# ---- uart_cmd_decoder_flat ----
==> uart_cmd_decoder_flat/zoom.png <==
Window x 58 to 108, y 58 to 108 um. Cells in gray, sequential cells in the stronger gray; small squares are vias.
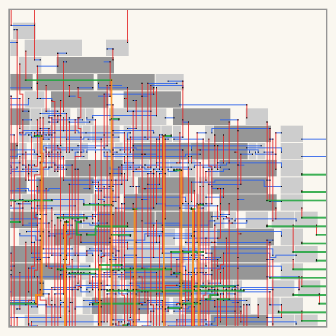

<file path="config.mk">
export PLATFORM = sky130hd
export DESIGN_NAME = uart_cmd_decoder_flat
export DESIGN_NICKNAME = d
export VERILOG_FILES = /design/src/rtl/uart_cmd_decoder_if.sv /design/src/rtl/uart_cmd_decoder.sv /design/src/flat_wrapper.sv
export SDC_FILE = /design/constraint.sdc
export NUM_CORES = 1
export LEC_CHECK = 0
export CAP_MARGIN = 20
export CORE_MARGIN = 2
export CORE_UTILIZATION = 55
export DETAILED_ROUTE_END_ITERATION = 12
export GPL_TIMING_DRIVEN = 0
export PLACE_DENSITY = 0.86
export SKIP_CTS_REPAIR_TIMING = 1
export SLEW_MARGIN = 20
export SYNTH_ARGS = -nofsm -noshare
export SYNTH_HDL_FRONTEND = slang
export SYNTH_SLANG_ARGS = --single-unit
</file>
<file path="constraint.sdc">
create_clock -name clk -period 17.5 [get_ports clk]
set_clock_uncertainty 0.15 [all_clocks]
set_input_delay 4.375 -clock clk [delete_from_list [all_inputs] [get_ports clk]]
set_output_delay 4.375 -clock clk [all_outputs]
set_load 0.005 [all_outputs]
</file>
<file path="src/rtl/uart_cmd_decoder_if.sv">
// Bus bundle for the UART command decoder: received-byte strobe in,
// write strobe, target bank, error strobe and busy flag out.
interface uart_cmd_decoder_if #(
  parameter int DATA_WIDTH = 16,
  parameter int NUM_CHN    = 4,
  parameter int CHN_WIDTH  = 3
);
  logic                          rx_valid_i;
  logic [7:0]                    rx_data_i;
  logic                          tr_valid_o;
  logic [CHN_WIDTH-1:0]          tr_chn_o;
  logic [DATA_WIDTH-1:0]         tr_data_o;
  logic [NUM_CHN*DATA_WIDTH-1:0] target_o;
  logic                          err_o;
  logic [1:0]                    err_code_o;
  logic                          busy_o;

  // Byte source / write consumer side
  modport master (
    output rx_valid_i, rx_data_i,
    input  tr_valid_o, tr_chn_o, tr_data_o, target_o, err_o, err_code_o, busy_o
  );

  // Decoder side
  modport slave (
    input  rx_valid_i, rx_data_i,
    output tr_valid_o, tr_chn_o, tr_data_o, target_o, err_o, err_code_o, busy_o
  );
endinterface

</file>
<file path="src/rtl/uart_cmd_decoder.sv">
// Framed command decoder for the motor-control UART link.
// Frame: SYNC CMD CHN D[NB-1]..D[0] CHK, CHK = XOR of everything after SYNC.
// Valid frames write a per-channel target bank (single or broadcast) and
// forward each write as a one-cycle strobe; bad frames raise err_o.
module uart_cmd_decoder #(
  parameter int         DATA_WIDTH  = 16,
  parameter int         NUM_CHN     = 4,
  parameter int         CHN_WIDTH   = 3,
  parameter logic [7:0] SYNC_BYTE   = 8'hA5,
  parameter int         TIMEOUT_CYC = 500000
) (
  input  logic               clk,
  input  logic               rst,
  uart_cmd_decoder_if.slave  bus
);

  localparam int NB = DATA_WIDTH / 8;
  localparam int TW = $clog2(TIMEOUT_CYC + 1);
  localparam int BW = (NB > 1) ? $clog2(NB) : 1;

  localparam logic [7:0] CMD_SET     = 8'h91;
  localparam logic [7:0] CMD_SET_ALL = 8'h92;
  localparam logic [7:0] CMD_STOP    = 8'h93;

  localparam logic [BW-1:0]        LAST_BYTE = BW'(NB - 1);
  localparam logic [TW-1:0]        TMO_LAST  = TW'(TIMEOUT_CYC - 1);
  localparam logic [CHN_WIDTH-1:0] LAST_IDX  = CHN_WIDTH'(NUM_CHN - 1);
  localparam logic [CHN_WIDTH:0]   NUM_CHN_W = (CHN_WIDTH + 1)'(NUM_CHN);

  typedef enum logic [2:0] {
    S_IDLE,
    S_CMD,
    S_CHN,
    S_DATA,
    S_CHK,
    S_APPLY
  } state_t;

  state_t                             state_q,    state_d;
  logic [7:0]                         cmd_q,      cmd_d;
  logic [CHN_WIDTH-1:0]               chn_q,      chn_d;
  logic [DATA_WIDTH-1:0]              data_q,     data_d;
  logic [BW-1:0]                      bcnt_q,     bcnt_d;
  logic [7:0]                         xor_q,      xor_d;
  logic                               chk_seen_q, chk_seen_d;
  logic [TW-1:0]                      tmo_q,      tmo_d;
  logic [CHN_WIDTH-1:0]               wr_idx_q,   wr_idx_d;
  logic [NUM_CHN-1:0][DATA_WIDTH-1:0] bank_q,     bank_d;
  logic                               tr_valid_q, tr_valid_d;
  logic [CHN_WIDTH-1:0]               tr_chn_q,   tr_chn_d;
  logic [DATA_WIDTH-1:0]              tr_data_q,  tr_data_d;
  logic                               err_q,      err_d;
  logic [1:0]                         err_code_q, err_code_d;
  logic                               busy_q,     busy_d;

  logic                  cmd_known;
  logic                  chn_ok;
  logic                  last_wr;
  logic [DATA_WIDTH-1:0] wr_val;

  // Frame classification and write-value selection from the captured fields
  assign cmd_known = (cmd_q == CMD_SET) || (cmd_q == CMD_SET_ALL) || (cmd_q == CMD_STOP);
  assign chn_ok    = ({1'b0, chn_q} < NUM_CHN_W);
  assign last_wr   = (cmd_q == CMD_SET) || (wr_idx_q == LAST_IDX);
  assign wr_val    = (cmd_q == CMD_STOP) ? '0 : data_q;

  // Next-state logic: byte parsing, validation, timeout and write sequencing
  always_comb begin
    state_d    = state_q;
    cmd_d      = cmd_q;
    chn_d      = chn_q;
    data_d     = data_q;
    bcnt_d     = bcnt_q;
    xor_d      = xor_q;
    chk_seen_d = chk_seen_q;
    tmo_d      = tmo_q;
    wr_idx_d   = wr_idx_q;
    bank_d     = bank_q;
    busy_d     = busy_q;
    // Strobes and their qualifiers are zero unless asserted this cycle
    tr_valid_d = 1'b0;
    tr_chn_d   = '0;
    tr_data_d  = '0;
    err_d      = 1'b0;
    err_code_d = 2'd0;

    case (state_q)
      S_IDLE: begin
        busy_d = 1'b0;
        if (bus.rx_valid_i && (bus.rx_data_i == SYNC_BYTE)) begin
          state_d    = S_CMD;
          busy_d     = 1'b1;
          xor_d      = 8'h00;
          tmo_d      = '0;
          bcnt_d     = '0;
          chk_seen_d = 1'b0;
        end
      end

      S_CMD, S_CHN, S_DATA, S_CHK: begin
        if ((state_q == S_CHK) && chk_seen_q) begin
          // Whole frame is in: checksum outranks command/channel checks
          chk_seen_d = 1'b0;
          if (xor_q != 8'h00) begin
            err_d      = 1'b1;
            err_code_d = 2'd1;
            state_d    = S_IDLE;
            busy_d     = 1'b0;
          end else if (!cmd_known || ((cmd_q == CMD_SET) && !chn_ok)) begin
            err_d      = 1'b1;
            err_code_d = 2'd2;
            state_d    = S_IDLE;
            busy_d     = 1'b0;
          end else begin
            state_d  = S_APPLY;
            wr_idx_d = (cmd_q == CMD_SET) ? chn_q : '0;
          end
        end else if (bus.rx_valid_i) begin
          tmo_d = '0;
          xor_d = xor_q ^ bus.rx_data_i;
          case (state_q)
            S_CMD: begin
              cmd_d   = bus.rx_data_i;
              state_d = S_CHN;
            end
            S_CHN: begin
              chn_d   = bus.rx_data_i[CHN_WIDTH-1:0];
              bcnt_d  = '0;
              state_d = S_DATA;
            end
            S_DATA: begin
              // MSB first: shift earlier bytes up
              data_d = (data_q << 8) | DATA_WIDTH'(bus.rx_data_i);
              if (bcnt_q == LAST_BYTE) begin
                state_d = S_CHK;
              end else begin
                bcnt_d = bcnt_q + 1'b1;
              end
            end
            default: chk_seen_d = 1'b1;
          endcase
        end else if (tmo_q == TMO_LAST) begin
          // Link went quiet mid-frame: drop the partial frame
          err_d      = 1'b1;
          err_code_d = 2'd3;
          state_d    = S_IDLE;
          busy_d     = 1'b0;
        end else begin
          tmo_d = tmo_q + 1'b1;
        end
      end

      S_APPLY: begin
        // One channel per cycle; incoming bytes are ignored here
        tr_valid_d = 1'b1;
        tr_chn_d   = wr_idx_q;
        tr_data_d  = wr_val;
        for (int i = 0; i < NUM_CHN; i++) begin
          if (wr_idx_q == CHN_WIDTH'(i)) bank_d[i] = wr_val;
        end
        if (last_wr) begin
          state_d = S_IDLE;
          busy_d  = 1'b0;
        end else begin
          wr_idx_d = wr_idx_q + 1'b1;
        end
      end

      default: begin
        state_d = S_IDLE;
        busy_d  = 1'b0;
      end
    endcase
  end

  // State and registered outputs; reset aborts any frame or write burst
  always_ff @(posedge clk or posedge rst) begin
    if (rst) begin
      state_q    <= S_IDLE;
      cmd_q      <= '0;
      chn_q      <= '0;
      data_q     <= '0;
      bcnt_q     <= '0;
      xor_q      <= '0;
      chk_seen_q <= 1'b0;
      tmo_q      <= '0;
      wr_idx_q   <= '0;
      bank_q     <= '0;
      tr_valid_q <= 1'b0;
      tr_chn_q   <= '0;
      tr_data_q  <= '0;
      err_q      <= 1'b0;
      err_code_q <= 2'd0;
      busy_q     <= 1'b0;
    end else begin
      state_q    <= state_d;
      cmd_q      <= cmd_d;
      chn_q      <= chn_d;
      data_q     <= data_d;
      bcnt_q     <= bcnt_d;
      xor_q      <= xor_d;
      chk_seen_q <= chk_seen_d;
      tmo_q      <= tmo_d;
      wr_idx_q   <= wr_idx_d;
      bank_q     <= bank_d;
      tr_valid_q <= tr_valid_d;
      tr_chn_q   <= tr_chn_d;
      tr_data_q  <= tr_data_d;
      err_q      <= err_d;
      err_code_q <= err_code_d;
      busy_q     <= busy_d;
    end
  end

  assign bus.tr_valid_o = tr_valid_q;
  assign bus.tr_chn_o   = tr_chn_q;
  assign bus.tr_data_o  = tr_data_q;
  assign bus.target_o   = bank_q;
  assign bus.err_o      = err_q;
  assign bus.err_code_o = err_code_q;
  assign bus.busy_o     = busy_q;

endmodule

</file>
<file path="src/flat_wrapper.sv">
// flat-port wrapper written by rule: the top's interface ports become plain ports
module uart_cmd_decoder_flat 
#(
  parameter int         DATA_WIDTH  = 16,
  parameter int         NUM_CHN     = 4,
  parameter int         CHN_WIDTH   = 3,
  parameter logic [7:0] SYNC_BYTE   = 8'hA5,
  parameter int         TIMEOUT_CYC = 500000
)
  (clk, rst, bus_rx_valid_i, bus_rx_data_i, bus_tr_valid_o, bus_tr_chn_o, bus_tr_data_o, bus_target_o, bus_err_o, bus_err_code_o, bus_busy_o);
  uart_cmd_decoder_if #(.DATA_WIDTH(DATA_WIDTH), .NUM_CHN(NUM_CHN), .CHN_WIDTH(CHN_WIDTH)) bus_i ();
  input  logic clk;
  input  logic rst;
  input wire logic [$bits(bus_i.rx_valid_i)-1:0] bus_rx_valid_i;
  input wire logic [$bits(bus_i.rx_data_i)-1:0] bus_rx_data_i;
  output wire logic [$bits(bus_i.tr_valid_o)-1:0] bus_tr_valid_o;
  output wire logic [$bits(bus_i.tr_chn_o)-1:0] bus_tr_chn_o;
  output wire logic [$bits(bus_i.tr_data_o)-1:0] bus_tr_data_o;
  output wire logic [$bits(bus_i.target_o)-1:0] bus_target_o;
  output wire logic [$bits(bus_i.err_o)-1:0] bus_err_o;
  output wire logic [$bits(bus_i.err_code_o)-1:0] bus_err_code_o;
  output wire logic [$bits(bus_i.busy_o)-1:0] bus_busy_o;
  assign bus_i.rx_valid_i = bus_rx_valid_i;
  assign bus_i.rx_data_i = bus_rx_data_i;
  assign bus_tr_valid_o = bus_i.tr_valid_o;
  assign bus_tr_chn_o = bus_i.tr_chn_o;
  assign bus_tr_data_o = bus_i.tr_data_o;
  assign bus_target_o = bus_i.target_o;
  assign bus_err_o = bus_i.err_o;
  assign bus_err_code_o = bus_i.err_code_o;
  assign bus_busy_o = bus_i.busy_o;
  uart_cmd_decoder #(.DATA_WIDTH(DATA_WIDTH), .NUM_CHN(NUM_CHN), .CHN_WIDTH(CHN_WIDTH), .SYNC_BYTE(SYNC_BYTE), .TIMEOUT_CYC(TIMEOUT_CYC)) u_core (.clk(clk), .rst(rst), .bus(bus_i));
endmodule
</file>
# ---- multiplicador_4bit_seq ----
<file path="src/rtl/multiplicador_4bit_seq.sv">
// Sequential unsigned shift-and-add multiplier: one conditional add per cycle over WIDTH
// iterations, returning a 2*WIDTH-bit product with a one-cycle done pulse.
module multiplicador_4bit_seq #(
    parameter int unsigned WIDTH = 4
) (
    input  logic                 clk,
    input  logic                 rst,
    input  logic                 start,
    input  logic [WIDTH-1:0]     A,
    input  logic [WIDTH-1:0]     B,
    output logic [2*WIDTH-1:0]   producto,
    output logic                 busy,
    output logic                 done
);

    localparam int unsigned CNT_W  = $clog2(WIDTH + 1);
    localparam int unsigned PROD_W = 2 * WIDTH;

    typedef enum logic [1:0] {
        IDLE = 2'd0,
        CALC = 2'd1,
        DONE = 2'd2
    } state_e;

    state_e              state_q;
    logic [WIDTH-1:0]    mcand_q;
    logic [WIDTH-1:0]    acc_hi_q;
    logic [WIDTH-1:0]    acc_lo_q;
    logic [CNT_W-1:0]    cnt_q;

    logic [WIDTH:0]      sum_d;
    logic [PROD_W-1:0]   acc_d;

    // One iteration: add multiplicand when the current multiplier bit is set, keep the carry,
    // then shift the whole {carry, high, low} vector right by one.
    always_comb begin
        sum_d = {1'b0, acc_hi_q} + (acc_lo_q[0] ? {1'b0, mcand_q} : (WIDTH + 1)'(0));
        acc_d = {sum_d, acc_lo_q[WIDTH-1:1]};
    end

    // Status outputs lag the state by one edge so busy covers exactly the WIDTH iteration cycles.
    always_ff @(posedge clk or posedge rst) begin
        if (rst) begin
            state_q  <= IDLE;
            mcand_q  <= '0;
            acc_hi_q <= '0;
            acc_lo_q <= '0;
            cnt_q    <= '0;
            producto <= '0;
            busy     <= 1'b0;
            done     <= 1'b0;
        end else begin
            busy <= (state_q == CALC);
            done <= (state_q == DONE);
            case (state_q)
                IDLE: begin
                    if (start) begin
                        mcand_q  <= A;
                        acc_hi_q <= '0;
                        acc_lo_q <= B;
                        cnt_q    <= '0;
                        state_q  <= CALC;
                    end
                end
                CALC: begin
                    acc_hi_q <= acc_d[PROD_W-1:WIDTH];
                    acc_lo_q <= acc_d[WIDTH-1:0];
                    cnt_q    <= cnt_q + CNT_W'(1);
                    if (cnt_q == CNT_W'(WIDTH - 1)) begin
                        producto <= acc_d;
                        state_q  <= DONE;
                    end
                end
                DONE: begin
                    state_q <= IDLE;
                end
                default: begin
                    state_q <= IDLE;
                end
            endcase
        end
    end

endmodule
</file>
<file path="config.mk">
export PLATFORM = sky130hd
export DESIGN_NAME = multiplicador_4bit_seq
export DESIGN_NICKNAME = d
export VERILOG_FILES = /design/src/rtl/multiplicador_4bit_seq.sv
export SDC_FILE = /design/constraint.sdc
export NUM_CORES = 1
export LEC_CHECK = 0
export CAP_MARGIN = 15
export CELL_PAD_IN_SITES_DETAIL_PLACEMENT = 2
export CELL_PAD_IN_SITES_GLOBAL_PLACEMENT = 2
export CORE_MARGIN = 2
export CORE_UTILIZATION = 33
export DETAILED_ROUTE_END_ITERATION = 16
export MAX_ROUTING_LAYER = met4
export PLACE_DENSITY_LB_ADDON = 0.1
export SYNTH_ARGS = -nofsm -noshare
export SYNTH_HDL_FRONTEND = slang
export SYNTH_SLANG_ARGS = --single-unit
</file>
<file path="constraint.sdc">
create_clock -name clk -period 2.4 [get_ports clk]
set_input_delay 0.6 -clock clk [delete_from_list [all_inputs] [get_ports clk]]
set_output_delay 0.6 -clock clk [all_outputs]
set_load 0.02 [all_outputs]
</file>
# ---- instr_issue_unit ----
File: config.mk
export PLATFORM = sky130hd
export DESIGN_NAME = instr_issue_unit
export DESIGN_NICKNAME = d
export VERILOG_FILES = /design/src/rtl/instr_issue_unit.sv
export SDC_FILE = /design/constraint.sdc
export NUM_CORES = 1
export LEC_CHECK = 0
export CAP_MARGIN = 20
export CORE_UTILIZATION = 35
export DETAILED_ROUTE_END_ITERATION = 16
export GPL_ROUTABILITY_DRIVEN = 0
export PLACE_DENSITY = 0.63
export SLEW_MARGIN = 25
export SYNTH_ARGS = -nofsm -noshare
export SYNTH_HDL_FRONTEND = slang
export SYNTH_SLANG_ARGS = --single-unit
File: constraint.sdc
create_clock -name clk -period 4.1 [get_ports clk]
set_input_delay 0.82 -clock clk [delete_from_list [all_inputs] [get_ports clk]]
set_output_delay 0.82 -clock clk [all_outputs]
set_load 0.01 [all_outputs]
File: src/rtl/instr_issue_unit.sv
// Instruction issue unit: fetches one word at a time, holds it for the
// consumer, then resolves the next pc from the redirect inputs on accept.
module instr_issue_unit #(
    parameter logic [31:0] RESET_PC = 32'h0000_0000,
    parameter logic [5:0]  HALT_OP  = 6'b111111
) (
    input  logic        clk,
    input  logic        rst_n,
    output logic        imem_req,
    output logic [31:0] imem_addr,
    input  logic        imem_ack,
    input  logic [31:0] imem_rdata,
    output logic        instr_valid,
    output logic [31:0] instr,
    output logic [5:0]  opcode,
    output logic [31:0] instr_pc,
    input  logic        instr_ready,
    input  logic        branch,
    input  logic        zero,
    input  logic        jump,
    input  logic        jal,
    input  logic        jr,
    input  logic [31:0] jr_target,
    output logic        link_wr,
    output logic [31:0] link_data,
    output logic        halted,
    output logic [15:0] issue_count
);

    typedef enum logic [1:0] {
        FETCH,
        HOLD,
        HALT
    } state_t;

    state_t      state;
    state_t      state_nx;
    logic [31:0] pc;
    logic [31:0] pc4;
    logic [31:0] br_off;
    logic [31:0] next_pc;
    logic        accept;
    logic        fetch_done;

    assign pc4    = instr_pc + 32'd4;
    assign br_off = {{14{instr[15]}}, instr[15:0], 2'b00};

    always_comb begin
        next_pc = pc4;
        priority case (1'b1)
            jr:             next_pc = {jr_target[31:2], 2'b00};
            (jump | jal):   next_pc = {pc4[31:28], instr[25:0], 2'b00};
            (branch & zero): next_pc = pc4 + br_off;
            default:        next_pc = pc4;
        endcase
    end

    always_comb begin
        state_nx    = state;
        imem_req    = 1'b0;
        instr_valid = 1'b0;
        halted      = 1'b0;
        accept      = 1'b0;
        fetch_done  = 1'b0;
        case (state)
            FETCH: begin
                // held low while reset is asserted so the request drops at once
                imem_req   = rst_n;
                fetch_done = imem_ack;
                if (imem_ack) state_nx = HOLD;
            end
            HOLD: begin
                instr_valid = 1'b1;
                accept      = instr_ready;
                if (instr_ready) begin
                    state_nx = (instr[31:26] == HALT_OP) ? HALT : FETCH;
                end
            end
            HALT: begin
                halted = 1'b1;
            end
            default: state_nx = FETCH;
        endcase
    end

    assign imem_addr = {pc[31:2], 2'b00};
    assign opcode    = instr[31:26];

    always_ff @(posedge clk or negedge rst_n) begin
        if (!rst_n) begin
            state       <= FETCH;
            pc          <= RESET_PC;
            instr       <= 32'd0;
            instr_pc    <= 32'd0;
            link_wr     <= 1'b0;
            link_data   <= 32'd0;
            issue_count <= 16'd0;
        end else begin
            state   <= state_nx;
            link_wr <= 1'b0;
            if (fetch_done) begin
                instr    <= imem_rdata;
                instr_pc <= pc;
            end
            if (accept) begin
                pc          <= next_pc;
                issue_count <= issue_count + 16'd1;
                if (jal) begin
                    link_wr   <= 1'b1;
                    link_data <= pc4;
                end
            end
        end
    end

endmodule

# ---- sa3x3_feeder ----
[src/rtl/sa3x3_feeder.sv]
// Host-side sequencer for a 3x3 systolic MAC array: clears the array, streams one
// kernel/patch column per cycle on the row lanes, waits out the diagonal drain and
// returns the array sum on a valid/ready port.
module sa3x3_feeder #(
    parameter int DW    = 8,
    parameter int DRAIN = 3
) (
    input  logic          clk,
    input  logic          rst,
    input  logic          ker_load,
    input  logic [9*DW-1:0] ker_data,
    input  logic          start,
    input  logic [9*DW-1:0] patch,
    output logic          ready,
    output logic [DW-1:0] din0,
    output logic [DW-1:0] din1,
    output logic [DW-1:0] din2,
    output logic [DW-1:0] win0,
    output logic [DW-1:0] win1,
    output logic [DW-1:0] win2,
    output logic          clear,
    input  logic [DW-1:0] arr_out,
    output logic          res_valid,
    input  logic          res_ready,
    output logic [DW-1:0] res_data
);

    typedef enum logic [2:0] {
        S_IDLE,
        S_CLR,
        S_FEED,
        S_DRN,
        S_HOLD
    } state_t;

    localparam logic [3:0] DRAIN_LAST = 4'(DRAIN - 1);

    state_t state, state_nxt;
    logic [3:0] cnt, cnt_nxt;

    logic [9*DW-1:0] ker_q, patch_q;
    logic [2:0][DW-1:0] din_q, win_q, din_nxt, win_nxt;
    logic clear_q, ready_q, res_valid_q;
    logic [DW-1:0] res_data_q;

    // NOTE: every signal gets a default before the case so no path leaves it
    // unassigned; a missing default here would infer a latch.
    always_comb begin
        state_nxt = state;
        cnt_nxt   = cnt;
        case (state)
            S_IDLE: begin
                if (start) begin
                    state_nxt = S_CLR;
                    cnt_nxt   = '0;
                end
            end
            S_CLR: begin
                state_nxt = S_FEED;
                cnt_nxt   = '0;
            end
            S_FEED: begin
                if (cnt == 4'd2) begin
                    state_nxt = S_DRN;
                    cnt_nxt   = '0;
                end else begin
                    cnt_nxt = cnt + 4'd1;
                end
            end
            S_DRN: begin
                if (cnt == DRAIN_LAST) begin
                    state_nxt = S_HOLD;
                    cnt_nxt   = '0;
                end else begin
                    cnt_nxt = cnt + 4'd1;
                end
            end
            S_HOLD: begin
                if (res_ready) state_nxt = S_IDLE;
            end
            default: state_nxt = S_IDLE;
        endcase
    end

    // Lanes are registered from the next state, so FEED column k is on the wires
    // exactly while the state register says FEED k.
    always_comb begin
        din_nxt = '0;
        win_nxt = '0;
        if (state_nxt == S_FEED) begin
            for (int r = 0; r < 3; r++) begin
                din_nxt[r] = patch_q[DW*(3*r + int'(cnt_nxt[1:0])) +: DW];
                win_nxt[r] = ker_q[DW*(3*r + int'(cnt_nxt[1:0])) +: DW];
            end
        end
    end

    // NOTE: sequential state uses non-blocking assignments only, so every register
    // samples pre-edge values regardless of statement order. The kernel and patch
    // stores are small enough to be plain reset flops rather than a RAM.
    always_ff @(posedge clk) begin
        if (rst) begin
            state       <= S_IDLE;
            cnt         <= '0;
            ker_q       <= '0;
            patch_q     <= '0;
            din_q       <= '0;
            win_q       <= '0;
            clear_q     <= 1'b0;
            ready_q     <= 1'b1;
            res_valid_q <= 1'b0;
            res_data_q  <= '0;
        end else begin
            state   <= state_nxt;
            cnt     <= cnt_nxt;
            din_q   <= din_nxt;
            win_q   <= win_nxt;
            clear_q <= (state_nxt == S_CLR);
            ready_q <= (state_nxt == S_IDLE);
            if (state == S_IDLE && ker_load) ker_q   <= ker_data;
            if (state == S_IDLE && start)    patch_q <= patch;
            if (state == S_DRN && cnt == DRAIN_LAST) begin
                res_data_q  <= arr_out;
                res_valid_q <= 1'b1;
            end else if (state == S_HOLD && res_ready) begin
                res_valid_q <= 1'b0;
            end
        end
    end

    assign ready     = ready_q;
    assign clear     = clear_q;
    assign din0      = din_q[0];
    assign din1      = din_q[1];
    assign din2      = din_q[2];
    assign win0      = win_q[0];
    assign win1      = win_q[1];
    assign win2      = win_q[2];
    assign res_valid = res_valid_q;
    assign res_data  = res_data_q;

endmodule

[config.mk]
export PLATFORM = sky130hd
export DESIGN_NAME = sa3x3_feeder
export DESIGN_NICKNAME = d
export VERILOG_FILES = /design/src/rtl/sa3x3_feeder.sv
export SDC_FILE = /design/constraint.sdc
export NUM_CORES = 1
export LEC_CHECK = 0
export CORE_MARGIN = 10
export CORE_UTILIZATION = 40
export DETAILED_ROUTE_END_ITERATION = 8
export PLACE_DENSITY = 0.7
export SLEW_MARGIN = 20
export SYNTH_ARGS = -nofsm -noshare
export SYNTH_HDL_FRONTEND = slang
export SYNTH_SLANG_ARGS = --single-unit
[constraint.sdc]
create_clock -name clk -period 2.9 [get_ports clk]
set_input_delay 0.87 -clock clk [delete_from_list [all_inputs] [get_ports clk]]
set_output_delay 0.87 -clock clk [all_outputs]
set_load 0.02 [all_outputs]
# ---- mem_tank ----
`src/rtl/edsac_pkg.sv`:
```
// Shared EDSAC store constants and the tank transfer state type.
package edsac_pkg;
    localparam int MC_LEN         = 36;
    localparam int HALF_MC        = 18;
    localparam int LONG_BITS      = 35;
    localparam int SHORT_BITS     = 17;
    localparam int WORDS_PER_TANK = 16;

    typedef enum logic [1:0] {IDLE, WAIT, XFER, DONE} tank_state_e;
endpackage

```
`src/rtl/tank_timer.sv`:
```
// Free-running pulse-interval / minor-cycle counters and slot-start strobe.
module tank_timer #(
    parameter int WORDS  = edsac_pkg::WORDS_PER_TANK,
    parameter int MC_LEN = edsac_pkg::MC_LEN,
    parameter int AW     = 4
) (
    input  logic          clk,
    input  logic          rst,
    input  logic [AW-1:0] addr,
    output logic [5:0]    pi_cnt,
    output logic [AW-1:0] mc_cnt,
    output logic          slot_start
);
    localparam logic [5:0]    PI_LAST = 6'(MC_LEN - 1);
    localparam logic [AW-1:0] MC_LAST = AW'(WORDS - 1);

    logic [5:0]    pi_q, pi_d;
    logic [AW-1:0] mc_q, mc_d;

    always_comb begin
        pi_d = pi_q + 6'd1;
        mc_d = mc_q;
        if (pi_q == PI_LAST) begin
            pi_d = '0;
            mc_d = (mc_q == MC_LAST) ? '0 : mc_q + AW'(1);
        end
    end

    always_ff @(posedge clk or posedge rst) begin
        if (rst) begin
            pi_q <= '0;
            mc_q <= '0;
        end else begin
            pi_q <= pi_d;
            mc_q <= mc_d;
        end
    end

    assign pi_cnt     = pi_q;
    assign mc_cnt     = mc_q;
    assign slot_start = (mc_q == addr) && (pi_q == '0);
endmodule

```
`src/rtl/mem_tank.sv`:
```
// One EDSAC mercury tank: 16 recirculating minor cycles, serial read/write
// of long or short words on the p.i. clock.
module mem_tank #(
    parameter int WORDS  = edsac_pkg::WORDS_PER_TANK,
    parameter int MC_LEN = edsac_pkg::MC_LEN,
    parameter int AW     = 4
) (
    input  logic          clk,
    input  logic          rst,
    input  logic          sel,
    input  logic          req,
    input  logic          rd,
    input  logic          wr,
    input  logic [AW-1:0] addr,
    input  logic          f1_pos,
    input  logic          f2_pos,
    input  logic          mib,
    output logic          mob,
    output logic          busy,
    output logic          done,
    output logic          err,
    output logic [5:0]    pi_cnt,
    output logic [AW-1:0] mc_cnt
);
    import edsac_pkg::*;

    localparam logic [5:0] PI_LAST = 6'(MC_LEN - 1);

    tank_state_e state_q, state_d;
    logic [AW-1:0] addr_q;
    logic          f1_q, f2_q, rd_q, wr_q, err_q;
    logic [WORDS-1:0][MC_LEN-1:0] mem_q;
    logic          slot_start, accept, xfer, in_win;

    tank_timer #(.WORDS(WORDS), .MC_LEN(MC_LEN), .AW(AW)) u_timer (
        .clk       (clk),
        .rst       (rst),
        .addr      (addr_q),
        .pi_cnt    (pi_cnt),
        .mc_cnt    (mc_cnt),
        .slot_start(slot_start)
    );

    assign accept = req & sel & (state_q == IDLE);

    always_comb begin
        if (f1_q)
            in_win = pi_cnt < 6'(LONG_BITS);
        else if (f2_q)
            in_win = (pi_cnt >= 6'(HALF_MC)) && (pi_cnt < 6'(HALF_MC + SHORT_BITS));
        else
            in_win = pi_cnt < 6'(SHORT_BITS);
    end

    // The slot-start cycle itself carries p.i. 0, so WAIT already transfers
    // in that cycle; XFER then covers p.i. 1..35.
    always_comb begin
        state_d = state_q;
        busy    = 1'b1;
        done    = 1'b0;
        xfer    = 1'b0;
        case (state_q)
            IDLE: begin
                busy = 1'b0;
                if (accept && (rd ^ wr)) state_d = WAIT;
            end
            WAIT: begin
                if (slot_start) begin
                    xfer    = 1'b1;
                    state_d = XFER;
                end
            end
            XFER: begin
                xfer = 1'b1;
                if (pi_cnt == PI_LAST) state_d = DONE;
            end
            DONE: begin
                done    = 1'b1;
                state_d = IDLE;
            end
            default: state_d = IDLE;
        endcase
    end

    always_ff @(posedge clk or posedge rst) begin
        if (rst) begin
            state_q <= IDLE;
            addr_q  <= '0;
            f1_q    <= 1'b0;
            f2_q    <= 1'b0;
            rd_q    <= 1'b0;
            wr_q    <= 1'b0;
            err_q   <= 1'b0;
        end else begin
            state_q <= state_d;
            err_q   <= accept & ~(rd ^ wr);
            if (accept) begin
                addr_q <= addr;
                f1_q   <= f1_pos;
                f2_q   <= f2_pos;
                rd_q   <= rd;
                wr_q   <= wr;
            end
        end
    end

    always_ff @(posedge clk or posedge rst) begin
        if (rst)
            mem_q <= '0;
        else if (xfer && wr_q && in_win)
            mem_q[addr_q][pi_cnt] <= mib;
    end

    assign mob = xfer & rd_q & in_win & mem_q[addr_q][pi_cnt];
    assign err = err_q;
endmodule

```
`config.mk`:
```
export PLATFORM = sky130hd
export DESIGN_NAME = mem_tank
export DESIGN_NICKNAME = d
export VERILOG_FILES = /design/src/rtl/edsac_pkg.sv /design/src/rtl/tank_timer.sv /design/src/rtl/mem_tank.sv
export SDC_FILE = /design/constraint.sdc
export NUM_CORES = 1
export LEC_CHECK = 0
export ABC_AREA = 0
export CORE_ASPECT_RATIO = 0.6
export CORE_MARGIN = 4
export CORE_UTILIZATION = 40
export CTS_CLUSTER_SIZE = 12
export DETAILED_ROUTE_END_ITERATION = 16
export SYNTH_ARGS = -nofsm -noshare
export SYNTH_HDL_FRONTEND = slang
export SYNTH_SLANG_ARGS = --single-unit
```
`constraint.sdc`:
```
create_clock -name clk -period 25.8 [get_ports clk]
set_clock_uncertainty 0.2 [all_clocks]
set_input_delay 2.58 -clock clk [delete_from_list [all_inputs] [get_ports clk]]
set_output_delay 2.58 -clock clk [all_outputs]
set_load 0.05 [all_outputs]
```
==> instr_issue_unit/met4.png <==
Scale: 2 px per um. Supply wires on this layer in gray. Cells faint in the background.
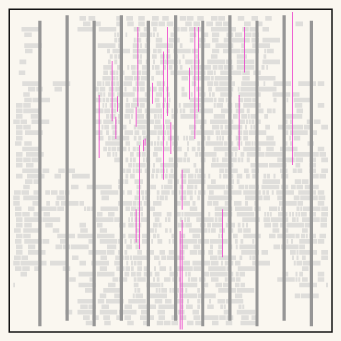
The layer holds 2.6% of the routed length. The layer carries 726 um of wire.

==> reports/metrics.yaml, instr_issue_unit <==
synthArstFlopShare: 1.00
placement.setup.worst_slack_ps: 128
clkTransAtPathRegs_ps: 70
total_leakage_power_uw: 0.00522
seq_area_frac: 0.301
tightest_slew_ps: 925
first_global_vias: 7437
status: "finished clean"
crit_required_ps: 4410
synth.yosys.seq_area_share: 0.418
chipHeight_um: 161
synth_compound_gate_area_share: 0.153
final_area_sq_mm: 0.0122
gr-usage-all-layers: 0.221
ys_types: 66
number_of_sequential_cells_in_the_layout: 147
power.largest_group: "combinational logic"
antenna_found_initial: 1
timing.fmax_mhz: 253
crit_family: "simple AND/OR/NAND/NOR gates"
globalRouteMet2Util: 0.325
instr_issue_unit: timing repair:
action	4_1_cts	5_1_grt
setup endpoints to repair	0	8
buffers inserted	0	0
resized	0	15
instr_issue_unit: per-stage QoR:
step | total power (uW) | instances
floorplan | 5270 | 925
detailed placement | 7610 | 1465
finish | 9310 | 1498
global placement | 7560 | 1465
CTS | 9250 | 1497
global route | 9920 | 1498
instr_issue_unit: worst min-delay path by stage:
stage                            endpoint  slack, ps  cells after the start
after global placement    issue_count[15]        460                      1
after CTS                          pc[27]        290                      1
after detailed placement  issue_count[15]        470                      1
final                              pc[20]        270                      1
after floorplan                    pc[30]        470                      2
after global routing               pc[20]        300                      1
instr_issue_unit: registers in the layout (all words and copies together) (netlist names):
signal and flops:
instr 32, instr_pc 32, issue_count 16, link_data 32, link_wr 1, pc 32, state 2
instr_issue_unit: cell families after synthesis:
group | count (synthesis)
simple gates | 270
compound gates | 219
flops | 147
buf+inv | 105
mux | 79
xor+xnor | 65
fa+ha+maj | 38
other cells | 1
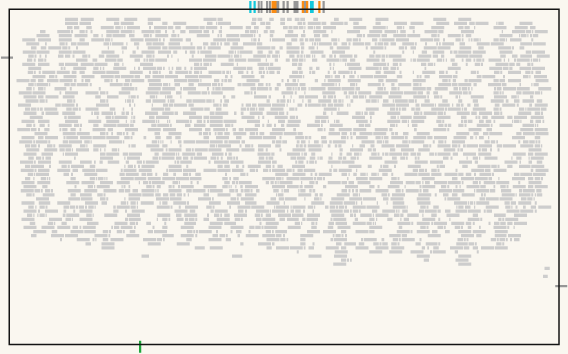
(mem_tank/pins.png)
Scale: 1.5 px per um. Pins as bars across the die edge, other pins in gray.
`mib`: in green, pins 1, direction input, edge bottom. `pi_cnt`: in orange, pins 6, direction output, edge top. `addr`: in cyan, pins 4, direction input, edge top.
All pins by edge: 24 top, 1 left, 1 bottom, 1 right.
chip width: 366 um
y dimension of the die: 223 um
port bufs: 26

==> reports/metrics.yaml, mem_tank <==
status: "finished clean"
hold_path_class: "reg -> reg"
cts_max_path_buffers: 3
number_of_sequential_cells_in_the_layout: 597
r2r-end: "mem_q[185]"
tritoncts: "yes"
synth-warning-count: 0
layout.cells.most_common_list: "594 x sky130_fd_sc_hd__dfrtp_1, 558 x sky130_fd_sc_hd__mux2_2, 402 x sky130_fd_sc_hd__nor3_1, 168 x sky130_fd_sc_hd__nor2_1, 127 x sky130_fd_sc_hd__mux4_2"
logic_area_sq_mm: 0.0147
cts-root-buf: "sky130_fd_sc_hd__clkbuf_16"
clock_net_power_uw: 761
total_leakage_power_uw: 0.0143
timing.fmax_mhz: 105
number_of_signal_net_inverters_in_the_final_layout: 13
layout_min_cycle_time_ps: 9510
diodes: 0
grt_overflow_total: 0
grt_setup_unrepaired: "false"
yosys-top-cells-count: "597 x sky130_fd_sc_hd__dfrtp_1, 558 x sky130_fd_sc_hd__mux2_2, 404 x sky130_fd_sc_hd__nor3_1"
synthDominantCellAreaShare: 0.487
==> mem_tank: worst min-delay path by stage <==
stage | start | to | slack [ps] | cells past startpoint
detailed placement | mem_q[417] | mem_q[417] | 270 | 1
CTS | mem_q[417] | mem_q[417] | 290 | 1
global route | mem_q[422] | mem_q[422] | 300 | 1
finish | mem_q[397] | mem_q[397] | 290 | 1
floorplan | mem_q[405] | mem_q[405] | 250 | 1
global placement | mem_q[410] | mem_q[410] | 260 | 1
==> mem_tank: metal layers <==
metal | wire [um] | share of wire | track usage
met3 | 8400 | 0.092 | 0.0649
met4 | 2190 | 0.024 | 0.0558
met5 | 0 | 0 | 0
met2 | 39100 | 0.43 | 0.320
met1 | 41600 | 0.46 | 0.335
==> mem_tank: cell families (layout without fill, tap and decap cells) <==
group                      count (synthesis)  count (layout)  share of synthesized area
muxes                                    756             756                      0.322
and+or+nand+nor                          756             756                      0.120
DFF                                      597             597                      0.487
buffers and inverters                    278             167                     0.0384
AOI/OAI and AO/OA                        111             111                     0.0267
adders and majority gates                  8               8                    0.00326
xor gates and xnor gates                   8               8                    0.00228
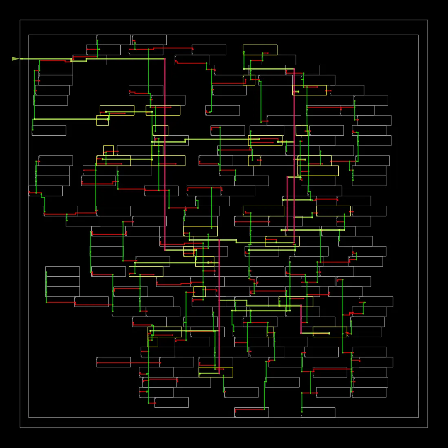
(uart_cmd_decoder_flat/final_clocks.png)
total CTS buffers: 17
number of sequential cells in the layout: 150
Clock buffer cells: 17

Notes on uart_cmd_decoder_flat/zoom.png above:
met4: in orange. met2: in red. met3: in green. met1: in blue.
Netlist names of flops here include `u_core.bus.target_o` (20), `u_core.bus.tr_chn_o` (3), `u_core.wr_idx_q` (3). Most frequent: dfrtp_1 (30), nand2_1 (25), o21ai_0 (25). 153 logic cells have their middle in the window. Sequential cells in the window: 30.

==> reports/metrics.yaml, uart_cmd_decoder_flat <==
status: "finished clean"
cts-root-buf: "sky130_fd_sc_hd__clkbuf_8"
layout.nets: 722
clock_area_frac: 0.0712
ys.flops: 150
antenna_violating_nets_post_route: 0
synthDominantCellAreaShare: 0.606
cp_slowest_cell: "sky130_fd_sc_hd__clkdlybuf4s50_1"
final_hold_viol_count: 0
tritoncts: "yes"
ys_types: 48
areaGrowthSynthToFinish_pct: 28.4
clock_latency_reported_for_the_late_side_of_the_worst_skew_pair_ps: 530
syn_avg_cell_area_sq_um: 10.5
layout.cells.most_common_list: "150 x sky130_fd_sc_hd__dfrtp_1, 110 x sky130_fd_sc_hd__nand2_1, 98 x sky130_fd_sc_hd__clkdlybuf4s50_1, 80 x sky130_fd_sc_hd__o21ai_0, 43 x sky130_fd_sc_hd__nor2_1"
layout-drive-gt1-share: 0.0992
fp.dieArea_sq_mm: 0.0121
warnings: 31
dp_cells: 826
worst_hold_path.endpoint: "u_core.bus.target_o[20]"
syn-instance-count: 587
first_global_vias: 4973
clock-sinks: 150
synth-warning-count: 0
cap_violations: 0
tightest_slew_ps: 691
biggestCellCategory: "sequential cells"
uart_cmd_decoder_flat: worst min-delay path, stage by stage, from the launching register on:
cell and delay (ps):
sky130_fd_sc_hd__dfrtp_1 340, sky130_fd_sc_hd__nand2_1 50, sky130_fd_sc_hd__o21ai_0 60
uart_cmd_decoder_flat: per-layer routing:
metal  share of wire  track usage  vias to the layer above
met1            0.39        0.355                     2491
met5               0            0                        -
met4           0.034        0.125                        0
met3           0.071       0.0664                       48
li1                -            -                     2245
met2            0.50        0.465                      237
uart_cmd_decoder_flat: through the flow:
step | setup slack [ps] | power, uW | utilization | hold slack [ps]
6_report | 11120 | 1140 | 0.730 | 334
5_1_grt | 10910 | 1200 | 0.730 | 364
4_1_cts | 11110 | 1140 | 0.730 | 341
3_5_place_dp | 10570 | 784 | 0.678 | 326
3_3_place_gp | 7350 | 764 | 0.675 | 312
2_1_floorplan | 8940 | 648 | - | 322
uart_cmd_decoder_flat: power by group:
group / internal, uW / switching [uW]
logic: 136 / 163
registers: 427 / 64.4
clock network: 204 / 147
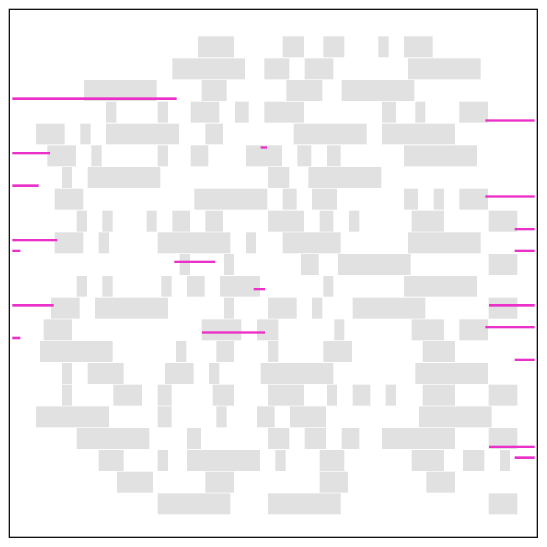
(multiplicador_4bit_seq/met3.png)
Scale: 8 px per um. Cells faint in the background.
17 nets have wire on it. The layer carries 89.9 um of wire. The layer holds 3.4% of the routed length.
met3 global-route usage: 0.0204
via count: 871

==> multiplicador_4bit_seq/pins.png <==
Scale: 6 px per um. Pins as bars across the die edge, other pins in gray.
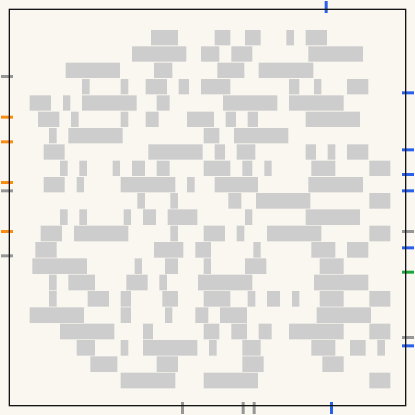
`producto`: in blue, pins 8, direction output, edge 6 right, 1 bottom, 1 top. `done`: in green, pins 1, direction output, edge right. `A`: in orange, pins 4, direction input, edge left.
All pins by edge: 9 right, 7 left, 4 bottom, 1 top.

==> reports/metrics.yaml, multiplicador_4bit_seq <==
crit-reg2reg-launch: "acc_lo_q[0]"
worst_hold_slack_ps: 476
biggestCellCategory: "sequential cells"
diodes: 0
reg_area_sq_um: 676
syn_avg_cell_area_sq_um: 11.0
yosys-stat-cells: 115
final-nonclk-buf-share: 0.144
post-layout-total-power_uw: 2050
wl_per_cell_um: 14.2
ys_sh_xor: 0.00694
detailedRoute.firstPassIterationCount: 4
final-setup-viol-count: 0
port_bufs: 20
status: "finished clean"
cp-end-kind: "flip-flop"
post_dp_cell_area_sq_mm: 0.00150
layout.cells.most_common_list: "27 x sky130_fd_sc_hd__nand2_1, 27 x sky130_fd_sc_hd__dfrtp_1, 20 x sky130_fd_sc_hd__clkdlybuf4s50_1, 6 x sky130_fd_sc_hd__ha_1"
grt_first_pass_wirelength_um: 4510
warnings: 26
ios: 21
synth.top_cells.by_area: "sky130_fd_sc_hd__dfrtp_1 54%, sky130_fd_sc_hd__nand2_1 8.0%, sky130_fd_sc_hd__ha_1 6.0%"
==> multiplicador_4bit_seq: sequential cells by signal (all words and copies together), names as in the netlist <==
name,cells
busy,1
cnt_q,3
acc_lo_q,4
mcand_q,4
producto,8
state_q,2
done,1
acc_hi_q,4
==> multiplicador_4bit_seq: critical path: stages, from the launching register on <==
cell                      delay [ps]
sky130_fd_sc_hd__dfrtp_1         420
sky130_fd_sc_hd__and2_1          160
sky130_fd_sc_hd__ha_1            220
sky130_fd_sc_hd__fa_1            440
sky130_fd_sc_hd__a21o_1          200
sky130_fd_sc_hd__a21oi_1         240
sky130_fd_sc_hd__o21ai_0         110
==> multiplicador_4bit_seq: layer usage <==
metal / routed length [um] / share of wire / track usage
met3: 89 / 0.034 / 0.0204
met5: 0 / 0 / -
met1: 1210 / 0.46 / 0.180
met2: 1280 / 0.49 / 0.235
met4: 43 / 0.016 / 0.0547
==> multiplicador_4bit_seq: where the power goes <==
group	internal [uW]	total, uW	switching, uW
combinational	446	974	528
clock	118	272	154
sequential	665	805	140
total	1230	2050	822
==> multiplicador_4bit_seq: stage by stage <==
step	setup WS [ps]	instances
floorplan	690	115
global placement	295	181
detailed placement	267	181
CTS	454	185
global route	371	185
finish	488	185
==> sa3x3_feeder/final_clocks.png <==
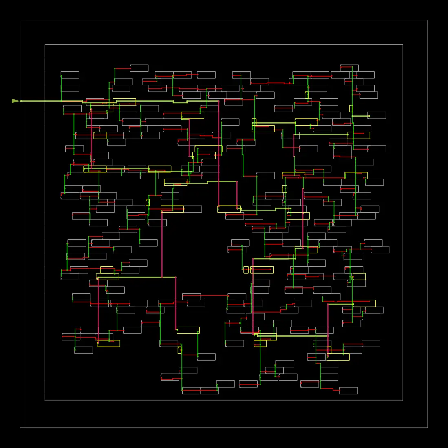
clock sink total: 210
clock latency reported for the late side of the worst-skew pair: 490 ps
Clock buffer cells: 31

==> reports/metrics.yaml, sa3x3_feeder <==
status: "finished clean"
worst_slew_margin_rel: 0.512
cpPeakStageDelay_ps: 630
antenna_found_initial: 4
fp.dieArea_sq_mm: 0.0272
worstPathMaxFanout: 1
path_cells: "clkdlybuf4s50_1"
most_common_cell_after_layout_fill_and_taps_aside: "sky130_fd_sc_hd__nand2_1"
synth.yosys.seq_area_share: 0.500
cts-root-buf: "sky130_fd_sc_hd__clkbuf_16"
numCtsBuffers: 22
cp-end-kind: "output port"
final-setup-viol-count: 0
final.fill_count: 1902
cts_max_path_buffers: 3
placementRows: 53
logic_area_sq_mm: 0.00376
timing.fmax_mhz: 420
cp_num_buf_inv: 1
setup-tns-final_ps: 0
synth.largest_area_cell: "sky130_fd_sc_hd__dfxtp_1"
[sa3x3_feeder: metrics by stage]
| step | area [sq um] | cells | power [uW] | hold WS, ps | utilization |
|---|---|---|---|---|---|
| after CTS | 11500 | 1403 | 7110 | 455 | 0.549 |
| after detailed placement | 10800 | 1367 | 4380 | 448 | 0.516 |
| final | 11500 | 1405 | 7040 | 454 | 0.550 |
| after global routing | 11500 | 1404 | 7340 | 469 | 0.550 |
| after global placement | 10800 | 1367 | 4360 | 441 | 0.516 |
| after floorplan | 8420 | 926 | 3940 | 436 | - |
[sa3x3_feeder: final cells by class]
cell class,instances,area share
clock inverter,5,0.00436
clock buffer,31,0.0562
inverter,3,0.000981
sequential,210,0.366
multi-input combinational,642,0.327
timing repair buffer,237,0.215
antenna,2,0.000436
tap,275,0.0300
[sa3x3_feeder: where the power goes]
part | switching [uW] | total [uW] | internal (uW)
logic | 584 | 1130 | 547
registers | 118 | 3180 | 3070
clock network | 1100 | 2730 | 1630
[sa3x3_feeder: metal layers]
layer,share of wire,vias to the layer above,GRT usage
met5,0.0011,-,0
met3,0.085,33,0.0585
met1,0.44,3232,0.218
met2,0.46,194,0.275
met4,0.016,4,0.0342
li1,-,3501,-

# ---- keypad_time_entry_flat ----
### src/rtl/keypad_time_pkg.sv
// Shared types, constants and key-decode helpers for the keypad time-entry block.
// Combinational helpers only; no state lives here.
package keypad_time_pkg;

  typedef enum logic [2:0] {
    IDLE  = 3'd0,
    ENTRY = 3'd1,
    DONE  = 3'd2,
    ERROR = 3'd3,
    HOLD  = 3'd4
  } state_t;

  localparam int         BCD_W       = 4;
  localparam logic [3:0] MAX_TEN_SEC = 4'd5;

  // Six-digit-wide defaults; the top slices them down to its own digit count.
  localparam logic [23:0] DEF_PRESET1 = 24'h000005;
  localparam logic [23:0] DEF_PRESET2 = 24'h000030;
  localparam logic [23:0] DEF_PRESET3 = 24'h000100;

  function automatic logic is_onehot10(input logic [9:0] v);
    int n;
    n = 0;
    for (int i = 0; i < 10; i++) n += int'(v[i]);
    return (n == 1);
  endfunction

  function automatic logic [3:0] encode10(input logic [9:0] v);
    logic [3:0] d;
    d = 4'd0;
    for (int i = 0; i < 10; i++) if (v[i]) d = 4'(i);
    return d;
  endfunction

endpackage

### src/rtl/keypad_time_entry_if.sv
// Keypad-side levels in, time/handshake results out; master drives keys, slave is the block.
interface keypad_time_entry_if #(
  parameter int NUM_DIGITS = 3
) ();
  localparam int CW = $clog2(NUM_DIGITS + 1);

  logic                    en;
  logic                    mode;
  logic                    sharp;
  logic                    star;
  logic [9:0]              keypad;
  logic [4*NUM_DIGITS-1:0] time_bcd;
  logic [CW-1:0]           digit_count;
  logic                    completeSetting;
  logic                    entry_error;
  logic                    setting_valid;

  modport master (
    output en, mode, sharp, star, keypad,
    input  time_bcd, digit_count, completeSetting, entry_error, setting_valid
  );

  modport slave (
    input  en, mode, sharp, star, keypad,
    output time_bcd, digit_count, completeSetting, entry_error, setting_valid
  );
endinterface

### src/rtl/keypad_time_entry_event_detect.sv
// Press-edge detection for digit/#/* keys with enable gating and star > sharp > digit priority.
// Events are combinational from current levels against one-cycle-old registered levels.
module keypad_event_detect
  import keypad_time_pkg::*;
(
  input  logic       clock,
  input  logic       reset,
  input  logic       en,
  input  logic       sharp,
  input  logic       star,
  input  logic [9:0] keypad,
  output logic       digit_ev,
  output logic [3:0] digit,
  output logic       sharp_ev,
  output logic       star_ev
);

  logic [9:0] keypad_q;
  logic       sharp_q;
  logic       star_q;

  // History tracks levels even while disabled, so a key held across en rising never fires.
  always_ff @(posedge clock) begin
    if (!reset) begin
      keypad_q <= '0;
      sharp_q  <= 1'b0;
      star_q   <= 1'b0;
    end else begin
      keypad_q <= keypad;
      sharp_q  <= sharp;
      star_q   <= star;
    end
  end

  logic raw_digit, raw_sharp, raw_star;

  always_comb begin
    raw_star  = en & star & ~star_q;
    raw_sharp = en & sharp & ~sharp_q;
    raw_digit = en & is_onehot10(keypad) & (keypad_q == 10'd0);
    star_ev   = raw_star;
    sharp_ev  = raw_sharp & ~raw_star;
    digit_ev  = raw_digit & ~raw_sharp & ~raw_star;
    digit     = encode10(keypad);
  end

endmodule

### src/rtl/keypad_time_entry.sv
// Keypad time entry: BCD shift-in or preset keys, validated on # and held for the countdown.
// Outputs registered; edits visible one cycle after the key edge, confirm pulse likewise.
module keypad_time_entry
  import keypad_time_pkg::*;
#(
  parameter int                      NUM_DIGITS = 3,
  parameter logic [4*NUM_DIGITS-1:0] PRESET1    = DEF_PRESET1[4*NUM_DIGITS-1:0],
  parameter logic [4*NUM_DIGITS-1:0] PRESET2    = DEF_PRESET2[4*NUM_DIGITS-1:0],
  parameter logic [4*NUM_DIGITS-1:0] PRESET3    = DEF_PRESET3[4*NUM_DIGITS-1:0]
) (
  input  logic                  clock,
  input  logic                  reset,
  keypad_time_entry_if.slave    bus
);

  localparam int            W    = BCD_W * NUM_DIGITS;
  localparam int            CW   = $clog2(NUM_DIGITS + 1);
  localparam logic [CW-1:0] FULL = CW'(NUM_DIGITS);

  state_t        state;
  logic [W-1:0]  time_q;
  logic [CW-1:0] count_q;
  logic          complete_q, error_q, valid_q;

  logic       digit_ev, sharp_ev, star_ev;
  logic [3:0] digit;

  keypad_event_detect u_event (
    .clock    (clock),
    .reset    (reset),
    .en       (bus.en),
    .sharp    (bus.sharp),
    .star     (bus.star),
    .keypad   (bus.keypad),
    .digit_ev (digit_ev),
    .digit    (digit),
    .sharp_ev (sharp_ev),
    .star_ev  (star_ev)
  );

  logic [W-1:0]  base_time, edit_time;
  logic [CW-1:0] base_cnt, edit_cnt;
  logic          confirm_ok;

  // A digit pressed while holding a confirmed time starts a fresh entry from zero.
  always_comb begin
    base_time = (state == HOLD) ? '0 : time_q;
    base_cnt  = (state == HOLD) ? '0 : count_q;
    edit_time = base_time;
    edit_cnt  = base_cnt;
    if (bus.mode) begin
      if (base_cnt < FULL) begin
        edit_time = {base_time[W-5:0], digit};
        edit_cnt  = base_cnt + 1'b1;
      end
    end else begin
      case (digit)
        4'd1:    begin edit_time = PRESET1; edit_cnt = FULL; end
        4'd2:    begin edit_time = PRESET2; edit_cnt = FULL; end
        4'd3:    begin edit_time = PRESET3; edit_cnt = FULL; end
        default: ;
      endcase
    end
    confirm_ok = (time_q != '0) && (time_q[7:4] <= MAX_TEN_SEC);
  end

  always_ff @(posedge clock) begin
    if (!reset) begin
      state      <= IDLE;
      time_q     <= '0;
      count_q    <= '0;
      complete_q <= 1'b0;
      error_q    <= 1'b0;
      valid_q    <= 1'b0;
    end else if (bus.en) begin
      complete_q <= 1'b0;
      error_q    <= 1'b0;
      case (state)
        IDLE, ENTRY: begin
          if (star_ev) begin
            time_q  <= '0;
            count_q <= '0;
            state   <= IDLE;
          end else if (sharp_ev) begin
            if (state == ENTRY && confirm_ok) begin
              complete_q <= 1'b1;
              valid_q    <= 1'b1;
              state      <= DONE;
            end else begin
              error_q <= 1'b1;
              time_q  <= '0;
              count_q <= '0;
              state   <= ERROR;
            end
          end else if (digit_ev) begin
            time_q  <= edit_time;
            count_q <= edit_cnt;
            state   <= ENTRY;
          end
        end
        DONE:  state <= HOLD;
        ERROR: state <= IDLE;
        HOLD: begin
          if (star_ev) begin
            time_q  <= '0;
            count_q <= '0;
            valid_q <= 1'b0;
            state   <= IDLE;
          end else if (digit_ev) begin
            time_q  <= edit_time;
            count_q <= edit_cnt;
            valid_q <= 1'b0;
            state   <= ENTRY;
          end
        end
        default: state <= IDLE;
      endcase
    end
  end

  assign bus.time_bcd        = time_q;
  assign bus.digit_count     = count_q;
  assign bus.completeSetting = complete_q;
  assign bus.entry_error     = error_q;
  assign bus.setting_valid   = valid_q;

endmodule

### src/flat_wrapper.sv
// flat-port wrapper written by rule: the top's interface ports become plain ports
module keypad_time_entry_flat import keypad_time_pkg::*;
#(
  parameter int                      NUM_DIGITS = 3,
  parameter logic [4*NUM_DIGITS-1:0] PRESET1    = DEF_PRESET1[4*NUM_DIGITS-1:0],
  parameter logic [4*NUM_DIGITS-1:0] PRESET2    = DEF_PRESET2[4*NUM_DIGITS-1:0],
  parameter logic [4*NUM_DIGITS-1:0] PRESET3    = DEF_PRESET3[4*NUM_DIGITS-1:0]
)
  (clock, reset, bus_en, bus_mode, bus_sharp, bus_star, bus_keypad, bus_time_bcd, bus_digit_count, bus_completeSetting, bus_entry_error, bus_setting_valid);
  keypad_time_entry_if #(.NUM_DIGITS(NUM_DIGITS)) bus_i ();
  input  logic clock;
  input  logic reset;
  input wire logic [$bits(bus_i.en)-1:0] bus_en;
  input wire logic [$bits(bus_i.mode)-1:0] bus_mode;
  input wire logic [$bits(bus_i.sharp)-1:0] bus_sharp;
  input wire logic [$bits(bus_i.star)-1:0] bus_star;
  input wire logic [$bits(bus_i.keypad)-1:0] bus_keypad;
  output wire logic [$bits(bus_i.time_bcd)-1:0] bus_time_bcd;
  output wire logic [$bits(bus_i.digit_count)-1:0] bus_digit_count;
  output wire logic [$bits(bus_i.completeSetting)-1:0] bus_completeSetting;
  output wire logic [$bits(bus_i.entry_error)-1:0] bus_entry_error;
  output wire logic [$bits(bus_i.setting_valid)-1:0] bus_setting_valid;
  assign bus_i.en = bus_en;
  assign bus_i.mode = bus_mode;
  assign bus_i.sharp = bus_sharp;
  assign bus_i.star = bus_star;
  assign bus_i.keypad = bus_keypad;
  assign bus_time_bcd = bus_i.time_bcd;
  assign bus_digit_count = bus_i.digit_count;
  assign bus_completeSetting = bus_i.completeSetting;
  assign bus_entry_error = bus_i.entry_error;
  assign bus_setting_valid = bus_i.setting_valid;
  keypad_time_entry #(.NUM_DIGITS(NUM_DIGITS), .PRESET1(PRESET1), .PRESET2(PRESET2), .PRESET3(PRESET3)) u_core (.clock(clock), .reset(reset), .bus(bus_i));
endmodule
### config.mk
export PLATFORM = sky130hd
export DESIGN_NAME = keypad_time_entry_flat
export DESIGN_NICKNAME = d
export VERILOG_FILES = /design/src/rtl/keypad_time_pkg.sv /design/src/rtl/keypad_time_entry_if.sv /design/src/rtl/keypad_time_entry_event_detect.sv /design/src/rtl/keypad_time_entry.sv /design/src/flat_wrapper.sv
export SDC_FILE = /design/constraint.sdc
export NUM_CORES = 1
export LEC_CHECK = 0
export CORE_UTILIZATION = 49
export CTS_BUF_LIST = sky130_fd_sc_hd__clkbuf_8
export CTS_CLUSTER_SIZE = 16
export DETAILED_ROUTE_END_ITERATION = 16
export PLACE_DENSITY_LB_ADDON = 0.1
export SETUP_SLACK_MARGIN = 0.1
export SYNTH_ARGS = -nofsm -noshare
export SYNTH_HDL_FRONTEND = slang
export SYNTH_SLANG_ARGS = --single-unit
### constraint.sdc
create_clock -name clock -period 6.5 [get_ports clock]
set_input_delay 1.3 -clock clock [delete_from_list [all_inputs] [get_ports clock]]
set_output_delay 1.3 -clock clock [all_outputs]
set_load 0.05 [all_outputs]
# ---- m_mem_arbiter ----
## src/rtl/m_mem_arbiter_pkg.sv

```systemverilog
// Shared encodings for the DRAM port arbiter: FSM states and owner codes.
package m_mem_arbiter_pkg;

  typedef enum logic [1:0] {
    ARB_IDLE  = 2'd0,
    ARB_ISSUE = 2'd1,
    ARB_WAIT  = 2'd2,
    ARB_DONE  = 2'd3
  } arb_state_e;

  localparam logic [1:0] OWN_NONE = 2'd0;
  localparam logic [1:0] OWN_PW   = 2'd1;
  localparam logic [1:0] OWN_CPU  = 2'd2;
  localparam logic [1:0] OWN_DMA  = 2'd3;

endpackage

```

## src/rtl/m_mem_arbiter_rr_pick2.sv

```systemverilog
// Two-way round-robin pick between CPU and DMA; rr=1 means DMA is preferred.
module m_rr_pick2 (
  input  logic cpu_req,
  input  logic dma_req,
  input  logic rr,
  output logic vld,
  output logic pick_dma,
  output logic rr_nxt
);

  always_comb begin
    vld      = cpu_req | dma_req;
    pick_dma = dma_req & (~cpu_req | rr);
    // the loser of this grant becomes the preferred one next time
    rr_nxt   = vld ? ~pick_dma : rr;
  end

endmodule

```

## src/rtl/m_mem_arbiter.sv

```systemverilog
// Single DRAM port arbiter for page walker, CPU and DMA; one transaction at a time,
// page walker has absolute priority and can lock out the others.
module m_mem_arbiter
  import m_mem_arbiter_pkg::*;
#(
  parameter int ADDR_W  = 32,
  parameter int DATA_W  = 32,
  parameter int TIMEOUT = 1023
) (
  input  logic              CLK,
  input  logic              RST,
  input  logic              w_pw_req,
  input  logic              w_pw_we,
  input  logic [ADDR_W-1:0] w_pw_addr,
  input  logic [DATA_W-1:0] w_pw_wdata,
  input  logic              w_pw_lock,
  input  logic              w_cpu_req,
  input  logic              w_cpu_we,
  input  logic [ADDR_W-1:0] w_cpu_addr,
  input  logic [DATA_W-1:0] w_cpu_wdata,
  input  logic              w_dma_req,
  input  logic              w_dma_we,
  input  logic [ADDR_W-1:0] w_dma_addr,
  input  logic [DATA_W-1:0] w_dma_wdata,
  output logic              w_pw_done,
  output logic              w_cpu_done,
  output logic              w_dma_done,
  output logic [DATA_W-1:0] w_rdata,
  output logic              w_err,
  output logic [1:0]        w_owner,
  output logic              w_mem_req,
  output logic              w_mem_we,
  output logic [ADDR_W-1:0] w_mem_addr,
  output logic [DATA_W-1:0] w_mem_wdata,
  input  logic              w_dram_busy,
  input  logic [DATA_W-1:0] w_dram_odata
);

  localparam int              CNT_W    = $clog2(TIMEOUT + 1);
  localparam logic [CNT_W-1:0] CNT_LAST = CNT_W'(TIMEOUT - 1);

  arb_state_e        state_q, state_d;
  logic              rr_q, rr_d;
  logic [1:0]        owner_q, owner_d;
  logic              mem_req_q, mem_req_d;
  logic              we_q, we_d;
  logic [ADDR_W-1:0] addr_q, addr_d;
  logic [DATA_W-1:0] wdata_q, wdata_d;
  logic [CNT_W-1:0]  cnt_q, cnt_d;
  logic [DATA_W-1:0] rdata_q, rdata_d;
  logic              err_q, err_d;
  logic [2:0]        done_q, done_d;

  logic pick_vld, pick_dma, rr_nxt;

  m_rr_pick2 u_pick (
    .cpu_req  (w_cpu_req),
    .dma_req  (w_dma_req),
    .rr       (rr_q),
    .vld      (pick_vld),
    .pick_dma (pick_dma),
    .rr_nxt   (rr_nxt)
  );

  always_comb begin
    state_d   = state_q;
    rr_d      = rr_q;
    owner_d   = owner_q;
    mem_req_d = 1'b0;
    we_d      = we_q;
    addr_d    = addr_q;
    wdata_d   = wdata_q;
    cnt_d     = cnt_q;
    rdata_d   = rdata_q;
    err_d     = err_q;
    done_d    = 3'b000;
    unique case (state_q)
      ARB_IDLE: begin
        if (w_pw_req) begin
          owner_d   = OWN_PW;
          we_d      = w_pw_we;
          addr_d    = w_pw_addr;
          wdata_d   = w_pw_wdata;
          mem_req_d = 1'b1;
          state_d   = ARB_ISSUE;
        end else if (!w_pw_lock && pick_vld) begin
          owner_d   = pick_dma ? OWN_DMA : OWN_CPU;
          we_d      = pick_dma ? w_dma_we    : w_cpu_we;
          addr_d    = pick_dma ? w_dma_addr  : w_cpu_addr;
          wdata_d   = pick_dma ? w_dma_wdata : w_cpu_wdata;
          rr_d      = rr_nxt;
          mem_req_d = 1'b1;
          state_d   = ARB_ISSUE;
        end
      end
      ARB_ISSUE: begin
        cnt_d   = '0;
        state_d = ARB_WAIT;
      end
      ARB_WAIT: begin
        // cnt_q == 0 marks the guard cycle where busy has not risen yet
        if (cnt_q != '0 && !w_dram_busy) begin
          rdata_d = w_dram_odata;
          err_d   = 1'b0;
          done_d  = {owner_q == OWN_DMA, owner_q == OWN_CPU, owner_q == OWN_PW};
          state_d = ARB_DONE;
        end else if (cnt_q >= CNT_LAST) begin
          rdata_d = '0;
          err_d   = 1'b1;
          done_d  = {owner_q == OWN_DMA, owner_q == OWN_CPU, owner_q == OWN_PW};
          state_d = ARB_DONE;
        end else begin
          cnt_d = cnt_q + CNT_W'(1);
        end
      end
      ARB_DONE: begin
        owner_d = OWN_NONE;
        state_d = ARB_IDLE;
      end
      default: state_d = ARB_IDLE;
    endcase
  end

  always_ff @(posedge CLK) begin
    if (RST) begin
      state_q   <= ARB_IDLE;
      rr_q      <= 1'b0;
      owner_q   <= OWN_NONE;
      mem_req_q <= 1'b0;
      we_q      <= 1'b0;
      addr_q    <= '0;
      wdata_q   <= '0;
      cnt_q     <= '0;
      rdata_q   <= '0;
      err_q     <= 1'b0;
      done_q    <= 3'b000;
    end else begin
      state_q   <= state_d;
      rr_q      <= rr_d;
      owner_q   <= owner_d;
      mem_req_q <= mem_req_d;
      we_q      <= we_d;
      addr_q    <= addr_d;
      wdata_q   <= wdata_d;
      cnt_q     <= cnt_d;
      rdata_q   <= rdata_d;
      err_q     <= err_d;
      done_q    <= done_d;
    end
  end

  assign w_pw_done   = done_q[0];
  assign w_cpu_done  = done_q[1];
  assign w_dma_done  = done_q[2];
  assign w_rdata     = rdata_q;
  assign w_err       = err_q;
  assign w_owner     = owner_q;
  assign w_mem_req   = mem_req_q;
  assign w_mem_we    = we_q;
  assign w_mem_addr  = addr_q;
  assign w_mem_wdata = wdata_q;

endmodule

```

## config.mk

```make
export PLATFORM = sky130hd
export DESIGN_NAME = m_mem_arbiter
export DESIGN_NICKNAME = d
export VERILOG_FILES = /design/src/rtl/m_mem_arbiter_pkg.sv /design/src/rtl/m_mem_arbiter_rr_pick2.sv /design/src/rtl/m_mem_arbiter.sv
export SDC_FILE = /design/constraint.sdc
export NUM_CORES = 1
export LEC_CHECK = 0
export ABC_AREA = 1
export ABC_CLOCK_PERIOD_IN_PS = 2000
export CORE_MARGIN = 10
export CORE_UTILIZATION = 40
export CTS_BUF_LIST = sky130_fd_sc_hd__clkbuf_4 sky130_fd_sc_hd__clkbuf_8
export CTS_CLUSTER_DIAMETER = 150
export DETAILED_ROUTE_END_ITERATION = 6
export GPL_ROUTABILITY_DRIVEN = 0
export MAX_ROUTING_LAYER = met4
export PLACE_DENSITY = 0.83
export SLEW_MARGIN = 20
export SYNTH_ARGS = -nofsm -noshare
export SYNTH_HDL_FRONTEND = slang
export SYNTH_SLANG_ARGS = --single-unit
export TNS_END_PERCENT = 10
```

## constraint.sdc

```tcl
create_clock -name CLK -period 2 [get_ports CLK]
set_input_delay 0.6 -clock CLK [delete_from_list [all_inputs] [get_ports CLK]]
set_output_delay 0.6 -clock CLK [all_outputs]
set_load 0.1 [all_outputs]
```

# ---- sll_seq_n ----
--- config.mk ---
export PLATFORM = sky130hd
export DESIGN_NAME = sll_seq_n
export DESIGN_NICKNAME = d
export VERILOG_FILES = /design/src/rtl/sll_seq_n.sv
export SDC_FILE = /design/constraint.sdc
export NUM_CORES = 1
export LEC_CHECK = 0
export ABC_CLOCK_PERIOD_IN_PS = 5800
export CAP_MARGIN = 30
export CORE_MARGIN = 5
export CORE_UTILIZATION = 50
export CTS_BUF_LIST = sky130_fd_sc_hd__clkbuf_16
export CTS_CLUSTER_SIZE = 14
export DETAILED_ROUTE_END_ITERATION = 7
export PLACE_DENSITY = 0.77
export RECOVER_POWER = 25
export SLEW_MARGIN = 5
export SYNTH_ARGS = -nofsm -noshare
export SYNTH_HDL_FRONTEND = slang
export SYNTH_SLANG_ARGS = --single-unit
--- constraint.sdc ---
create_clock -name clk -period 5.8 [get_ports clk]
set_input_delay 1.45 -clock clk [delete_from_list [all_inputs] [get_ports clk]]
set_output_delay 1.45 -clock clk [all_outputs]
set_load 0.1 [all_outputs]
--- src/rtl/sll_seq_n.sv ---
// Sequential logical-left barrel shifter, one barrel level resolved per clock.
// Latency: L = log2(N) edges from the accepting edge to the done pulse, independent of B.
// Backpressure: start is taken only while idle; requests made while busy are dropped.
module sll_seq_n #(
    parameter int N = 8
) (
    input  logic         clk,
    input  logic         rst_n,
    input  logic         start,
    input  logic [N-1:0] A,
    input  logic [N-1:0] B,
    output logic         busy,
    output logic         done,
    output logic [N-1:0] C
);

    localparam int L  = $clog2(N);
    localparam int CW = $clog2(L + 1);

    typedef enum logic {IDLE, SHIFT} state_t;

    state_t         state, state_nxt;
    logic [N-1:0]   data_r;
    logic [N-1:0]   step_dat;
    logic [N-1:0]   c_r;
    logic [L-1:0]   amt_r;
    logic           ovf_r;
    logic [CW-1:0]  cnt;
    logic           done_r;
    logic           amt_bit;
    logic           last;

    always_ff @(posedge clk or negedge rst_n) begin
        if (!rst_n) begin
            state <= IDLE;
        end else begin
            state <= state_nxt;
        end
    end

    // cnt reaches L while idle after an op; the masked select keeps that harmless.
    always_comb begin
        state_nxt = state;
        amt_bit   = |(amt_r & (L'(1) << cnt));
        last      = (state == SHIFT) && (cnt == CW'(L - 1));
        step_dat  = amt_bit ? (data_r << (32'd1 << cnt)) : data_r;
        case (state)
            IDLE:    if (start) state_nxt = SHIFT;
            SHIFT:   if (last)  state_nxt = IDLE;
            default: state_nxt = IDLE;
        endcase
    end

    always_ff @(posedge clk or negedge rst_n) begin
        if (!rst_n) begin
            data_r <= '0;
            amt_r  <= '0;
            ovf_r  <= 1'b0;
            cnt    <= '0;
            c_r    <= '0;
            done_r <= 1'b0;
        end else begin
            case (state)
                IDLE: begin
                    done_r <= 1'b0;
                    if (start) begin
                        data_r <= A;
                        amt_r  <= B[L-1:0];
                        ovf_r  <= |B[N-1:L];
                        cnt    <= '0;
                    end
                end
                SHIFT: begin
                    data_r <= step_dat;
                    cnt    <= cnt + CW'(1);
                    if (last) begin
                        c_r    <= ovf_r ? '0 : step_dat;
                        done_r <= 1'b1;
                    end
                end
                default: done_r <= 1'b0;
            endcase
        end
    end

    assign busy = (state == SHIFT);
    assign done = done_r;
    assign C    = c_r;

endmodule

==> keypad_time_entry_flat/met3.png <==
Scale: 8 px per um. Cells faint in the background.
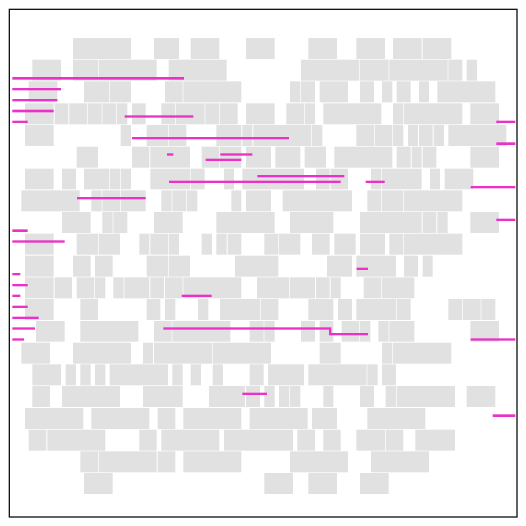
The longest straight run is 21.2 um. 29 nets have wire on it. The wires run mostly horizontal. The layer carries 188 um of wire. The layer holds 4.7% of the routed length.
met3 global-route usage: 0.0380
via count: 1629
overall routed net length: 4030 um

==> reports/metrics.yaml, keypad_time_entry_flat <==
status: "finished clean"
gr-usage-all-layers: 0.223
total_leakage_power_uw: 0.000864
critPathMostFrequentCell: "sky130_fd_sc_hd__fa_1"
cpPeakStageDelay_ps: 600
diodes: 0
layout-drive-gt1-share: 0.0864
syn-instance-count: 211
tightest_slew_ps: 640
final.period_utilization: 0.857
worstSetupPathType: "in -> reg"
biggestCellCategory: "logic gates"
timing.clock.skew_ps: 4.89
route.top_layer_used: "met4"
dp_cells: 282
areaGrowthSynthToFinish_pct: 23.7
final.signal_buffer_count: 32
logic_area_sq_mm: 0.00109
simple_gate_area_frac: 0.273
place.detailed.hpwl_um: 3040
floorplan.core_util: 0.531
drt-met1-wl_um: 1950
met3RoutedLength_um: 187
synth-warning-count: 0
layout_min_cycle_time_ps: 5570
synthDominantCellAreaShare: 0.348
chipHeight_um: 63.3
## keypad_time_entry_flat: state kept, by name (all words and copies together), names as in the netlist
name                        cells
u_core.u_event.sharp_q          1
u_core.bus.digit_count          2
u_core.u_event.star_q           1
u_core.state                    3
u_core.bus.entry_error          1
u_core.u_event.keypad_q        10
u_core.bus.time_bcd            12
u_core.bus.setting_valid        1
u_core.bus.completeSetting      1
## keypad_time_entry_flat: where the power goes
| part | total, uW | switching, uW | internal, uW |
|---|---|---|---|
| clock network | 165 | 71.0 | 94.2 |
| logic | 95.4 | 52.8 | 42.6 |
| registers | 205 | 3.61 | 201 |
## keypad_time_entry_flat: cells by family after synthesis
family                   after synthesis
AND-OR/OR-AND                         59
adder cells (fa/ha/maj)                8
buffers and inverters                 26
flip-flops                            32
multiplexers                           2
AND/OR/NAND/NOR                       84
## keypad_time_entry_flat: stage by stage
step	instance area [sq um]	worst slack, ps	hold WS (ps)	util
floorplan	1840	1360	506	-
global placement	2180	755	451	0.628
detailed placement	2180	610	454	0.628
CTS	2280	917	464	0.656
global route	2280	770	484	0.656
finish	2280	929	460	0.656
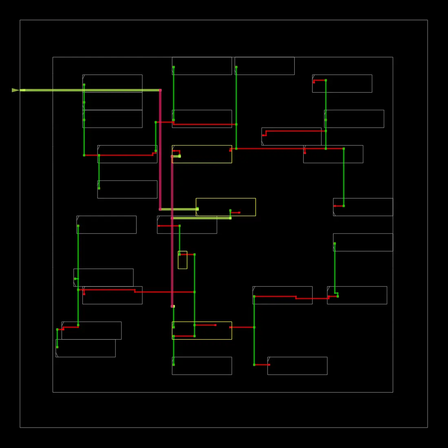
(sll_seq_n/final_clocks.png)
Clock buffer cells: 3
clock sink total: 24
P_clk: 151 uW

==> reports/metrics.yaml, sll_seq_n <==
route.met2.wl_um: 1680
crit_family: "buffers and inverters"
status: "finished clean"
clkTransAtPathRegs_ps: 60
drt-total-wl_um: 3370
cp_slowest_cell: "sky130_fd_sc_hd__clkdlybuf4s50_1"
yosys-stat-cells: 145
power-per-cell-area_mw_per_mm2: 643
htree_levels: 1
chipHeight_um: 62.8
worst-endpoint-arrival_ps: 2460
detail_route.drc_violations: 0
layout.nets: 195
worst_ir_drop_vdd_uv: 450
syn-instance-count: 145
-- sll_seq_n: synthesized netlist by cell type (all sizes together) (2+ instances only) --
| cell type | instances |
|---|---|
| mux2i | 9 |
| a211oi | 9 |
| nor2 | 8 |
| clkbuf | 6 |
| inv | 3 |
| buf | 4 |
| a32oi | 5 |
| ha | 6 |
| mux2 | 4 |
| nor3 | 4 |
| nand2 | 11 |
| nand3 | 2 |
| a31oi | 2 |
| dfrtp | 24 |
| a21oi | 8 |
| a22oi | 5 |
| o21ai | 11 |
| a21o | 2 |
| nor2b | 12 |
-- sll_seq_n: state kept, by name, indices dropped and copies added, names as in the netlist --
signal	cells
ovf_r	1
data_r	8
done	1
amt_r	3
cnt	2
C	8
busy	1
-- sll_seq_n: routing by layer --
layer  global-route usage  vias up
met5                    0        -
met2                0.299       39
li1                     -      576
met1                0.221      595
met4               0.0743        0
met3               0.0252        9
-- sll_seq_n: tightest hold or removal path: cells and delay by family (launching register included) --
kind / cells / cell delay [ps]
compound gates: 1 / 60
flops: 1 / 340
simple gates: 1 / 40
==> m_mem_arbiter/final_clocks.png <==
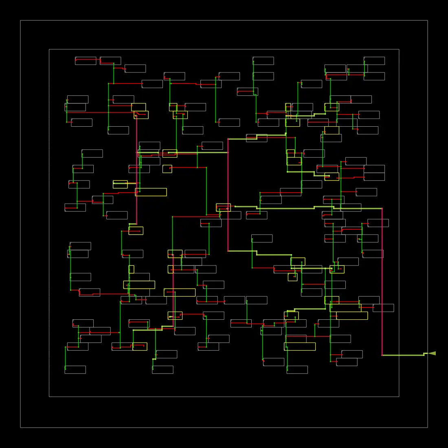
P_clk: 2680 uW
Clock buffer cells: 19
clock latency reported for the late side of the worst-skew pair: 450 ps
clock sink total: 117
total CTS buffers: 17

==> reports/metrics.yaml, m_mem_arbiter <==
status: "finished clean"
pg_comb_uw: 9180
post_dp_cell_area_sq_mm: 0.0108
internal_power_uw: 7940
timing.final.ws_setup_ps: 208
synth.yosys.seq_area_share: 0.384
number_of_enable_flip_flop_cells: 0
first_iter_violations: 375
maximum_number_of_pins_on_one_net_before_global_route_repair: 104
ys.flops: 117
synthArstFlopShare: 0
cp_slowest_cell: "sky130_fd_sc_hd__dfxtp_1"
crit_cells: 8
placement.setup.worst_slack_ps: -243
logic_area_sq_mm: 0.00308
[m_mem_arbiter: state kept, by name, summed over array words and instances, names as in the netlist]
signal and flops:
rr_q 1, w_mem_addr 32, w_err 1, w_mem_req 1, w_mem_wdata 32, cnt_q 10, w_owner 2, state_q 2
w_rdata 32, done_q 3, w_mem_we 1
[m_mem_arbiter: cell type report]
class,instances,area share
inverters,91,0.0304
repair buffers,368,0.425
well taps,188,0.0208
multi-input cells,615,0.272
flip-flops and latches,117,0.207
diodes,3,0.000664
clock inverters,13,0.0201
clock buffers,19,0.0231
[m_mem_arbiter: kinds of logic (layout without fill, tap and decap cells)]
logic type                 Yosys count  after routing  share of synthesized area
other                                0              3                          0
xor gates and xnor gates             4              4                    0.00575
buffers and inverters              150            491                      0.111
and+or+nand+nor                    290            290                      0.220
AOI/OAI and AO/OA                  313            313                      0.262
adders and majority gates            8              8                     0.0164
DFF                                117            117                      0.384
[m_mem_arbiter: routing by layer]
layer | track usage | vias to the layer above | wire, um
met4 | 0.117 | 0 | 915
met5 | - | - | 0
met1 | 0.243 | 3243 | 9160
li1 | - | 3511 | -
met3 | 0.104 | 57 | 2450
met2 | 0.411 | 336 | 12700

# ---- pc_seq_ras ----
[config.mk]
export PLATFORM = sky130hd
export DESIGN_NAME = pc_seq_ras
export DESIGN_NICKNAME = d
export VERILOG_FILES = /design/src/rtl/pc_seq_ras.sv
export SDC_FILE = /design/constraint.sdc
export NUM_CORES = 1
export LEC_CHECK = 0
export ABC_AREA = 1
export CORE_UTILIZATION = 35
export DETAILED_ROUTE_END_ITERATION = 6
export SLEW_MARGIN = 20
export SYNTH_ARGS = -nofsm -noshare
export SYNTH_HDL_FRONTEND = slang
export SYNTH_SLANG_ARGS = --single-unit
[constraint.sdc]
create_clock -name clk -period 3.9 [get_ports clk]
set_clock_uncertainty 0.05 [all_clocks]
set_input_delay 0.585 -clock clk [delete_from_list [all_inputs] [get_ports clk]]
set_output_delay 0.585 -clock clk [all_outputs]
set_load 0.05 [all_outputs]
[src/rtl/pc_seq_ras.sv]
// PC sequencer: holds the architectural PC, issues valid/ready fetch requests,
// resolves retire-time branches and trap redirects, and scores jalr returns on a RAS.
module pc_seq_ras #(
    parameter int              XLEN      = 64,
    parameter int              AW        = 32,
    parameter logic [AW-1:0]   RESET_VEC = 32'h8000_0000,
    parameter int              RAS_DEPTH = 4,
    parameter int              CNT_W     = 32
) (
    input  logic              clk,
    input  logic              rst,
    output logic              req_valid_o,
    input  logic              req_ready_i,
    output logic [AW-1:0]     req_pc_o,
    input  logic              ex_valid_i,
    input  logic [2:0]        ex_op_i,
    input  logic              ex_zero_i,
    input  logic              ex_less_i,
    input  logic [XLEN-1:0]   ex_src1_i,
    input  logic [XLEN-1:0]   ex_imm_i,
    input  logic              ex_link_i,
    input  logic              ex_ret_i,
    input  logic              trap_valid_i,
    input  logic [AW-1:0]     trap_pc_i,
    output logic              flush_o,
    output logic [AW-1:0]     pc_o,
    output logic [CNT_W-1:0]  ras_hits_o,
    output logic [CNT_W-1:0]  ras_miss_o
);

    localparam int PW = (RAS_DEPTH > 1) ? $clog2(RAS_DEPTH) : 1;
    localparam int CW = $clog2(RAS_DEPTH + 1);

    typedef enum logic {S_FETCH, S_EXEC} state_t;

    state_t             state_q, state_d;
    logic [AW-1:0]      pc_q, pc_d, pend_pc_q, pend_pc_d;
    logic               pend_q, pend_d, flush_q, flush_d;
    logic [AW-1:0]      ras_q [RAS_DEPTH];
    logic [PW-1:0]      sp_q, sp_d, sp_pop, ras_widx;
    logic [CW-1:0]      cnt_q, cnt_d, cnt_pop;
    logic [CNT_W-1:0]   hits_q, hits_d, miss_q, miss_d;
    logic [AW-1:0]      next_pc, link_addr, taken_pc, jalr_pc, top_entry;
    logic               retire, do_pop, do_push, ras_we;
    logic               unused_upper;

    function automatic logic [CNT_W-1:0] sat_inc(input logic [CNT_W-1:0] v);
        return (v == '1) ? v : v + CNT_W'(1);
    endfunction

    assign req_valid_o  = (state_q == S_FETCH) && !rst;
    assign req_pc_o     = pc_q;
    assign pc_o         = pc_q;
    assign flush_o      = flush_q;
    assign ras_hits_o   = hits_q;
    assign ras_miss_o   = miss_q;

    assign link_addr    = pc_q + AW'(4);
    assign taken_pc     = pc_q + ex_imm_i[AW-1:0];
    assign jalr_pc      = (ex_src1_i[AW-1:0] + ex_imm_i[AW-1:0]) & ~AW'(1);
    assign top_entry    = ras_q[sp_q - PW'(1)];
    // Only the low AW bits of the operands can affect a PC.
    assign unused_upper = ^{ex_src1_i[XLEN-1:AW], ex_imm_i[XLEN-1:AW]};

    always_comb begin
        // NOTE: a default before the case keeps every path assigned, so no latch is inferred.
        next_pc = pc_q;
        case (ex_op_i)
            3'b000:  next_pc = link_addr;
            3'b001:  next_pc = taken_pc;
            3'b010:  next_pc = jalr_pc;
            3'b100:  next_pc = ex_zero_i  ? taken_pc : link_addr;
            3'b101:  next_pc = !ex_zero_i ? taken_pc : link_addr;
            3'b110:  next_pc = ex_less_i  ? taken_pc : link_addr;
            3'b111:  next_pc = !ex_less_i ? taken_pc : link_addr;
            default: next_pc = pc_q;
        endcase
    end

    always_comb begin
        state_d   = state_q;
        pc_d      = pc_q;
        pend_d    = pend_q;
        pend_pc_d = pend_pc_q;
        flush_d   = 1'b0;
        retire    = 1'b0;
        case (state_q)
            S_FETCH: begin
                if (req_valid_o && req_ready_i) begin
                    // A redirect seen while this request was outstanding kills its instruction.
                    if (trap_valid_i || pend_q) begin
                        pc_d    = trap_valid_i ? trap_pc_i : pend_pc_q;
                        pend_d  = 1'b0;
                        flush_d = 1'b1;
                    end else begin
                        state_d = S_EXEC;
                    end
                end else if (trap_valid_i) begin
                    if (req_valid_o) begin
                        pend_d    = 1'b1;
                        pend_pc_d = trap_pc_i;
                    end else begin
                        pc_d = trap_pc_i;
                    end
                end
            end
            S_EXEC: begin
                if (trap_valid_i) begin
                    pc_d    = trap_pc_i;
                    state_d = S_FETCH;
                end else if (ex_valid_i) begin
                    pc_d    = next_pc;
                    state_d = S_FETCH;
                    retire  = 1'b1;
                end
            end
            default: state_d = S_FETCH;
        endcase
    end

    // Pop first, then push on top of the popped position; link+ret thus replaces the top.
    always_comb begin
        do_pop  = retire && ex_ret_i;
        do_push = retire && ex_link_i;
        sp_pop  = sp_q;
        cnt_pop = cnt_q;
        hits_d  = hits_q;
        miss_d  = miss_q;
        if (do_pop) begin
            if (cnt_q == '0) begin
                miss_d = sat_inc(miss_q);
            end else begin
                sp_pop  = sp_q - PW'(1);
                cnt_pop = cnt_q - CW'(1);
                if (top_entry == next_pc) hits_d = sat_inc(hits_q);
                else                      miss_d = sat_inc(miss_q);
            end
        end
        sp_d     = sp_pop;
        cnt_d    = cnt_pop;
        ras_we   = do_push;
        ras_widx = sp_pop;
        if (do_push) begin
            sp_d  = sp_pop + PW'(1);
            cnt_d = (cnt_pop == CW'(RAS_DEPTH)) ? cnt_pop : cnt_pop + CW'(1);
        end
    end

    always_ff @(posedge clk) begin
        // NOTE: state registers use non-blocking assignments so every flop samples pre-edge values.
        if (rst) begin
            state_q   <= S_FETCH;
            pc_q      <= RESET_VEC;
            pend_q    <= 1'b0;
            pend_pc_q <= '0;
            flush_q   <= 1'b0;
            sp_q      <= '0;
            cnt_q     <= '0;
            hits_q    <= '0;
            miss_q    <= '0;
        end else begin
            state_q   <= state_d;
            pc_q      <= pc_d;
            pend_q    <= pend_d;
            pend_pc_q <= pend_pc_d;
            flush_q   <= flush_d;
            sp_q      <= sp_d;
            cnt_q     <= cnt_d;
            hits_q    <= hits_d;
            miss_q    <= miss_d;
        end
    end

    // NOTE: the stack array is not reset; a zero count makes its contents unreachable.
    always_ff @(posedge clk) begin
        if (ras_we && !rst) ras_q[ras_widx] <= link_addr;
    end

endmodule
# ---- instruction_fetch ----
`config.mk`:
```
export PLATFORM = sky130hd
export DESIGN_NAME = instruction_fetch
export DESIGN_NICKNAME = d
export VERILOG_FILES = /design/src/rtl/riscv_pkg.sv /design/src/rtl/pc_next.sv /design/src/rtl/instruction_fetch.sv
export SDC_FILE = /design/constraint.sdc
export NUM_CORES = 1
export LEC_CHECK = 0
export CORE_MARGIN = 4
export CORE_UTILIZATION = 43
export DETAILED_ROUTE_END_ITERATION = 6
export PLACE_DENSITY = 0.8
export SYNTH_ARGS = -nofsm -noshare
export SYNTH_HDL_FRONTEND = slang
export SYNTH_SLANG_ARGS = --single-unit
```
`constraint.sdc`:
```
create_clock -name clk -period 3.5 [get_ports clk]
set_clock_uncertainty 0.2 [all_clocks]
set_input_delay 0.7 -clock clk [delete_from_list [all_inputs] [get_ports clk]]
set_output_delay 0.7 -clock clk [all_outputs]
set_load 0.02 [all_outputs]
```
`src/rtl/riscv_pkg.sv`:
```
// ============================================================================
// Module : riscv_pkg
// Desc   : Shared constants and types for the single-issue RISC-V core.
// Rev    : 1.0 - initial release
// ============================================================================
`default_nettype none

package riscv_pkg;

  localparam int unsigned XLEN = 32;

  localparam logic [XLEN-1:0] NOP_INSTR    = 32'h0000_0013;
  localparam logic [XLEN-1:0] EBREAK_INSTR = 32'h0010_0073;

  typedef enum logic [0:0] {
    RUN  = 1'b0,
    HALT = 1'b1
  } fetch_state_t;

endpackage : riscv_pkg

`default_nettype wire

```
`src/rtl/pc_next.sv`:
```
// ============================================================================
// Module : pc_next
// Desc   : Next-PC mux of {hold, pc+4, aligned redirect target}.
// Rev    : 1.0 - initial release
// ============================================================================
`default_nettype none

module pc_next
  import riscv_pkg::*;
(
  input  logic [XLEN-1:0] pc,
  input  logic            redirect_valid,
  input  logic [XLEN-1:0] redirect_pc,
  input  logic            load,
  input  logic            is_ebreak,
  output logic [XLEN-1:0] next_pc
);

  always_comb begin
    next_pc = pc;
    if (redirect_valid) begin
      next_pc = redirect_pc & ~32'h0000_0003;
    end else if (load && !is_ebreak) begin
      next_pc = pc + 32'd4;
    end
  end

endmodule : pc_next

`default_nettype wire

```
`src/rtl/instruction_fetch.sv`:
```
// ============================================================================
// Module : instruction_fetch
// Desc   : PC register and fetch output register with valid/ready to decode.
// Rev    : 1.0 - initial release
// ============================================================================
`default_nettype none

module instruction_fetch
  import riscv_pkg::*;
#(
  parameter logic [XLEN-1:0] RESET_PC = 32'h0000_0000
)
(
  input  logic            clk,
  input  logic            rst,
  output logic [XLEN-1:0] imem_addr,
  input  logic [XLEN-1:0] imem_instr,
  input  logic            redirect_valid,
  input  logic [XLEN-1:0] redirect_pc,
  output logic            out_valid,
  input  logic            out_ready,
  output logic [XLEN-1:0] out_instr,
  output logic [XLEN-1:0] out_pc,
  output logic            halted
);

  fetch_state_t    r_state;
  logic [XLEN-1:0] r_pc;
  logic            r_out_valid;
  logic [XLEN-1:0] r_out_instr;
  logic [XLEN-1:0] r_out_pc;
  logic            r_halted;

  logic            w_load;
  logic            w_is_ebreak;
  logic [XLEN-1:0] w_next_pc;

  assign w_load      = (r_state == RUN) && (!r_out_valid || out_ready);
  assign w_is_ebreak = (imem_instr == EBREAK_INSTR);

  pc_next u_pc_next (
    .pc             (r_pc),
    .redirect_valid (redirect_valid),
    .redirect_pc    (redirect_pc),
    .load           (w_load),
    .is_ebreak      (w_is_ebreak),
    .next_pc        (w_next_pc)
  );

  always_ff @(posedge clk) begin
    if (rst) begin
      r_state     <= RUN;
      r_pc        <= RESET_PC;
      r_out_valid <= 1'b0;
      r_out_instr <= NOP_INSTR;
      r_out_pc    <= '0;
      r_halted    <= 1'b0;
    end else begin
      r_pc <= w_next_pc;
      // Redirect flushes whatever is held and discards the word on imem_instr.
      if (redirect_valid) begin
        r_state     <= RUN;
        r_out_valid <= 1'b0;
        r_halted    <= 1'b0;
      end else if (w_load) begin
        r_out_instr <= imem_instr;
        r_out_pc    <= r_pc;
        r_out_valid <= 1'b1;
        if (w_is_ebreak) begin
          r_state  <= HALT;
          r_halted <= 1'b1;
        end
      end else if (r_out_valid && out_ready) begin
        r_out_valid <= 1'b0;
      end
    end
  end

  assign imem_addr = r_pc;
  assign out_valid = r_out_valid;
  assign out_instr = r_out_instr;
  assign out_pc    = r_out_pc;
  assign halted    = r_halted;

endmodule : instruction_fetch

`default_nettype wire

```
# ---- fetch_unit_flat ----
### src/rtl/fetch_unit_if.sv
// Fetch unit bus bundle: memory read port toward memory and the instruction
// queue head toward the pipeline.
interface fetch_unit_if;
  logic [15:0] MAB_out;
  logic        mem_rd;
  logic        mem_rdy;
  logic [15:0] MDB_in;
  logic [15:0] ir_out;
  logic [15:0] ir_pc;
  logic        ir_valid;
  logic        ir_ready;

  modport master (
    output MAB_out, mem_rd, ir_out, ir_pc, ir_valid,
    input  mem_rdy, MDB_in, ir_ready
  );

  modport slave (
    input  MAB_out, mem_rd, ir_out, ir_pc, ir_valid,
    output mem_rdy, MDB_in, ir_ready
  );
endinterface

### src/rtl/fetch_unit.sv
// Instruction prefetcher: issues sequential 16-bit word reads (one in flight)
// into a small FIFO, and on redirect flushes the queue and drops stale reads.
module fetch_unit #(
  parameter int QDEPTH = 2
) (
  input  logic         clk,
  input  logic         rst,
  input  logic [15:0]  RST_VEC,
  input  logic         redirect,
  input  logic [15:0]  redirect_pc,
  fetch_unit_if.master bus
);
  localparam int PW = (QDEPTH > 1) ? $clog2(QDEPTH) : 1;
  localparam int CW = PW + 1;

  typedef enum logic [1:0] {IDLE, REQ, DROP} state_t;

  state_t        state;
  logic [15:0]   fptr;
  logic [15:0]   mab;
  logic          rd;
  logic [CW-1:0] count;
  logic [CW-1:0] count_after;
  logic [PW-1:0] head;
  logic [PW-1:0] tail;
  logic [15:0]   q_word [QDEPTH];
  logic [15:0]   q_pc   [QDEPTH];
  logic [15:0]   redir_addr;
  logic          push;
  logic          pop;

  assign redir_addr  = redirect_pc & 16'hFFFE;
  assign push        = (state == REQ) && bus.mem_rdy && !redirect && !rst;
  assign pop         = (count != '0) && bus.ir_ready;
  assign count_after = count + CW'(push) - CW'(pop);

  // Redirect outranks everything; a read still in flight at that moment is
  // completed in DROP so its data never lands in the queue.
  always_ff @(posedge clk) begin
    if (rst) begin
      state <= IDLE;
      rd    <= 1'b0;
      mab   <= '0;
      fptr  <= RST_VEC & 16'hFFFE;
      count <= '0;
      head  <= '0;
      tail  <= '0;
    end else if (redirect) begin
      count <= '0;
      head  <= '0;
      tail  <= '0;
      if (state == IDLE || bus.mem_rdy) begin
        state <= REQ;
        rd    <= 1'b1;
        mab   <= redir_addr;
        fptr  <= redir_addr + 16'd2;
      end else begin
        state <= DROP;
        fptr  <= redir_addr;
      end
    end else begin
      count <= count_after;
      if (push) tail <= tail + PW'(1);
      if (pop)  head <= head + PW'(1);
      case (state)
        IDLE: begin
          if (count < CW'(QDEPTH)) begin
            state <= REQ;
            rd    <= 1'b1;
            mab   <= fptr;
            fptr  <= fptr + 16'd2;
          end
        end
        REQ: begin
          if (bus.mem_rdy) begin
            if (count_after < CW'(QDEPTH)) begin
              mab  <= fptr;
              fptr <= fptr + 16'd2;
            end else begin
              state <= IDLE;
              rd    <= 1'b0;
            end
          end
        end
        DROP: begin
          if (bus.mem_rdy) begin
            state <= REQ;
            mab   <= fptr;
            fptr  <= fptr + 16'd2;
          end
        end
        default: begin
          state <= IDLE;
          rd    <= 1'b0;
        end
      endcase
    end
  end

  always_ff @(posedge clk) begin
    if (push) begin
      q_word[tail] <= bus.MDB_in;
      q_pc[tail]   <= mab;
    end
  end

  // Gating on count keeps stale storage off the outputs after reset or flush.
  assign bus.mem_rd   = rd;
  assign bus.MAB_out  = mab;
  assign bus.ir_valid = (count != '0);
  assign bus.ir_out   = (count != '0) ? q_word[head] : 16'h0000;
  assign bus.ir_pc    = (count != '0) ? q_pc[head]   : 16'h0000;
endmodule

### src/flat_wrapper.sv
// flat-port wrapper written by rule: the top's interface ports become plain ports
module fetch_unit_flat 
#(
  parameter int QDEPTH = 2
)
  (clk, rst, RST_VEC, redirect, redirect_pc, bus_MAB_out, bus_mem_rd, bus_ir_out, bus_ir_pc, bus_ir_valid, bus_mem_rdy, bus_MDB_in, bus_ir_ready);
  fetch_unit_if bus_i ();
  input  logic clk;
  input  logic rst;
  input  logic [15:0] RST_VEC;
  input  logic redirect;
  input  logic [15:0] redirect_pc;
  output wire logic [$bits(bus_i.MAB_out)-1:0] bus_MAB_out;
  output wire logic [$bits(bus_i.mem_rd)-1:0] bus_mem_rd;
  output wire logic [$bits(bus_i.ir_out)-1:0] bus_ir_out;
  output wire logic [$bits(bus_i.ir_pc)-1:0] bus_ir_pc;
  output wire logic [$bits(bus_i.ir_valid)-1:0] bus_ir_valid;
  input wire logic [$bits(bus_i.mem_rdy)-1:0] bus_mem_rdy;
  input wire logic [$bits(bus_i.MDB_in)-1:0] bus_MDB_in;
  input wire logic [$bits(bus_i.ir_ready)-1:0] bus_ir_ready;
  assign bus_MAB_out = bus_i.MAB_out;
  assign bus_mem_rd = bus_i.mem_rd;
  assign bus_ir_out = bus_i.ir_out;
  assign bus_ir_pc = bus_i.ir_pc;
  assign bus_ir_valid = bus_i.ir_valid;
  assign bus_i.mem_rdy = bus_mem_rdy;
  assign bus_i.MDB_in = bus_MDB_in;
  assign bus_i.ir_ready = bus_ir_ready;
  fetch_unit #(.QDEPTH(QDEPTH)) u_core (.clk(clk), .rst(rst), .RST_VEC(RST_VEC), .redirect(redirect), .redirect_pc(redirect_pc), .bus(bus_i));
endmodule
### config.mk
export PLATFORM = sky130hd
export DESIGN_NAME = fetch_unit_flat
export DESIGN_NICKNAME = d
export VERILOG_FILES = /design/src/rtl/fetch_unit_if.sv /design/src/rtl/fetch_unit.sv /design/src/flat_wrapper.sv
export SDC_FILE = /design/constraint.sdc
export NUM_CORES = 1
export LEC_CHECK = 0
export ABC_AREA = 1
export CAP_MARGIN = 0
export CORE_MARGIN = 4
export CORE_UTILIZATION = 47
export CTS_CLUSTER_DIAMETER = 80
export DETAILED_ROUTE_END_ITERATION = 12
export PLACE_DENSITY = 0.74
export SLEW_MARGIN = 30
export SYNTH_ARGS = -nofsm -noshare
export SYNTH_HDL_FRONTEND = slang
export SYNTH_SLANG_ARGS = --single-unit
### constraint.sdc
create_clock -name clk -period 2.65 [get_ports clk]
set_input_delay 0.3975 -clock clk [delete_from_list [all_inputs] [get_ports clk]]
set_output_delay 0.3975 -clock clk [all_outputs]
set_load 0.01 [all_outputs]

==> layout pictures side by side <==
I/O pins on the die edge.
panel A
Scale: 4 px per um. Pins as bars across the die edge, other pins in gray.
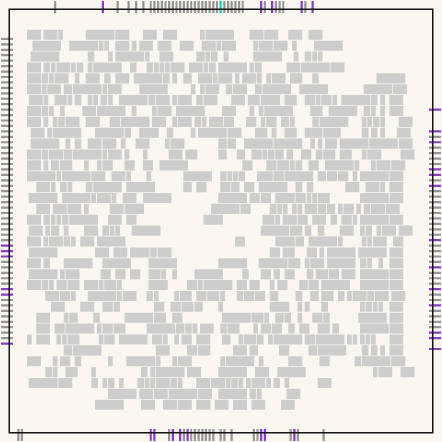
panel B
Scale: 1.5 px per um. Pins as bars across the die edge, other pins in gray.
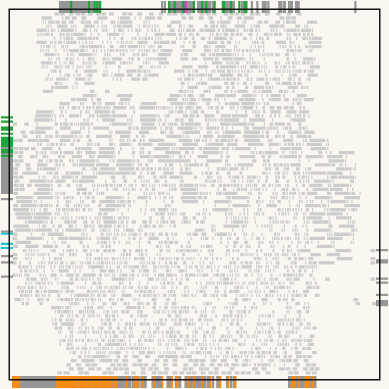
panel C
Scale: 3 px per um. Pins as bars across the die edge, other pins in gray.
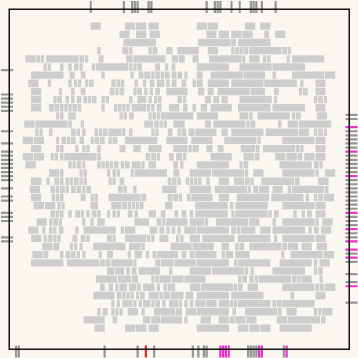
For instruction_fetch, see panel A.
For pc_seq_ras, see panel B.
For fetch_unit_flat, see panel C.

Key to panel B:
`ex_src1_i`: in orange, pins 64, direction input, edge bottom. `trap_pc_i`: in green, pins 32, direction input, edge 19 top, 13 left. `ex_op_i`: in cyan, pins 3, direction input, edge left. `trap_valid_i`: in magenta, pins 1, direction input, edge top.
All pins by edge: 158 bottom, 94 top, 41 left, 9 right.

==> pc_seq_ras/met4.png <==
Scale: 1.5 px per um. Supply wires on this layer in gray. Cells faint in the background.
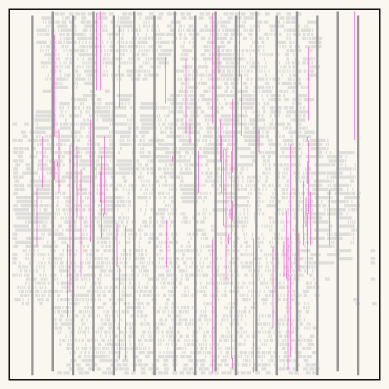
The layer holds 3.4% of the routed length. The wires run mostly vertical. The layer carries 2700 um of wire.
overall routed net length: 80500 um
via count: 22900

==> pc_seq_ras/final_clocks.png <==
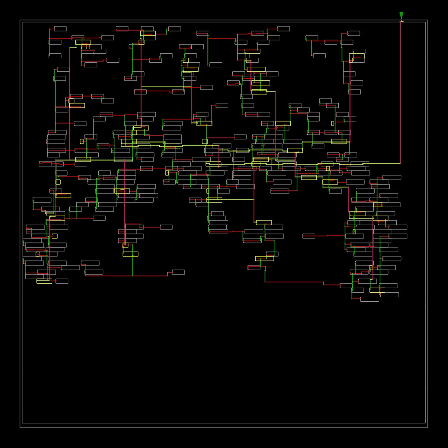
total CTS buffers: 28
clock sink total: 264
Clock buffer cells: 35
number of sequential cells in the layout: 264
clock latency reported for the late side of the worst-skew pair: 570 ps

==> reports/metrics.yaml, pc_seq_ras <==
final_area_sq_mm: 0.0279
largest_register_ffs: 128
syn_nets: 3512
worst_slew_margin_rel: 0.497
cp-end-kind: "flip-flop"
global_route.peak_usage_layer: "met2"
htree_levels: 1
post_cts_buffers: 0
antenna_violating_nets_post_route: 0
layout.cells.most_common_list: "1079 x sky130_fd_sc_hd__nand2_1, 500 x sky130_fd_sc_hd__inv_1, 361 x sky130_fd_sc_hd__buf_4, 237 x sky130_fd_sc_hd__nor2_1, 229 x sky130_fd_sc_hd__clkdlybuf4s50_1"
netlist.top_cell.by_instances: "sky130_fd_sc_hd__nand2_1"
timing.fmax_mhz: 271
grt_use_met1: 0.350
first_global_vias: 20900
crit_cells: 23
timing.final.ws_setup_ps: 208
worstPathMaxFanout: 14
final-setup-viol-count: 0
gr-usage-met3: 0.0392
status: "finished clean"
[pc_seq_ras: layout make-up]
type	count	area share
Clock inverter	17	0.00683
Sequential cell	264	0.236
Inverter	524	0.0706
Clock buffer	35	0.0276
Multi-Input combinational cell	2341	0.430
Timing Repair Buffer	615	0.194
Antenna cell	2	0.000180
Tap cell	773	0.0347
[pc_seq_ras: kinds of logic (layout without fill, tap and decap cells)]
family                   after synthesis  after routing  share of synthesized area
AND-OR/OR-AND                        375            375                      0.106
flip-flops                           264            264                      0.315
adder cells (fa/ha/maj)               74             74                     0.0451
multiplexers                           2              2                   0.000960
other                                  0              2                          0
AND/OR/NAND/NOR                     1830           1830                      0.377
XOR/XNOR                              60             60                     0.0259
buffers and inverters                661           1191                      0.129
[pc_seq_ras: where the power goes]
part / total, uW / switching (uW) / internal (uW)
clock network: 2820 / 1210 / 1610
registers: 3060 / 76.9 / 2990
logic: 3360 / 2030 / 1340
[pc_seq_ras: stage by stage]
stage               cells  hold slack (ps)
floorplan            3266              370
global placement     4513              377
detailed placement   4513              388
CTS                  4565              302
global route         4571              363
finish               4571              333
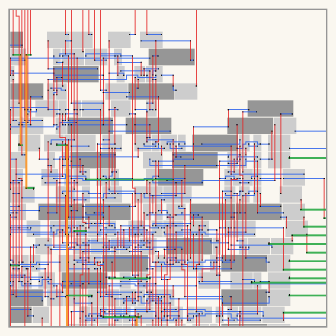
(instruction_fetch/zoom.png)
Window x 54 to 104, y 54 to 104 um. Cells in gray, sequential cells in the stronger gray; small squares are vias.
met2: in red. met1: in blue. met3: in green. met4: in orange.
161 logic cells have their middle in the window. Sequential cells in the window: 22. Netlist names of flops here include `imem_addr` (10), `out_pc` (10). Most frequent: clkdlybuf4s50_1 (32), nand2_1 (28), dfxtp_1 (22).

==> reports/metrics.yaml, instruction_fetch <==
status: "finished clean"
crit-reg2reg-launch: "imem_addr[5]"
final.signal_buffer_count: 169
hold_start: "out_pc[29]"
path_cells: "nand4_2 -> or4_1 -> or3_1 -> or4_1 -> a311oi_1"
well_tap_count: 129
cpPeakStageDelay_ps: 660
crit_required_ps: 3550
worstPathMaxFanout: 10
timing.reg2reg.worst_path_depth: 5
power.share.switching: 0.297
flop_cell: "sky130_fd_sc_hd__dfxtp_1"
worst-endpoint-arrival_ps: 2980
floorplan.core_util: 0.442
logic_family: "simple AND/OR/NAND/NOR gates"
netlist.top_cell.by_instances: "sky130_fd_sc_hd__nand2_1"
cp-end-kind: "flip-flop"
==> instruction_fetch: through the flow <==
stage / setup WS, ps / hold slack [ps] / area (sq um) / power [uW] / utilization
CTS: 554 / 261 / 5940 / 2320 / 0.643
floorplan: 716 / 335 / 4100 / 1430 / -
finish: 576 / 258 / 5940 / 2310 / 0.643
global placement: 483 / 241 / 5770 / 1670 / 0.624
global route: 411 / 283 / 5940 / 2420 / 0.643
detailed placement: 352 / 248 / 5770 / 1680 / 0.624
==> instruction_fetch: worst max path at each step <==
stage / end / slack, ps / cells past startpoint / start
2_1_floorplan: imem_addr[31] / 720 / 8 / imem_addr[5]
3_3_place_gp: imem_addr[27] / 480 / 7 / imem_instr[18]
3_5_place_dp: imem_addr[14] / 350 / 7 / imem_instr[26]
4_1_cts: imem_addr[31] / 550 / 5 / imem_addr[5]
5_1_grt: imem_addr[31] / 410 / 5 / imem_addr[5]
6_report: imem_addr[31] / 580 / 5 / imem_addr[5]
==> instruction_fetch: power groups by stage <==
stage / registers (uW) / logic [uW] / clock network, uW
floorplan: 1280 / 153 / 0
global placement: 1210 / 455 / 0
detailed placement: 1220 / 462 / 0
CTS: 1190 / 464 / 666
global route: 1200 / 496 / 715
finish: 1190 / 461 / 652
==> fetch_unit_flat/zoom.png <==
Window x 60 to 110, y 60 to 110 um. Cells in gray, sequential cells in the stronger gray; small squares are vias.
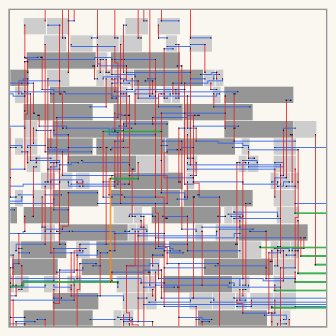
met2: in red. met4: in orange. met1: in blue. met3: in green.
Netlist names of flops here include `u_core.q_pc` (21), `u_core.bus.MAB_out` (7), `u_core.q_word` (5). 119 logic cells have their middle in the window. Sequential cells in the window: 33. Most frequent: nand2_1 (29), edfxtp_1 (26), clkdlybuf4s50_1 (25).

==> reports/metrics.yaml, fetch_unit_flat <==
status: "finished clean"
cts-root-buf: "sky130_fd_sc_hd__clkbuf_8"
htree_levels: 3
worstPathMaxFanout: 32
first_iter_violations: 369
gr-usage-met3: 0.0369
grt_overflow_total: 0
r2r-end: "u_core.fptr[10]"
antenna_violating_nets_post_route: 0
layout.cells.most_common_list: "180 x sky130_fd_sc_hd__nand2_1, 100 x sky130_fd_sc_hd__clkdlybuf4s50_1, 79 x sky130_fd_sc_hd__edfxtp_1, 63 x sky130_fd_sc_hd__nor2_1, 58 x sky130_fd_sc_hd__a21oi_1"
timing.fmax_mhz: 426
pwr-share-seq: 0.566
syn-instance-count: 606
ff2ff_setup_slack_ps: 360
most_common_cell_after_layout_fill_and_taps_aside: "sky130_fd_sc_hd__nand2_1"
synth_area_sq_mm: 0.00516
[fetch_unit_flat: worst min path at each step]
stage / from / to / slack (ps) / cells past startpoint
floorplan: u_core.head / flip-flop / 430 / 1
global placement: u_core.head / u_core.head / 440 / 1
detailed placement: u_core.head / flip-flop / 450 / 1
CTS: u_core.head / flip-flop / 470 / 1
global route: u_core.head / flip-flop / 490 / 1
finish: u_core.head / flip-flop / 480 / 1
[fetch_unit_flat: stage by stage]
stage	cell area [sq um]	instances	util
final	6580	852	0.610
after detailed placement	6400	836	0.593
after CTS	6580	852	0.610
after global routing	6580	852	0.610
after floorplan	5160	606	-
after global placement	6400	836	0.593
[fetch_unit_flat: worst max-delay path: stages (launching register included)]
cell	delay, ps
sky130_fd_sc_hd__dfxtp_1	480
sky130_fd_sc_hd__nor2_2	80
sky130_fd_sc_hd__buf_4	250
sky130_fd_sc_hd__a21oi_1	180
sky130_fd_sc_hd__clkdlybuf4s50_1	590
[fetch_unit_flat: final cells by class]
class,instances,area [sq um]
clock buffer,10,128
fill,950,4210
sequential,104,2870
tap,140,175
multi-input combinational,428,2010
clock inverter,6,52.6
inverter,49,184
timing repair buffer,115,1160

# ---- uart_tx_responder ----
==> uart_tx_responder/zoom.png <==
Window x 66 to 116, y 66 to 116 um. Cells in gray, sequential cells in the stronger gray; small squares are vias.
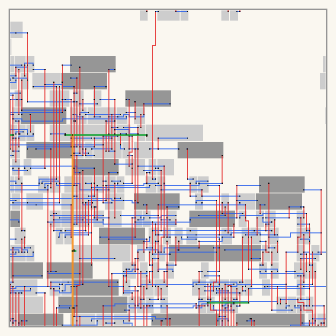
==> uart_tx_responder/met3.png <==
Scale: 4 px per um. Cells faint in the background.
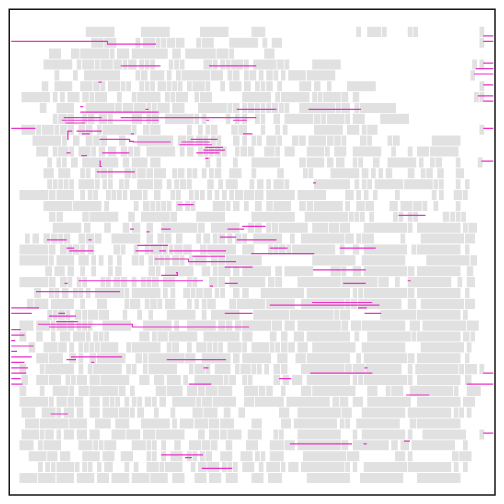
File: config.mk
export PLATFORM = sky130hd
export DESIGN_NAME = uart_tx_responder
export DESIGN_NICKNAME = d
export VERILOG_FILES = /design/src/rtl/uart_pkg.sv /design/src/rtl/sync_fifo.sv /design/src/rtl/uart_tx_responder.sv
export SDC_FILE = /design/constraint.sdc
export NUM_CORES = 1
export LEC_CHECK = 0
export ABC_AREA = 1
export CAP_MARGIN = 10
export CORE_MARGIN = 2
export CORE_UTILIZATION = 55
export CTS_CLUSTER_SIZE = 24
export DETAILED_ROUTE_END_ITERATION = 12
export PLACE_DENSITY_LB_ADDON = 0.2
export SYNTH_ARGS = -nofsm -noshare
export SYNTH_HDL_FRONTEND = slang
export SYNTH_SLANG_ARGS = --single-unit
File: constraint.sdc
create_clock -name clk_i -period 2.6 [get_ports clk_i]
set_input_delay 0.52 -clock clk_i [delete_from_list [all_inputs] [get_ports clk_i]]
set_output_delay 0.52 -clock clk_i [all_outputs]
set_load 0.005 [all_outputs]
File: src/rtl/uart_pkg.sv
// Shared types and register map for the memory-mapped UART transmitter.
package uart_pkg;

  typedef enum logic [1:0] {
    IDLE  = 2'd0,
    START = 2'd1,
    DATA  = 2'd2,
    STOP  = 2'd3
  } state_t;

  localparam logic [1:0] OFF_TXDATA  = 2'd0;
  localparam logic [1:0] OFF_STATUS  = 2'd1;
  localparam logic [1:0] OFF_BAUDDIV = 2'd2;

  localparam int ST_EMPTY = 0;
  localparam int ST_FULL  = 1;
  localparam int ST_BUSY  = 2;
  localparam int ST_OVF   = 3;

  // A zero divider would stall the bit timer, so it is promoted to 1.
  function automatic logic [15:0] div_sanitize(input logic [15:0] v);
    return (v == 16'd0) ? 16'd1 : v;
  endfunction

endpackage

File: src/rtl/sync_fifo.sv
// Single-clock FIFO with registered storage; a push is accepted when full
// if a pop happens on the same edge.
module sync_fifo #(
  parameter int unsigned Width = 8,
  parameter int unsigned Depth = 8
) (
  input  logic                     clk_i,
  input  logic                     rst_i,
  input  logic                     push_i,
  input  logic [Width-1:0]         wdata_i,
  input  logic                     pop_i,
  output logic [Width-1:0]         rdata_o,
  output logic                     full_o,
  output logic                     empty_o,
  output logic [$clog2(Depth):0]   count_o
);

  localparam int unsigned AW = $clog2(Depth);
  localparam logic [AW:0] CntFull = Depth[AW:0];

  logic [Width-1:0] r_mem [Depth];
  logic [AW-1:0]    r_wr_ptr;
  logic [AW-1:0]    r_rd_ptr;
  logic [AW:0]      r_count;

  logic w_do_push;
  logic w_do_pop;

  assign empty_o   = (r_count == '0);
  assign full_o    = (r_count == CntFull);
  assign count_o   = r_count;
  assign rdata_o   = r_mem[r_rd_ptr];
  assign w_do_pop  = pop_i && !empty_o;
  assign w_do_push = push_i && (!full_o || w_do_pop);

  always_ff @(posedge clk_i) begin
    if (w_do_push) begin
      r_mem[r_wr_ptr] <= wdata_i;
    end
  end

  always_ff @(posedge clk_i) begin
    if (rst_i) begin
      r_wr_ptr <= '0;
      r_rd_ptr <= '0;
      r_count  <= '0;
    end else begin
      if (w_do_push) r_wr_ptr <= r_wr_ptr + AW'(1);
      if (w_do_pop)  r_rd_ptr <= r_rd_ptr + AW'(1);
      case ({w_do_push, w_do_pop})
        2'b10:   r_count <= r_count + (AW+1)'(1);
        2'b01:   r_count <= r_count - (AW+1)'(1);
        default: r_count <= r_count;
      endcase
    end
  end

endmodule

File: src/rtl/uart_tx_responder.sv
// Memory-mapped 8N1 UART transmitter on the data-memory port: TX FIFO,
// STATUS and BAUDDIV registers, and a frame serialiser.
//
// state | meaning
// IDLE  | line high; pops the FIFO head when a byte is waiting
// START | line low for div_q cycles
// DATA  | shift[0] on the line, div_q cycles per bit, 8 bits LSB first
// STOP  | line high for div_q cycles
module uart_tx_responder
  import uart_pkg::*;
#(
  parameter int unsigned           RegBits   = 32,
  parameter logic [RegBits-1:0]    BaseAddr  = 32'h0000_1000,
  parameter int unsigned           FifoDepth = 8,
  parameter int unsigned           ClkDiv    = 16
) (
  input  logic               clk_i,
  input  logic               rst_i,
  input  logic [RegBits-1:0] a_i,
  input  logic [RegBits-1:0] wd_i,
  input  logic               we_i,
  output logic [RegBits-1:0] rd_o,
  output logic               tx_o,
  output logic               irq_o
);

  localparam int unsigned CntW     = $clog2(FifoDepth) + 1;
  localparam logic [15:0] DivReset = ClkDiv[15:0];

  state_t      r_state;
  logic [7:0]  r_shift;
  logic [2:0]  r_bit_cnt;
  logic [15:0] r_timer;
  logic [15:0] r_div_q;
  logic [15:0] r_bauddiv;
  logic        r_ovf;

  state_t      w_state_nxt;
  logic [7:0]  w_shift_nxt;
  logic [2:0]  w_bit_cnt_nxt;
  logic [15:0] w_timer_nxt;
  logic [15:0] w_div_q_nxt;

  logic            w_sel;
  logic [1:0]      w_off;
  logic            w_wr_tx;
  logic            w_wr_status;
  logic            w_wr_baud;
  logic            w_fifo_pop;
  logic            w_fifo_full;
  logic            w_fifo_empty;
  logic [7:0]      w_fifo_head;
  logic [CntW-1:0] w_fifo_count;
  logic            w_unused;

  assign w_sel       = (a_i[RegBits-1:4] == BaseAddr[RegBits-1:4]);
  assign w_off       = a_i[3:2];
  assign w_wr_tx     = we_i && w_sel && (w_off == OFF_TXDATA);
  assign w_wr_status = we_i && w_sel && (w_off == OFF_STATUS);
  assign w_wr_baud   = we_i && w_sel && (w_off == OFF_BAUDDIV);
  assign w_unused    = ^{a_i[1:0], wd_i[RegBits-1:16], w_fifo_count};

  sync_fifo #(
    .Width (8),
    .Depth (FifoDepth)
  ) u_fifo (
    .clk_i   (clk_i),
    .rst_i   (rst_i),
    .push_i  (w_wr_tx),
    .wdata_i (wd_i[7:0]),
    .pop_i   (w_fifo_pop),
    .rdata_o (w_fifo_head),
    .full_o  (w_fifo_full),
    .empty_o (w_fifo_empty),
    .count_o (w_fifo_count)
  );

  // A push that finds the FIFO full is only dropped if the serialiser
  // is not freeing a slot on the same edge.
  always_ff @(posedge clk_i) begin
    if (rst_i) begin
      r_bauddiv <= DivReset;
      r_ovf     <= 1'b0;
    end else begin
      if (w_wr_baud) r_bauddiv <= div_sanitize(wd_i[15:0]);
      if (w_wr_status && wd_i[ST_OVF]) begin
        r_ovf <= 1'b0;
      end else if (w_wr_tx && w_fifo_full && !w_fifo_pop) begin
        r_ovf <= 1'b1;
      end
    end
  end

  always_ff @(posedge clk_i) begin
    if (rst_i) begin
      r_state   <= IDLE;
      r_shift   <= '0;
      r_bit_cnt <= '0;
      r_timer   <= '0;
      r_div_q   <= '0;
    end else begin
      r_state   <= w_state_nxt;
      r_shift   <= w_shift_nxt;
      r_bit_cnt <= w_bit_cnt_nxt;
      r_timer   <= w_timer_nxt;
      r_div_q   <= w_div_q_nxt;
    end
  end

  // Each line state holds for div_q cycles: the timer is loaded with
  // div_q-1 and the state advances on terminal count zero.
  always_comb begin
    w_state_nxt   = r_state;
    w_shift_nxt   = r_shift;
    w_bit_cnt_nxt = r_bit_cnt;
    w_timer_nxt   = r_timer;
    w_div_q_nxt   = r_div_q;
    w_fifo_pop    = 1'b0;
    case (r_state)
      IDLE: begin
        if (!w_fifo_empty) begin
          w_fifo_pop    = 1'b1;
          w_shift_nxt   = w_fifo_head;
          w_div_q_nxt   = r_bauddiv;
          w_timer_nxt   = r_bauddiv - 16'd1;
          w_bit_cnt_nxt = 3'd0;
          w_state_nxt   = START;
        end
      end
      START: begin
        if (r_timer == 16'd0) begin
          w_timer_nxt = r_div_q - 16'd1;
          w_state_nxt = DATA;
        end else begin
          w_timer_nxt = r_timer - 16'd1;
        end
      end
      DATA: begin
        if (r_timer == 16'd0) begin
          w_timer_nxt = r_div_q - 16'd1;
          w_shift_nxt = {1'b0, r_shift[7:1]};
          if (r_bit_cnt == 3'd7) begin
            w_state_nxt = STOP;
          end else begin
            w_bit_cnt_nxt = r_bit_cnt + 3'd1;
          end
        end else begin
          w_timer_nxt = r_timer - 16'd1;
        end
      end
      STOP: begin
        if (r_timer == 16'd0) begin
          w_state_nxt = IDLE;
        end else begin
          w_timer_nxt = r_timer - 16'd1;
        end
      end
      default: w_state_nxt = IDLE;
    endcase
  end

  always_comb begin
    tx_o = 1'b1;
    case (r_state)
      START:   tx_o = 1'b0;
      DATA:    tx_o = r_shift[0];
      default: tx_o = 1'b1;
    endcase
  end

  assign irq_o = w_fifo_empty && (r_state == IDLE);

  always_comb begin
    rd_o = '0;
    if (w_sel) begin
      case (w_off)
        OFF_STATUS: begin
          rd_o[ST_EMPTY] = w_fifo_empty;
          rd_o[ST_FULL]  = w_fifo_full;
          rd_o[ST_BUSY]  = (r_state != IDLE);
          rd_o[ST_OVF]   = r_ovf;
        end
        OFF_BAUDDIV: rd_o[15:0] = r_bauddiv;
        default:     rd_o = '0;
      endcase
    end
  end

endmodule

==> reports/metrics.yaml <==
synthArstFlopShare: 0
dp_cells: 1210
power.share.switching: 0.232
cp-end-kind: "output port"
synth.largest_area_cell: "sky130_fd_sc_hd__edfxtp_1"
final.signal_buffer_count: 117
seq_area_frac: 0.372
timing.reg2reg.worst_path_depth: 12
power-per-cell-area_mw_per_mm2: 526
crit_end: "irq_o"
clock_net_power_uw: 2380
yosys-stat-cells: 966
final_area_sq_mm: 0.00920
cap_violations: 0
antenna_found_initial: 0
first_iter_violations: 539
comb_share: 0.395
worstSetupStartpointType: "flip-flop"
ff2ff_setup_slack_ps: 360
cts-root-buf: "sky130_fd_sc_hd__clkbuf_16"
areaGrowthSynthToFinish_pct: 22.0
status: "finished clean"
place.detailed.hpwl_um: 13400
clock-sinks: 139
timing.clock.skew_ps: 8.85
About uart_tx_responder/zoom.png:
met3: in green. met2: in red. met4: in orange. met1: in blue.
Netlist names of flops here include `r_shift` (8), `r_bit_cnt` (3), `u_fifo.r_mem` (3). Most frequent: nor2_1 (29), nand2_1 (28), dfxtp_1 (18). 154 logic cells have their middle in the window. Sequential cells in the window: 21.

About uart_tx_responder/met3.png:
The wires run mostly horizontal. The longest straight run is 33.6 um. The layer carries 795 um of wire.
overall routed net length: 19200 um
met3 global-route usage: 0.0423
via count: 6751

## registers in the layout (all words and copies together) (netlist names), named ones only
| register | flops |
|---|---|
| r_timer | 16 |
| u_fifo.r_wr_ptr | 3 |
| r_div_q | 16 |
| u_fifo.count_o | 4 |
| r_bit_cnt | 3 |
| u_fifo.r_mem | 64 |
| r_bauddiv | 16 |
| r_state | 2 |
| r_shift | 8 |
| r_ovf | 1 |
| u_fifo.r_rd_ptr | 3 |
## routing by layer
metal | vias to the layer above | track usage | share of wire
met4 | 0 | 0.104 | 0.025
met2 | 181 | 0.470 | 0.49
li1 | 3402 | - | -
met1 | 3123 | 0.349 | 0.44
met3 | 45 | 0.0423 | 0.041
met5 | - | 0 | 0
## cell families (layout without fill, tap and decap cells)
group,count (synthesis),after routing
and+or+nand+nor,454,454
adders and majority gates,16,16
buffers and inverters,142,237
other,1,16
xor gates and xnor gates,20,20
AOI/OAI and AO/OA,194,194
DFF,139,139
## timing repair
action	CTS	global route
hold buffers	0	0
pin swaps	23	14
resized	85	30
hold endpoints to repair	0	0
buffers inserted	9	1
endpoints found under the setup margin	17	17
cloned	1	0


==> gallery <==
I/O pins on the die edge.
image #1
Scale: 3 px per um. Pins as bars across the die edge, other pins in gray.
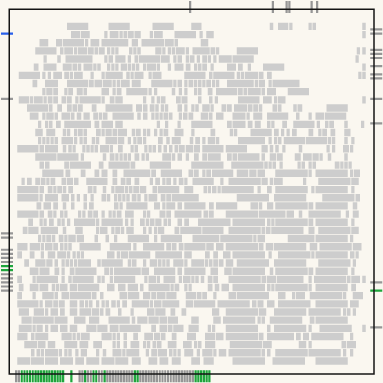
image #2
Scale: 6 px per um. Pins as bars across the die edge, other pins in gray.
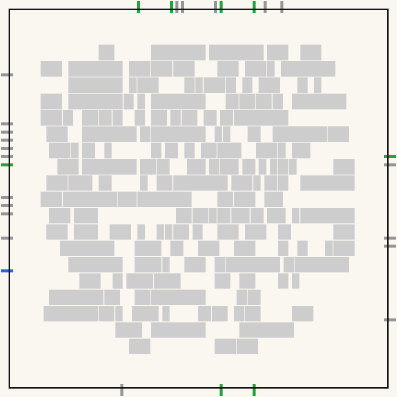
image #3
Scale: 2 px per um. Pins as bars across the die edge, other pins in gray.
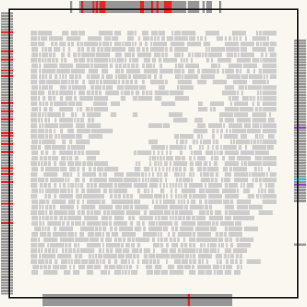
image #4
Scale: 2 px per um. Pins as bars across the die edge, other pins in gray.
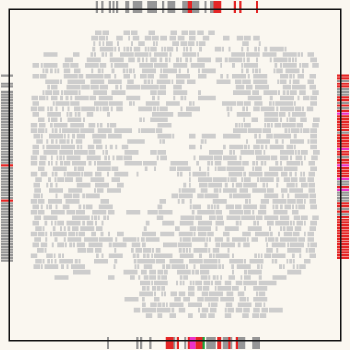
image #5
Scale: 6 px per um. Pins as bars across the die edge, other pins in gray.
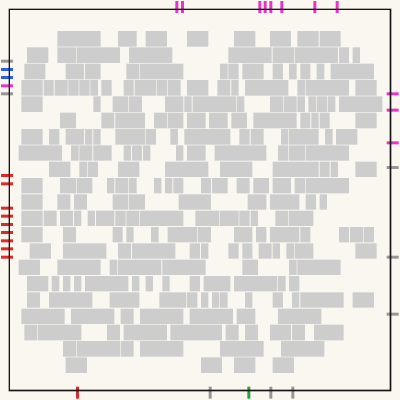
image #6
Scale: 3 px per um. Pins as bars across the die edge, other pins in gray.
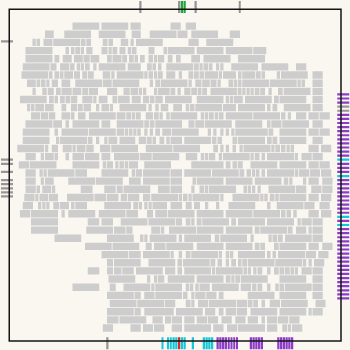
Image #2 comes from sll_seq_n.
Image #1 comes from uart_tx_responder.
Image #5 comes from keypad_time_entry_flat.
Image #4 comes from sa3x3_feeder.
Image #3 comes from m_mem_arbiter.
Image #6 comes from uart_cmd_decoder_flat.
The one with the most pins is image #3.
The one with the largest die is image #4.

Key to image #1:
`clk_i`: in blue, pins 1, direction input, edge left. `wd_i`: in green, pins 32, direction input, edge 29 bottom, 2 left, 1 right.
All pins by edge: 67 bottom, 15 left, 13 right, 6 top.


## Gallery

The clock network.
picture 1
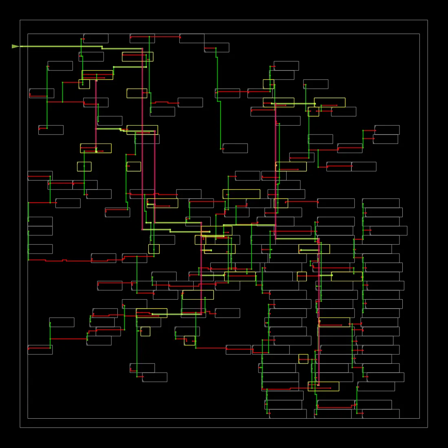
picture 2
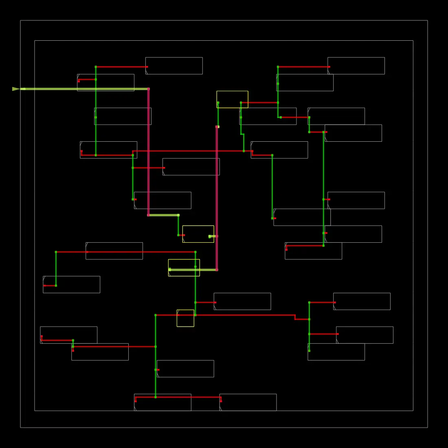
picture 3
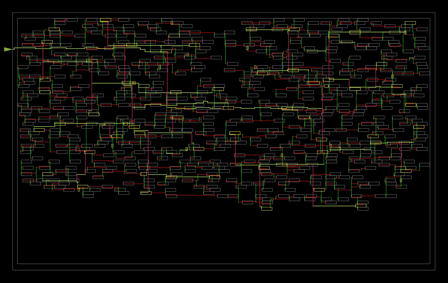
picture 4
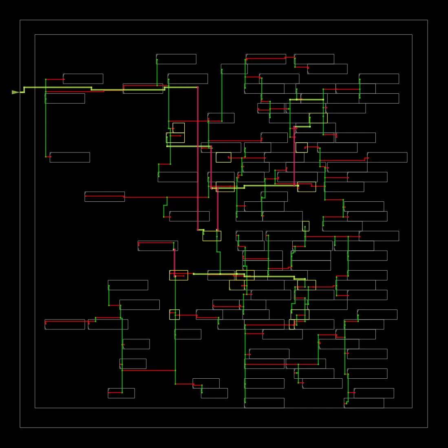
picture 5
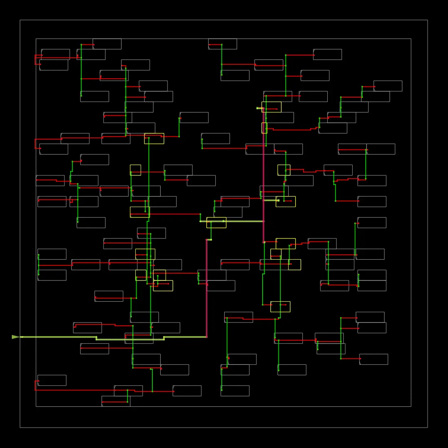
picture 6
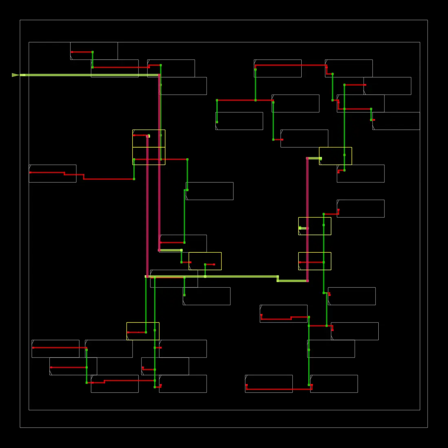
Of these, fewest clock buffers: picture 2
Of these, most sequential cells: picture 3
keypad_time_entry_flat: picture 6
uart_tx_responder: picture 1
fetch_unit_flat: picture 4
multiplicador_4bit_seq: picture 2
instruction_fetch: picture 5
mem_tank: picture 3

Power figures rest on the tool's default switching activity, not on a simulated workload.
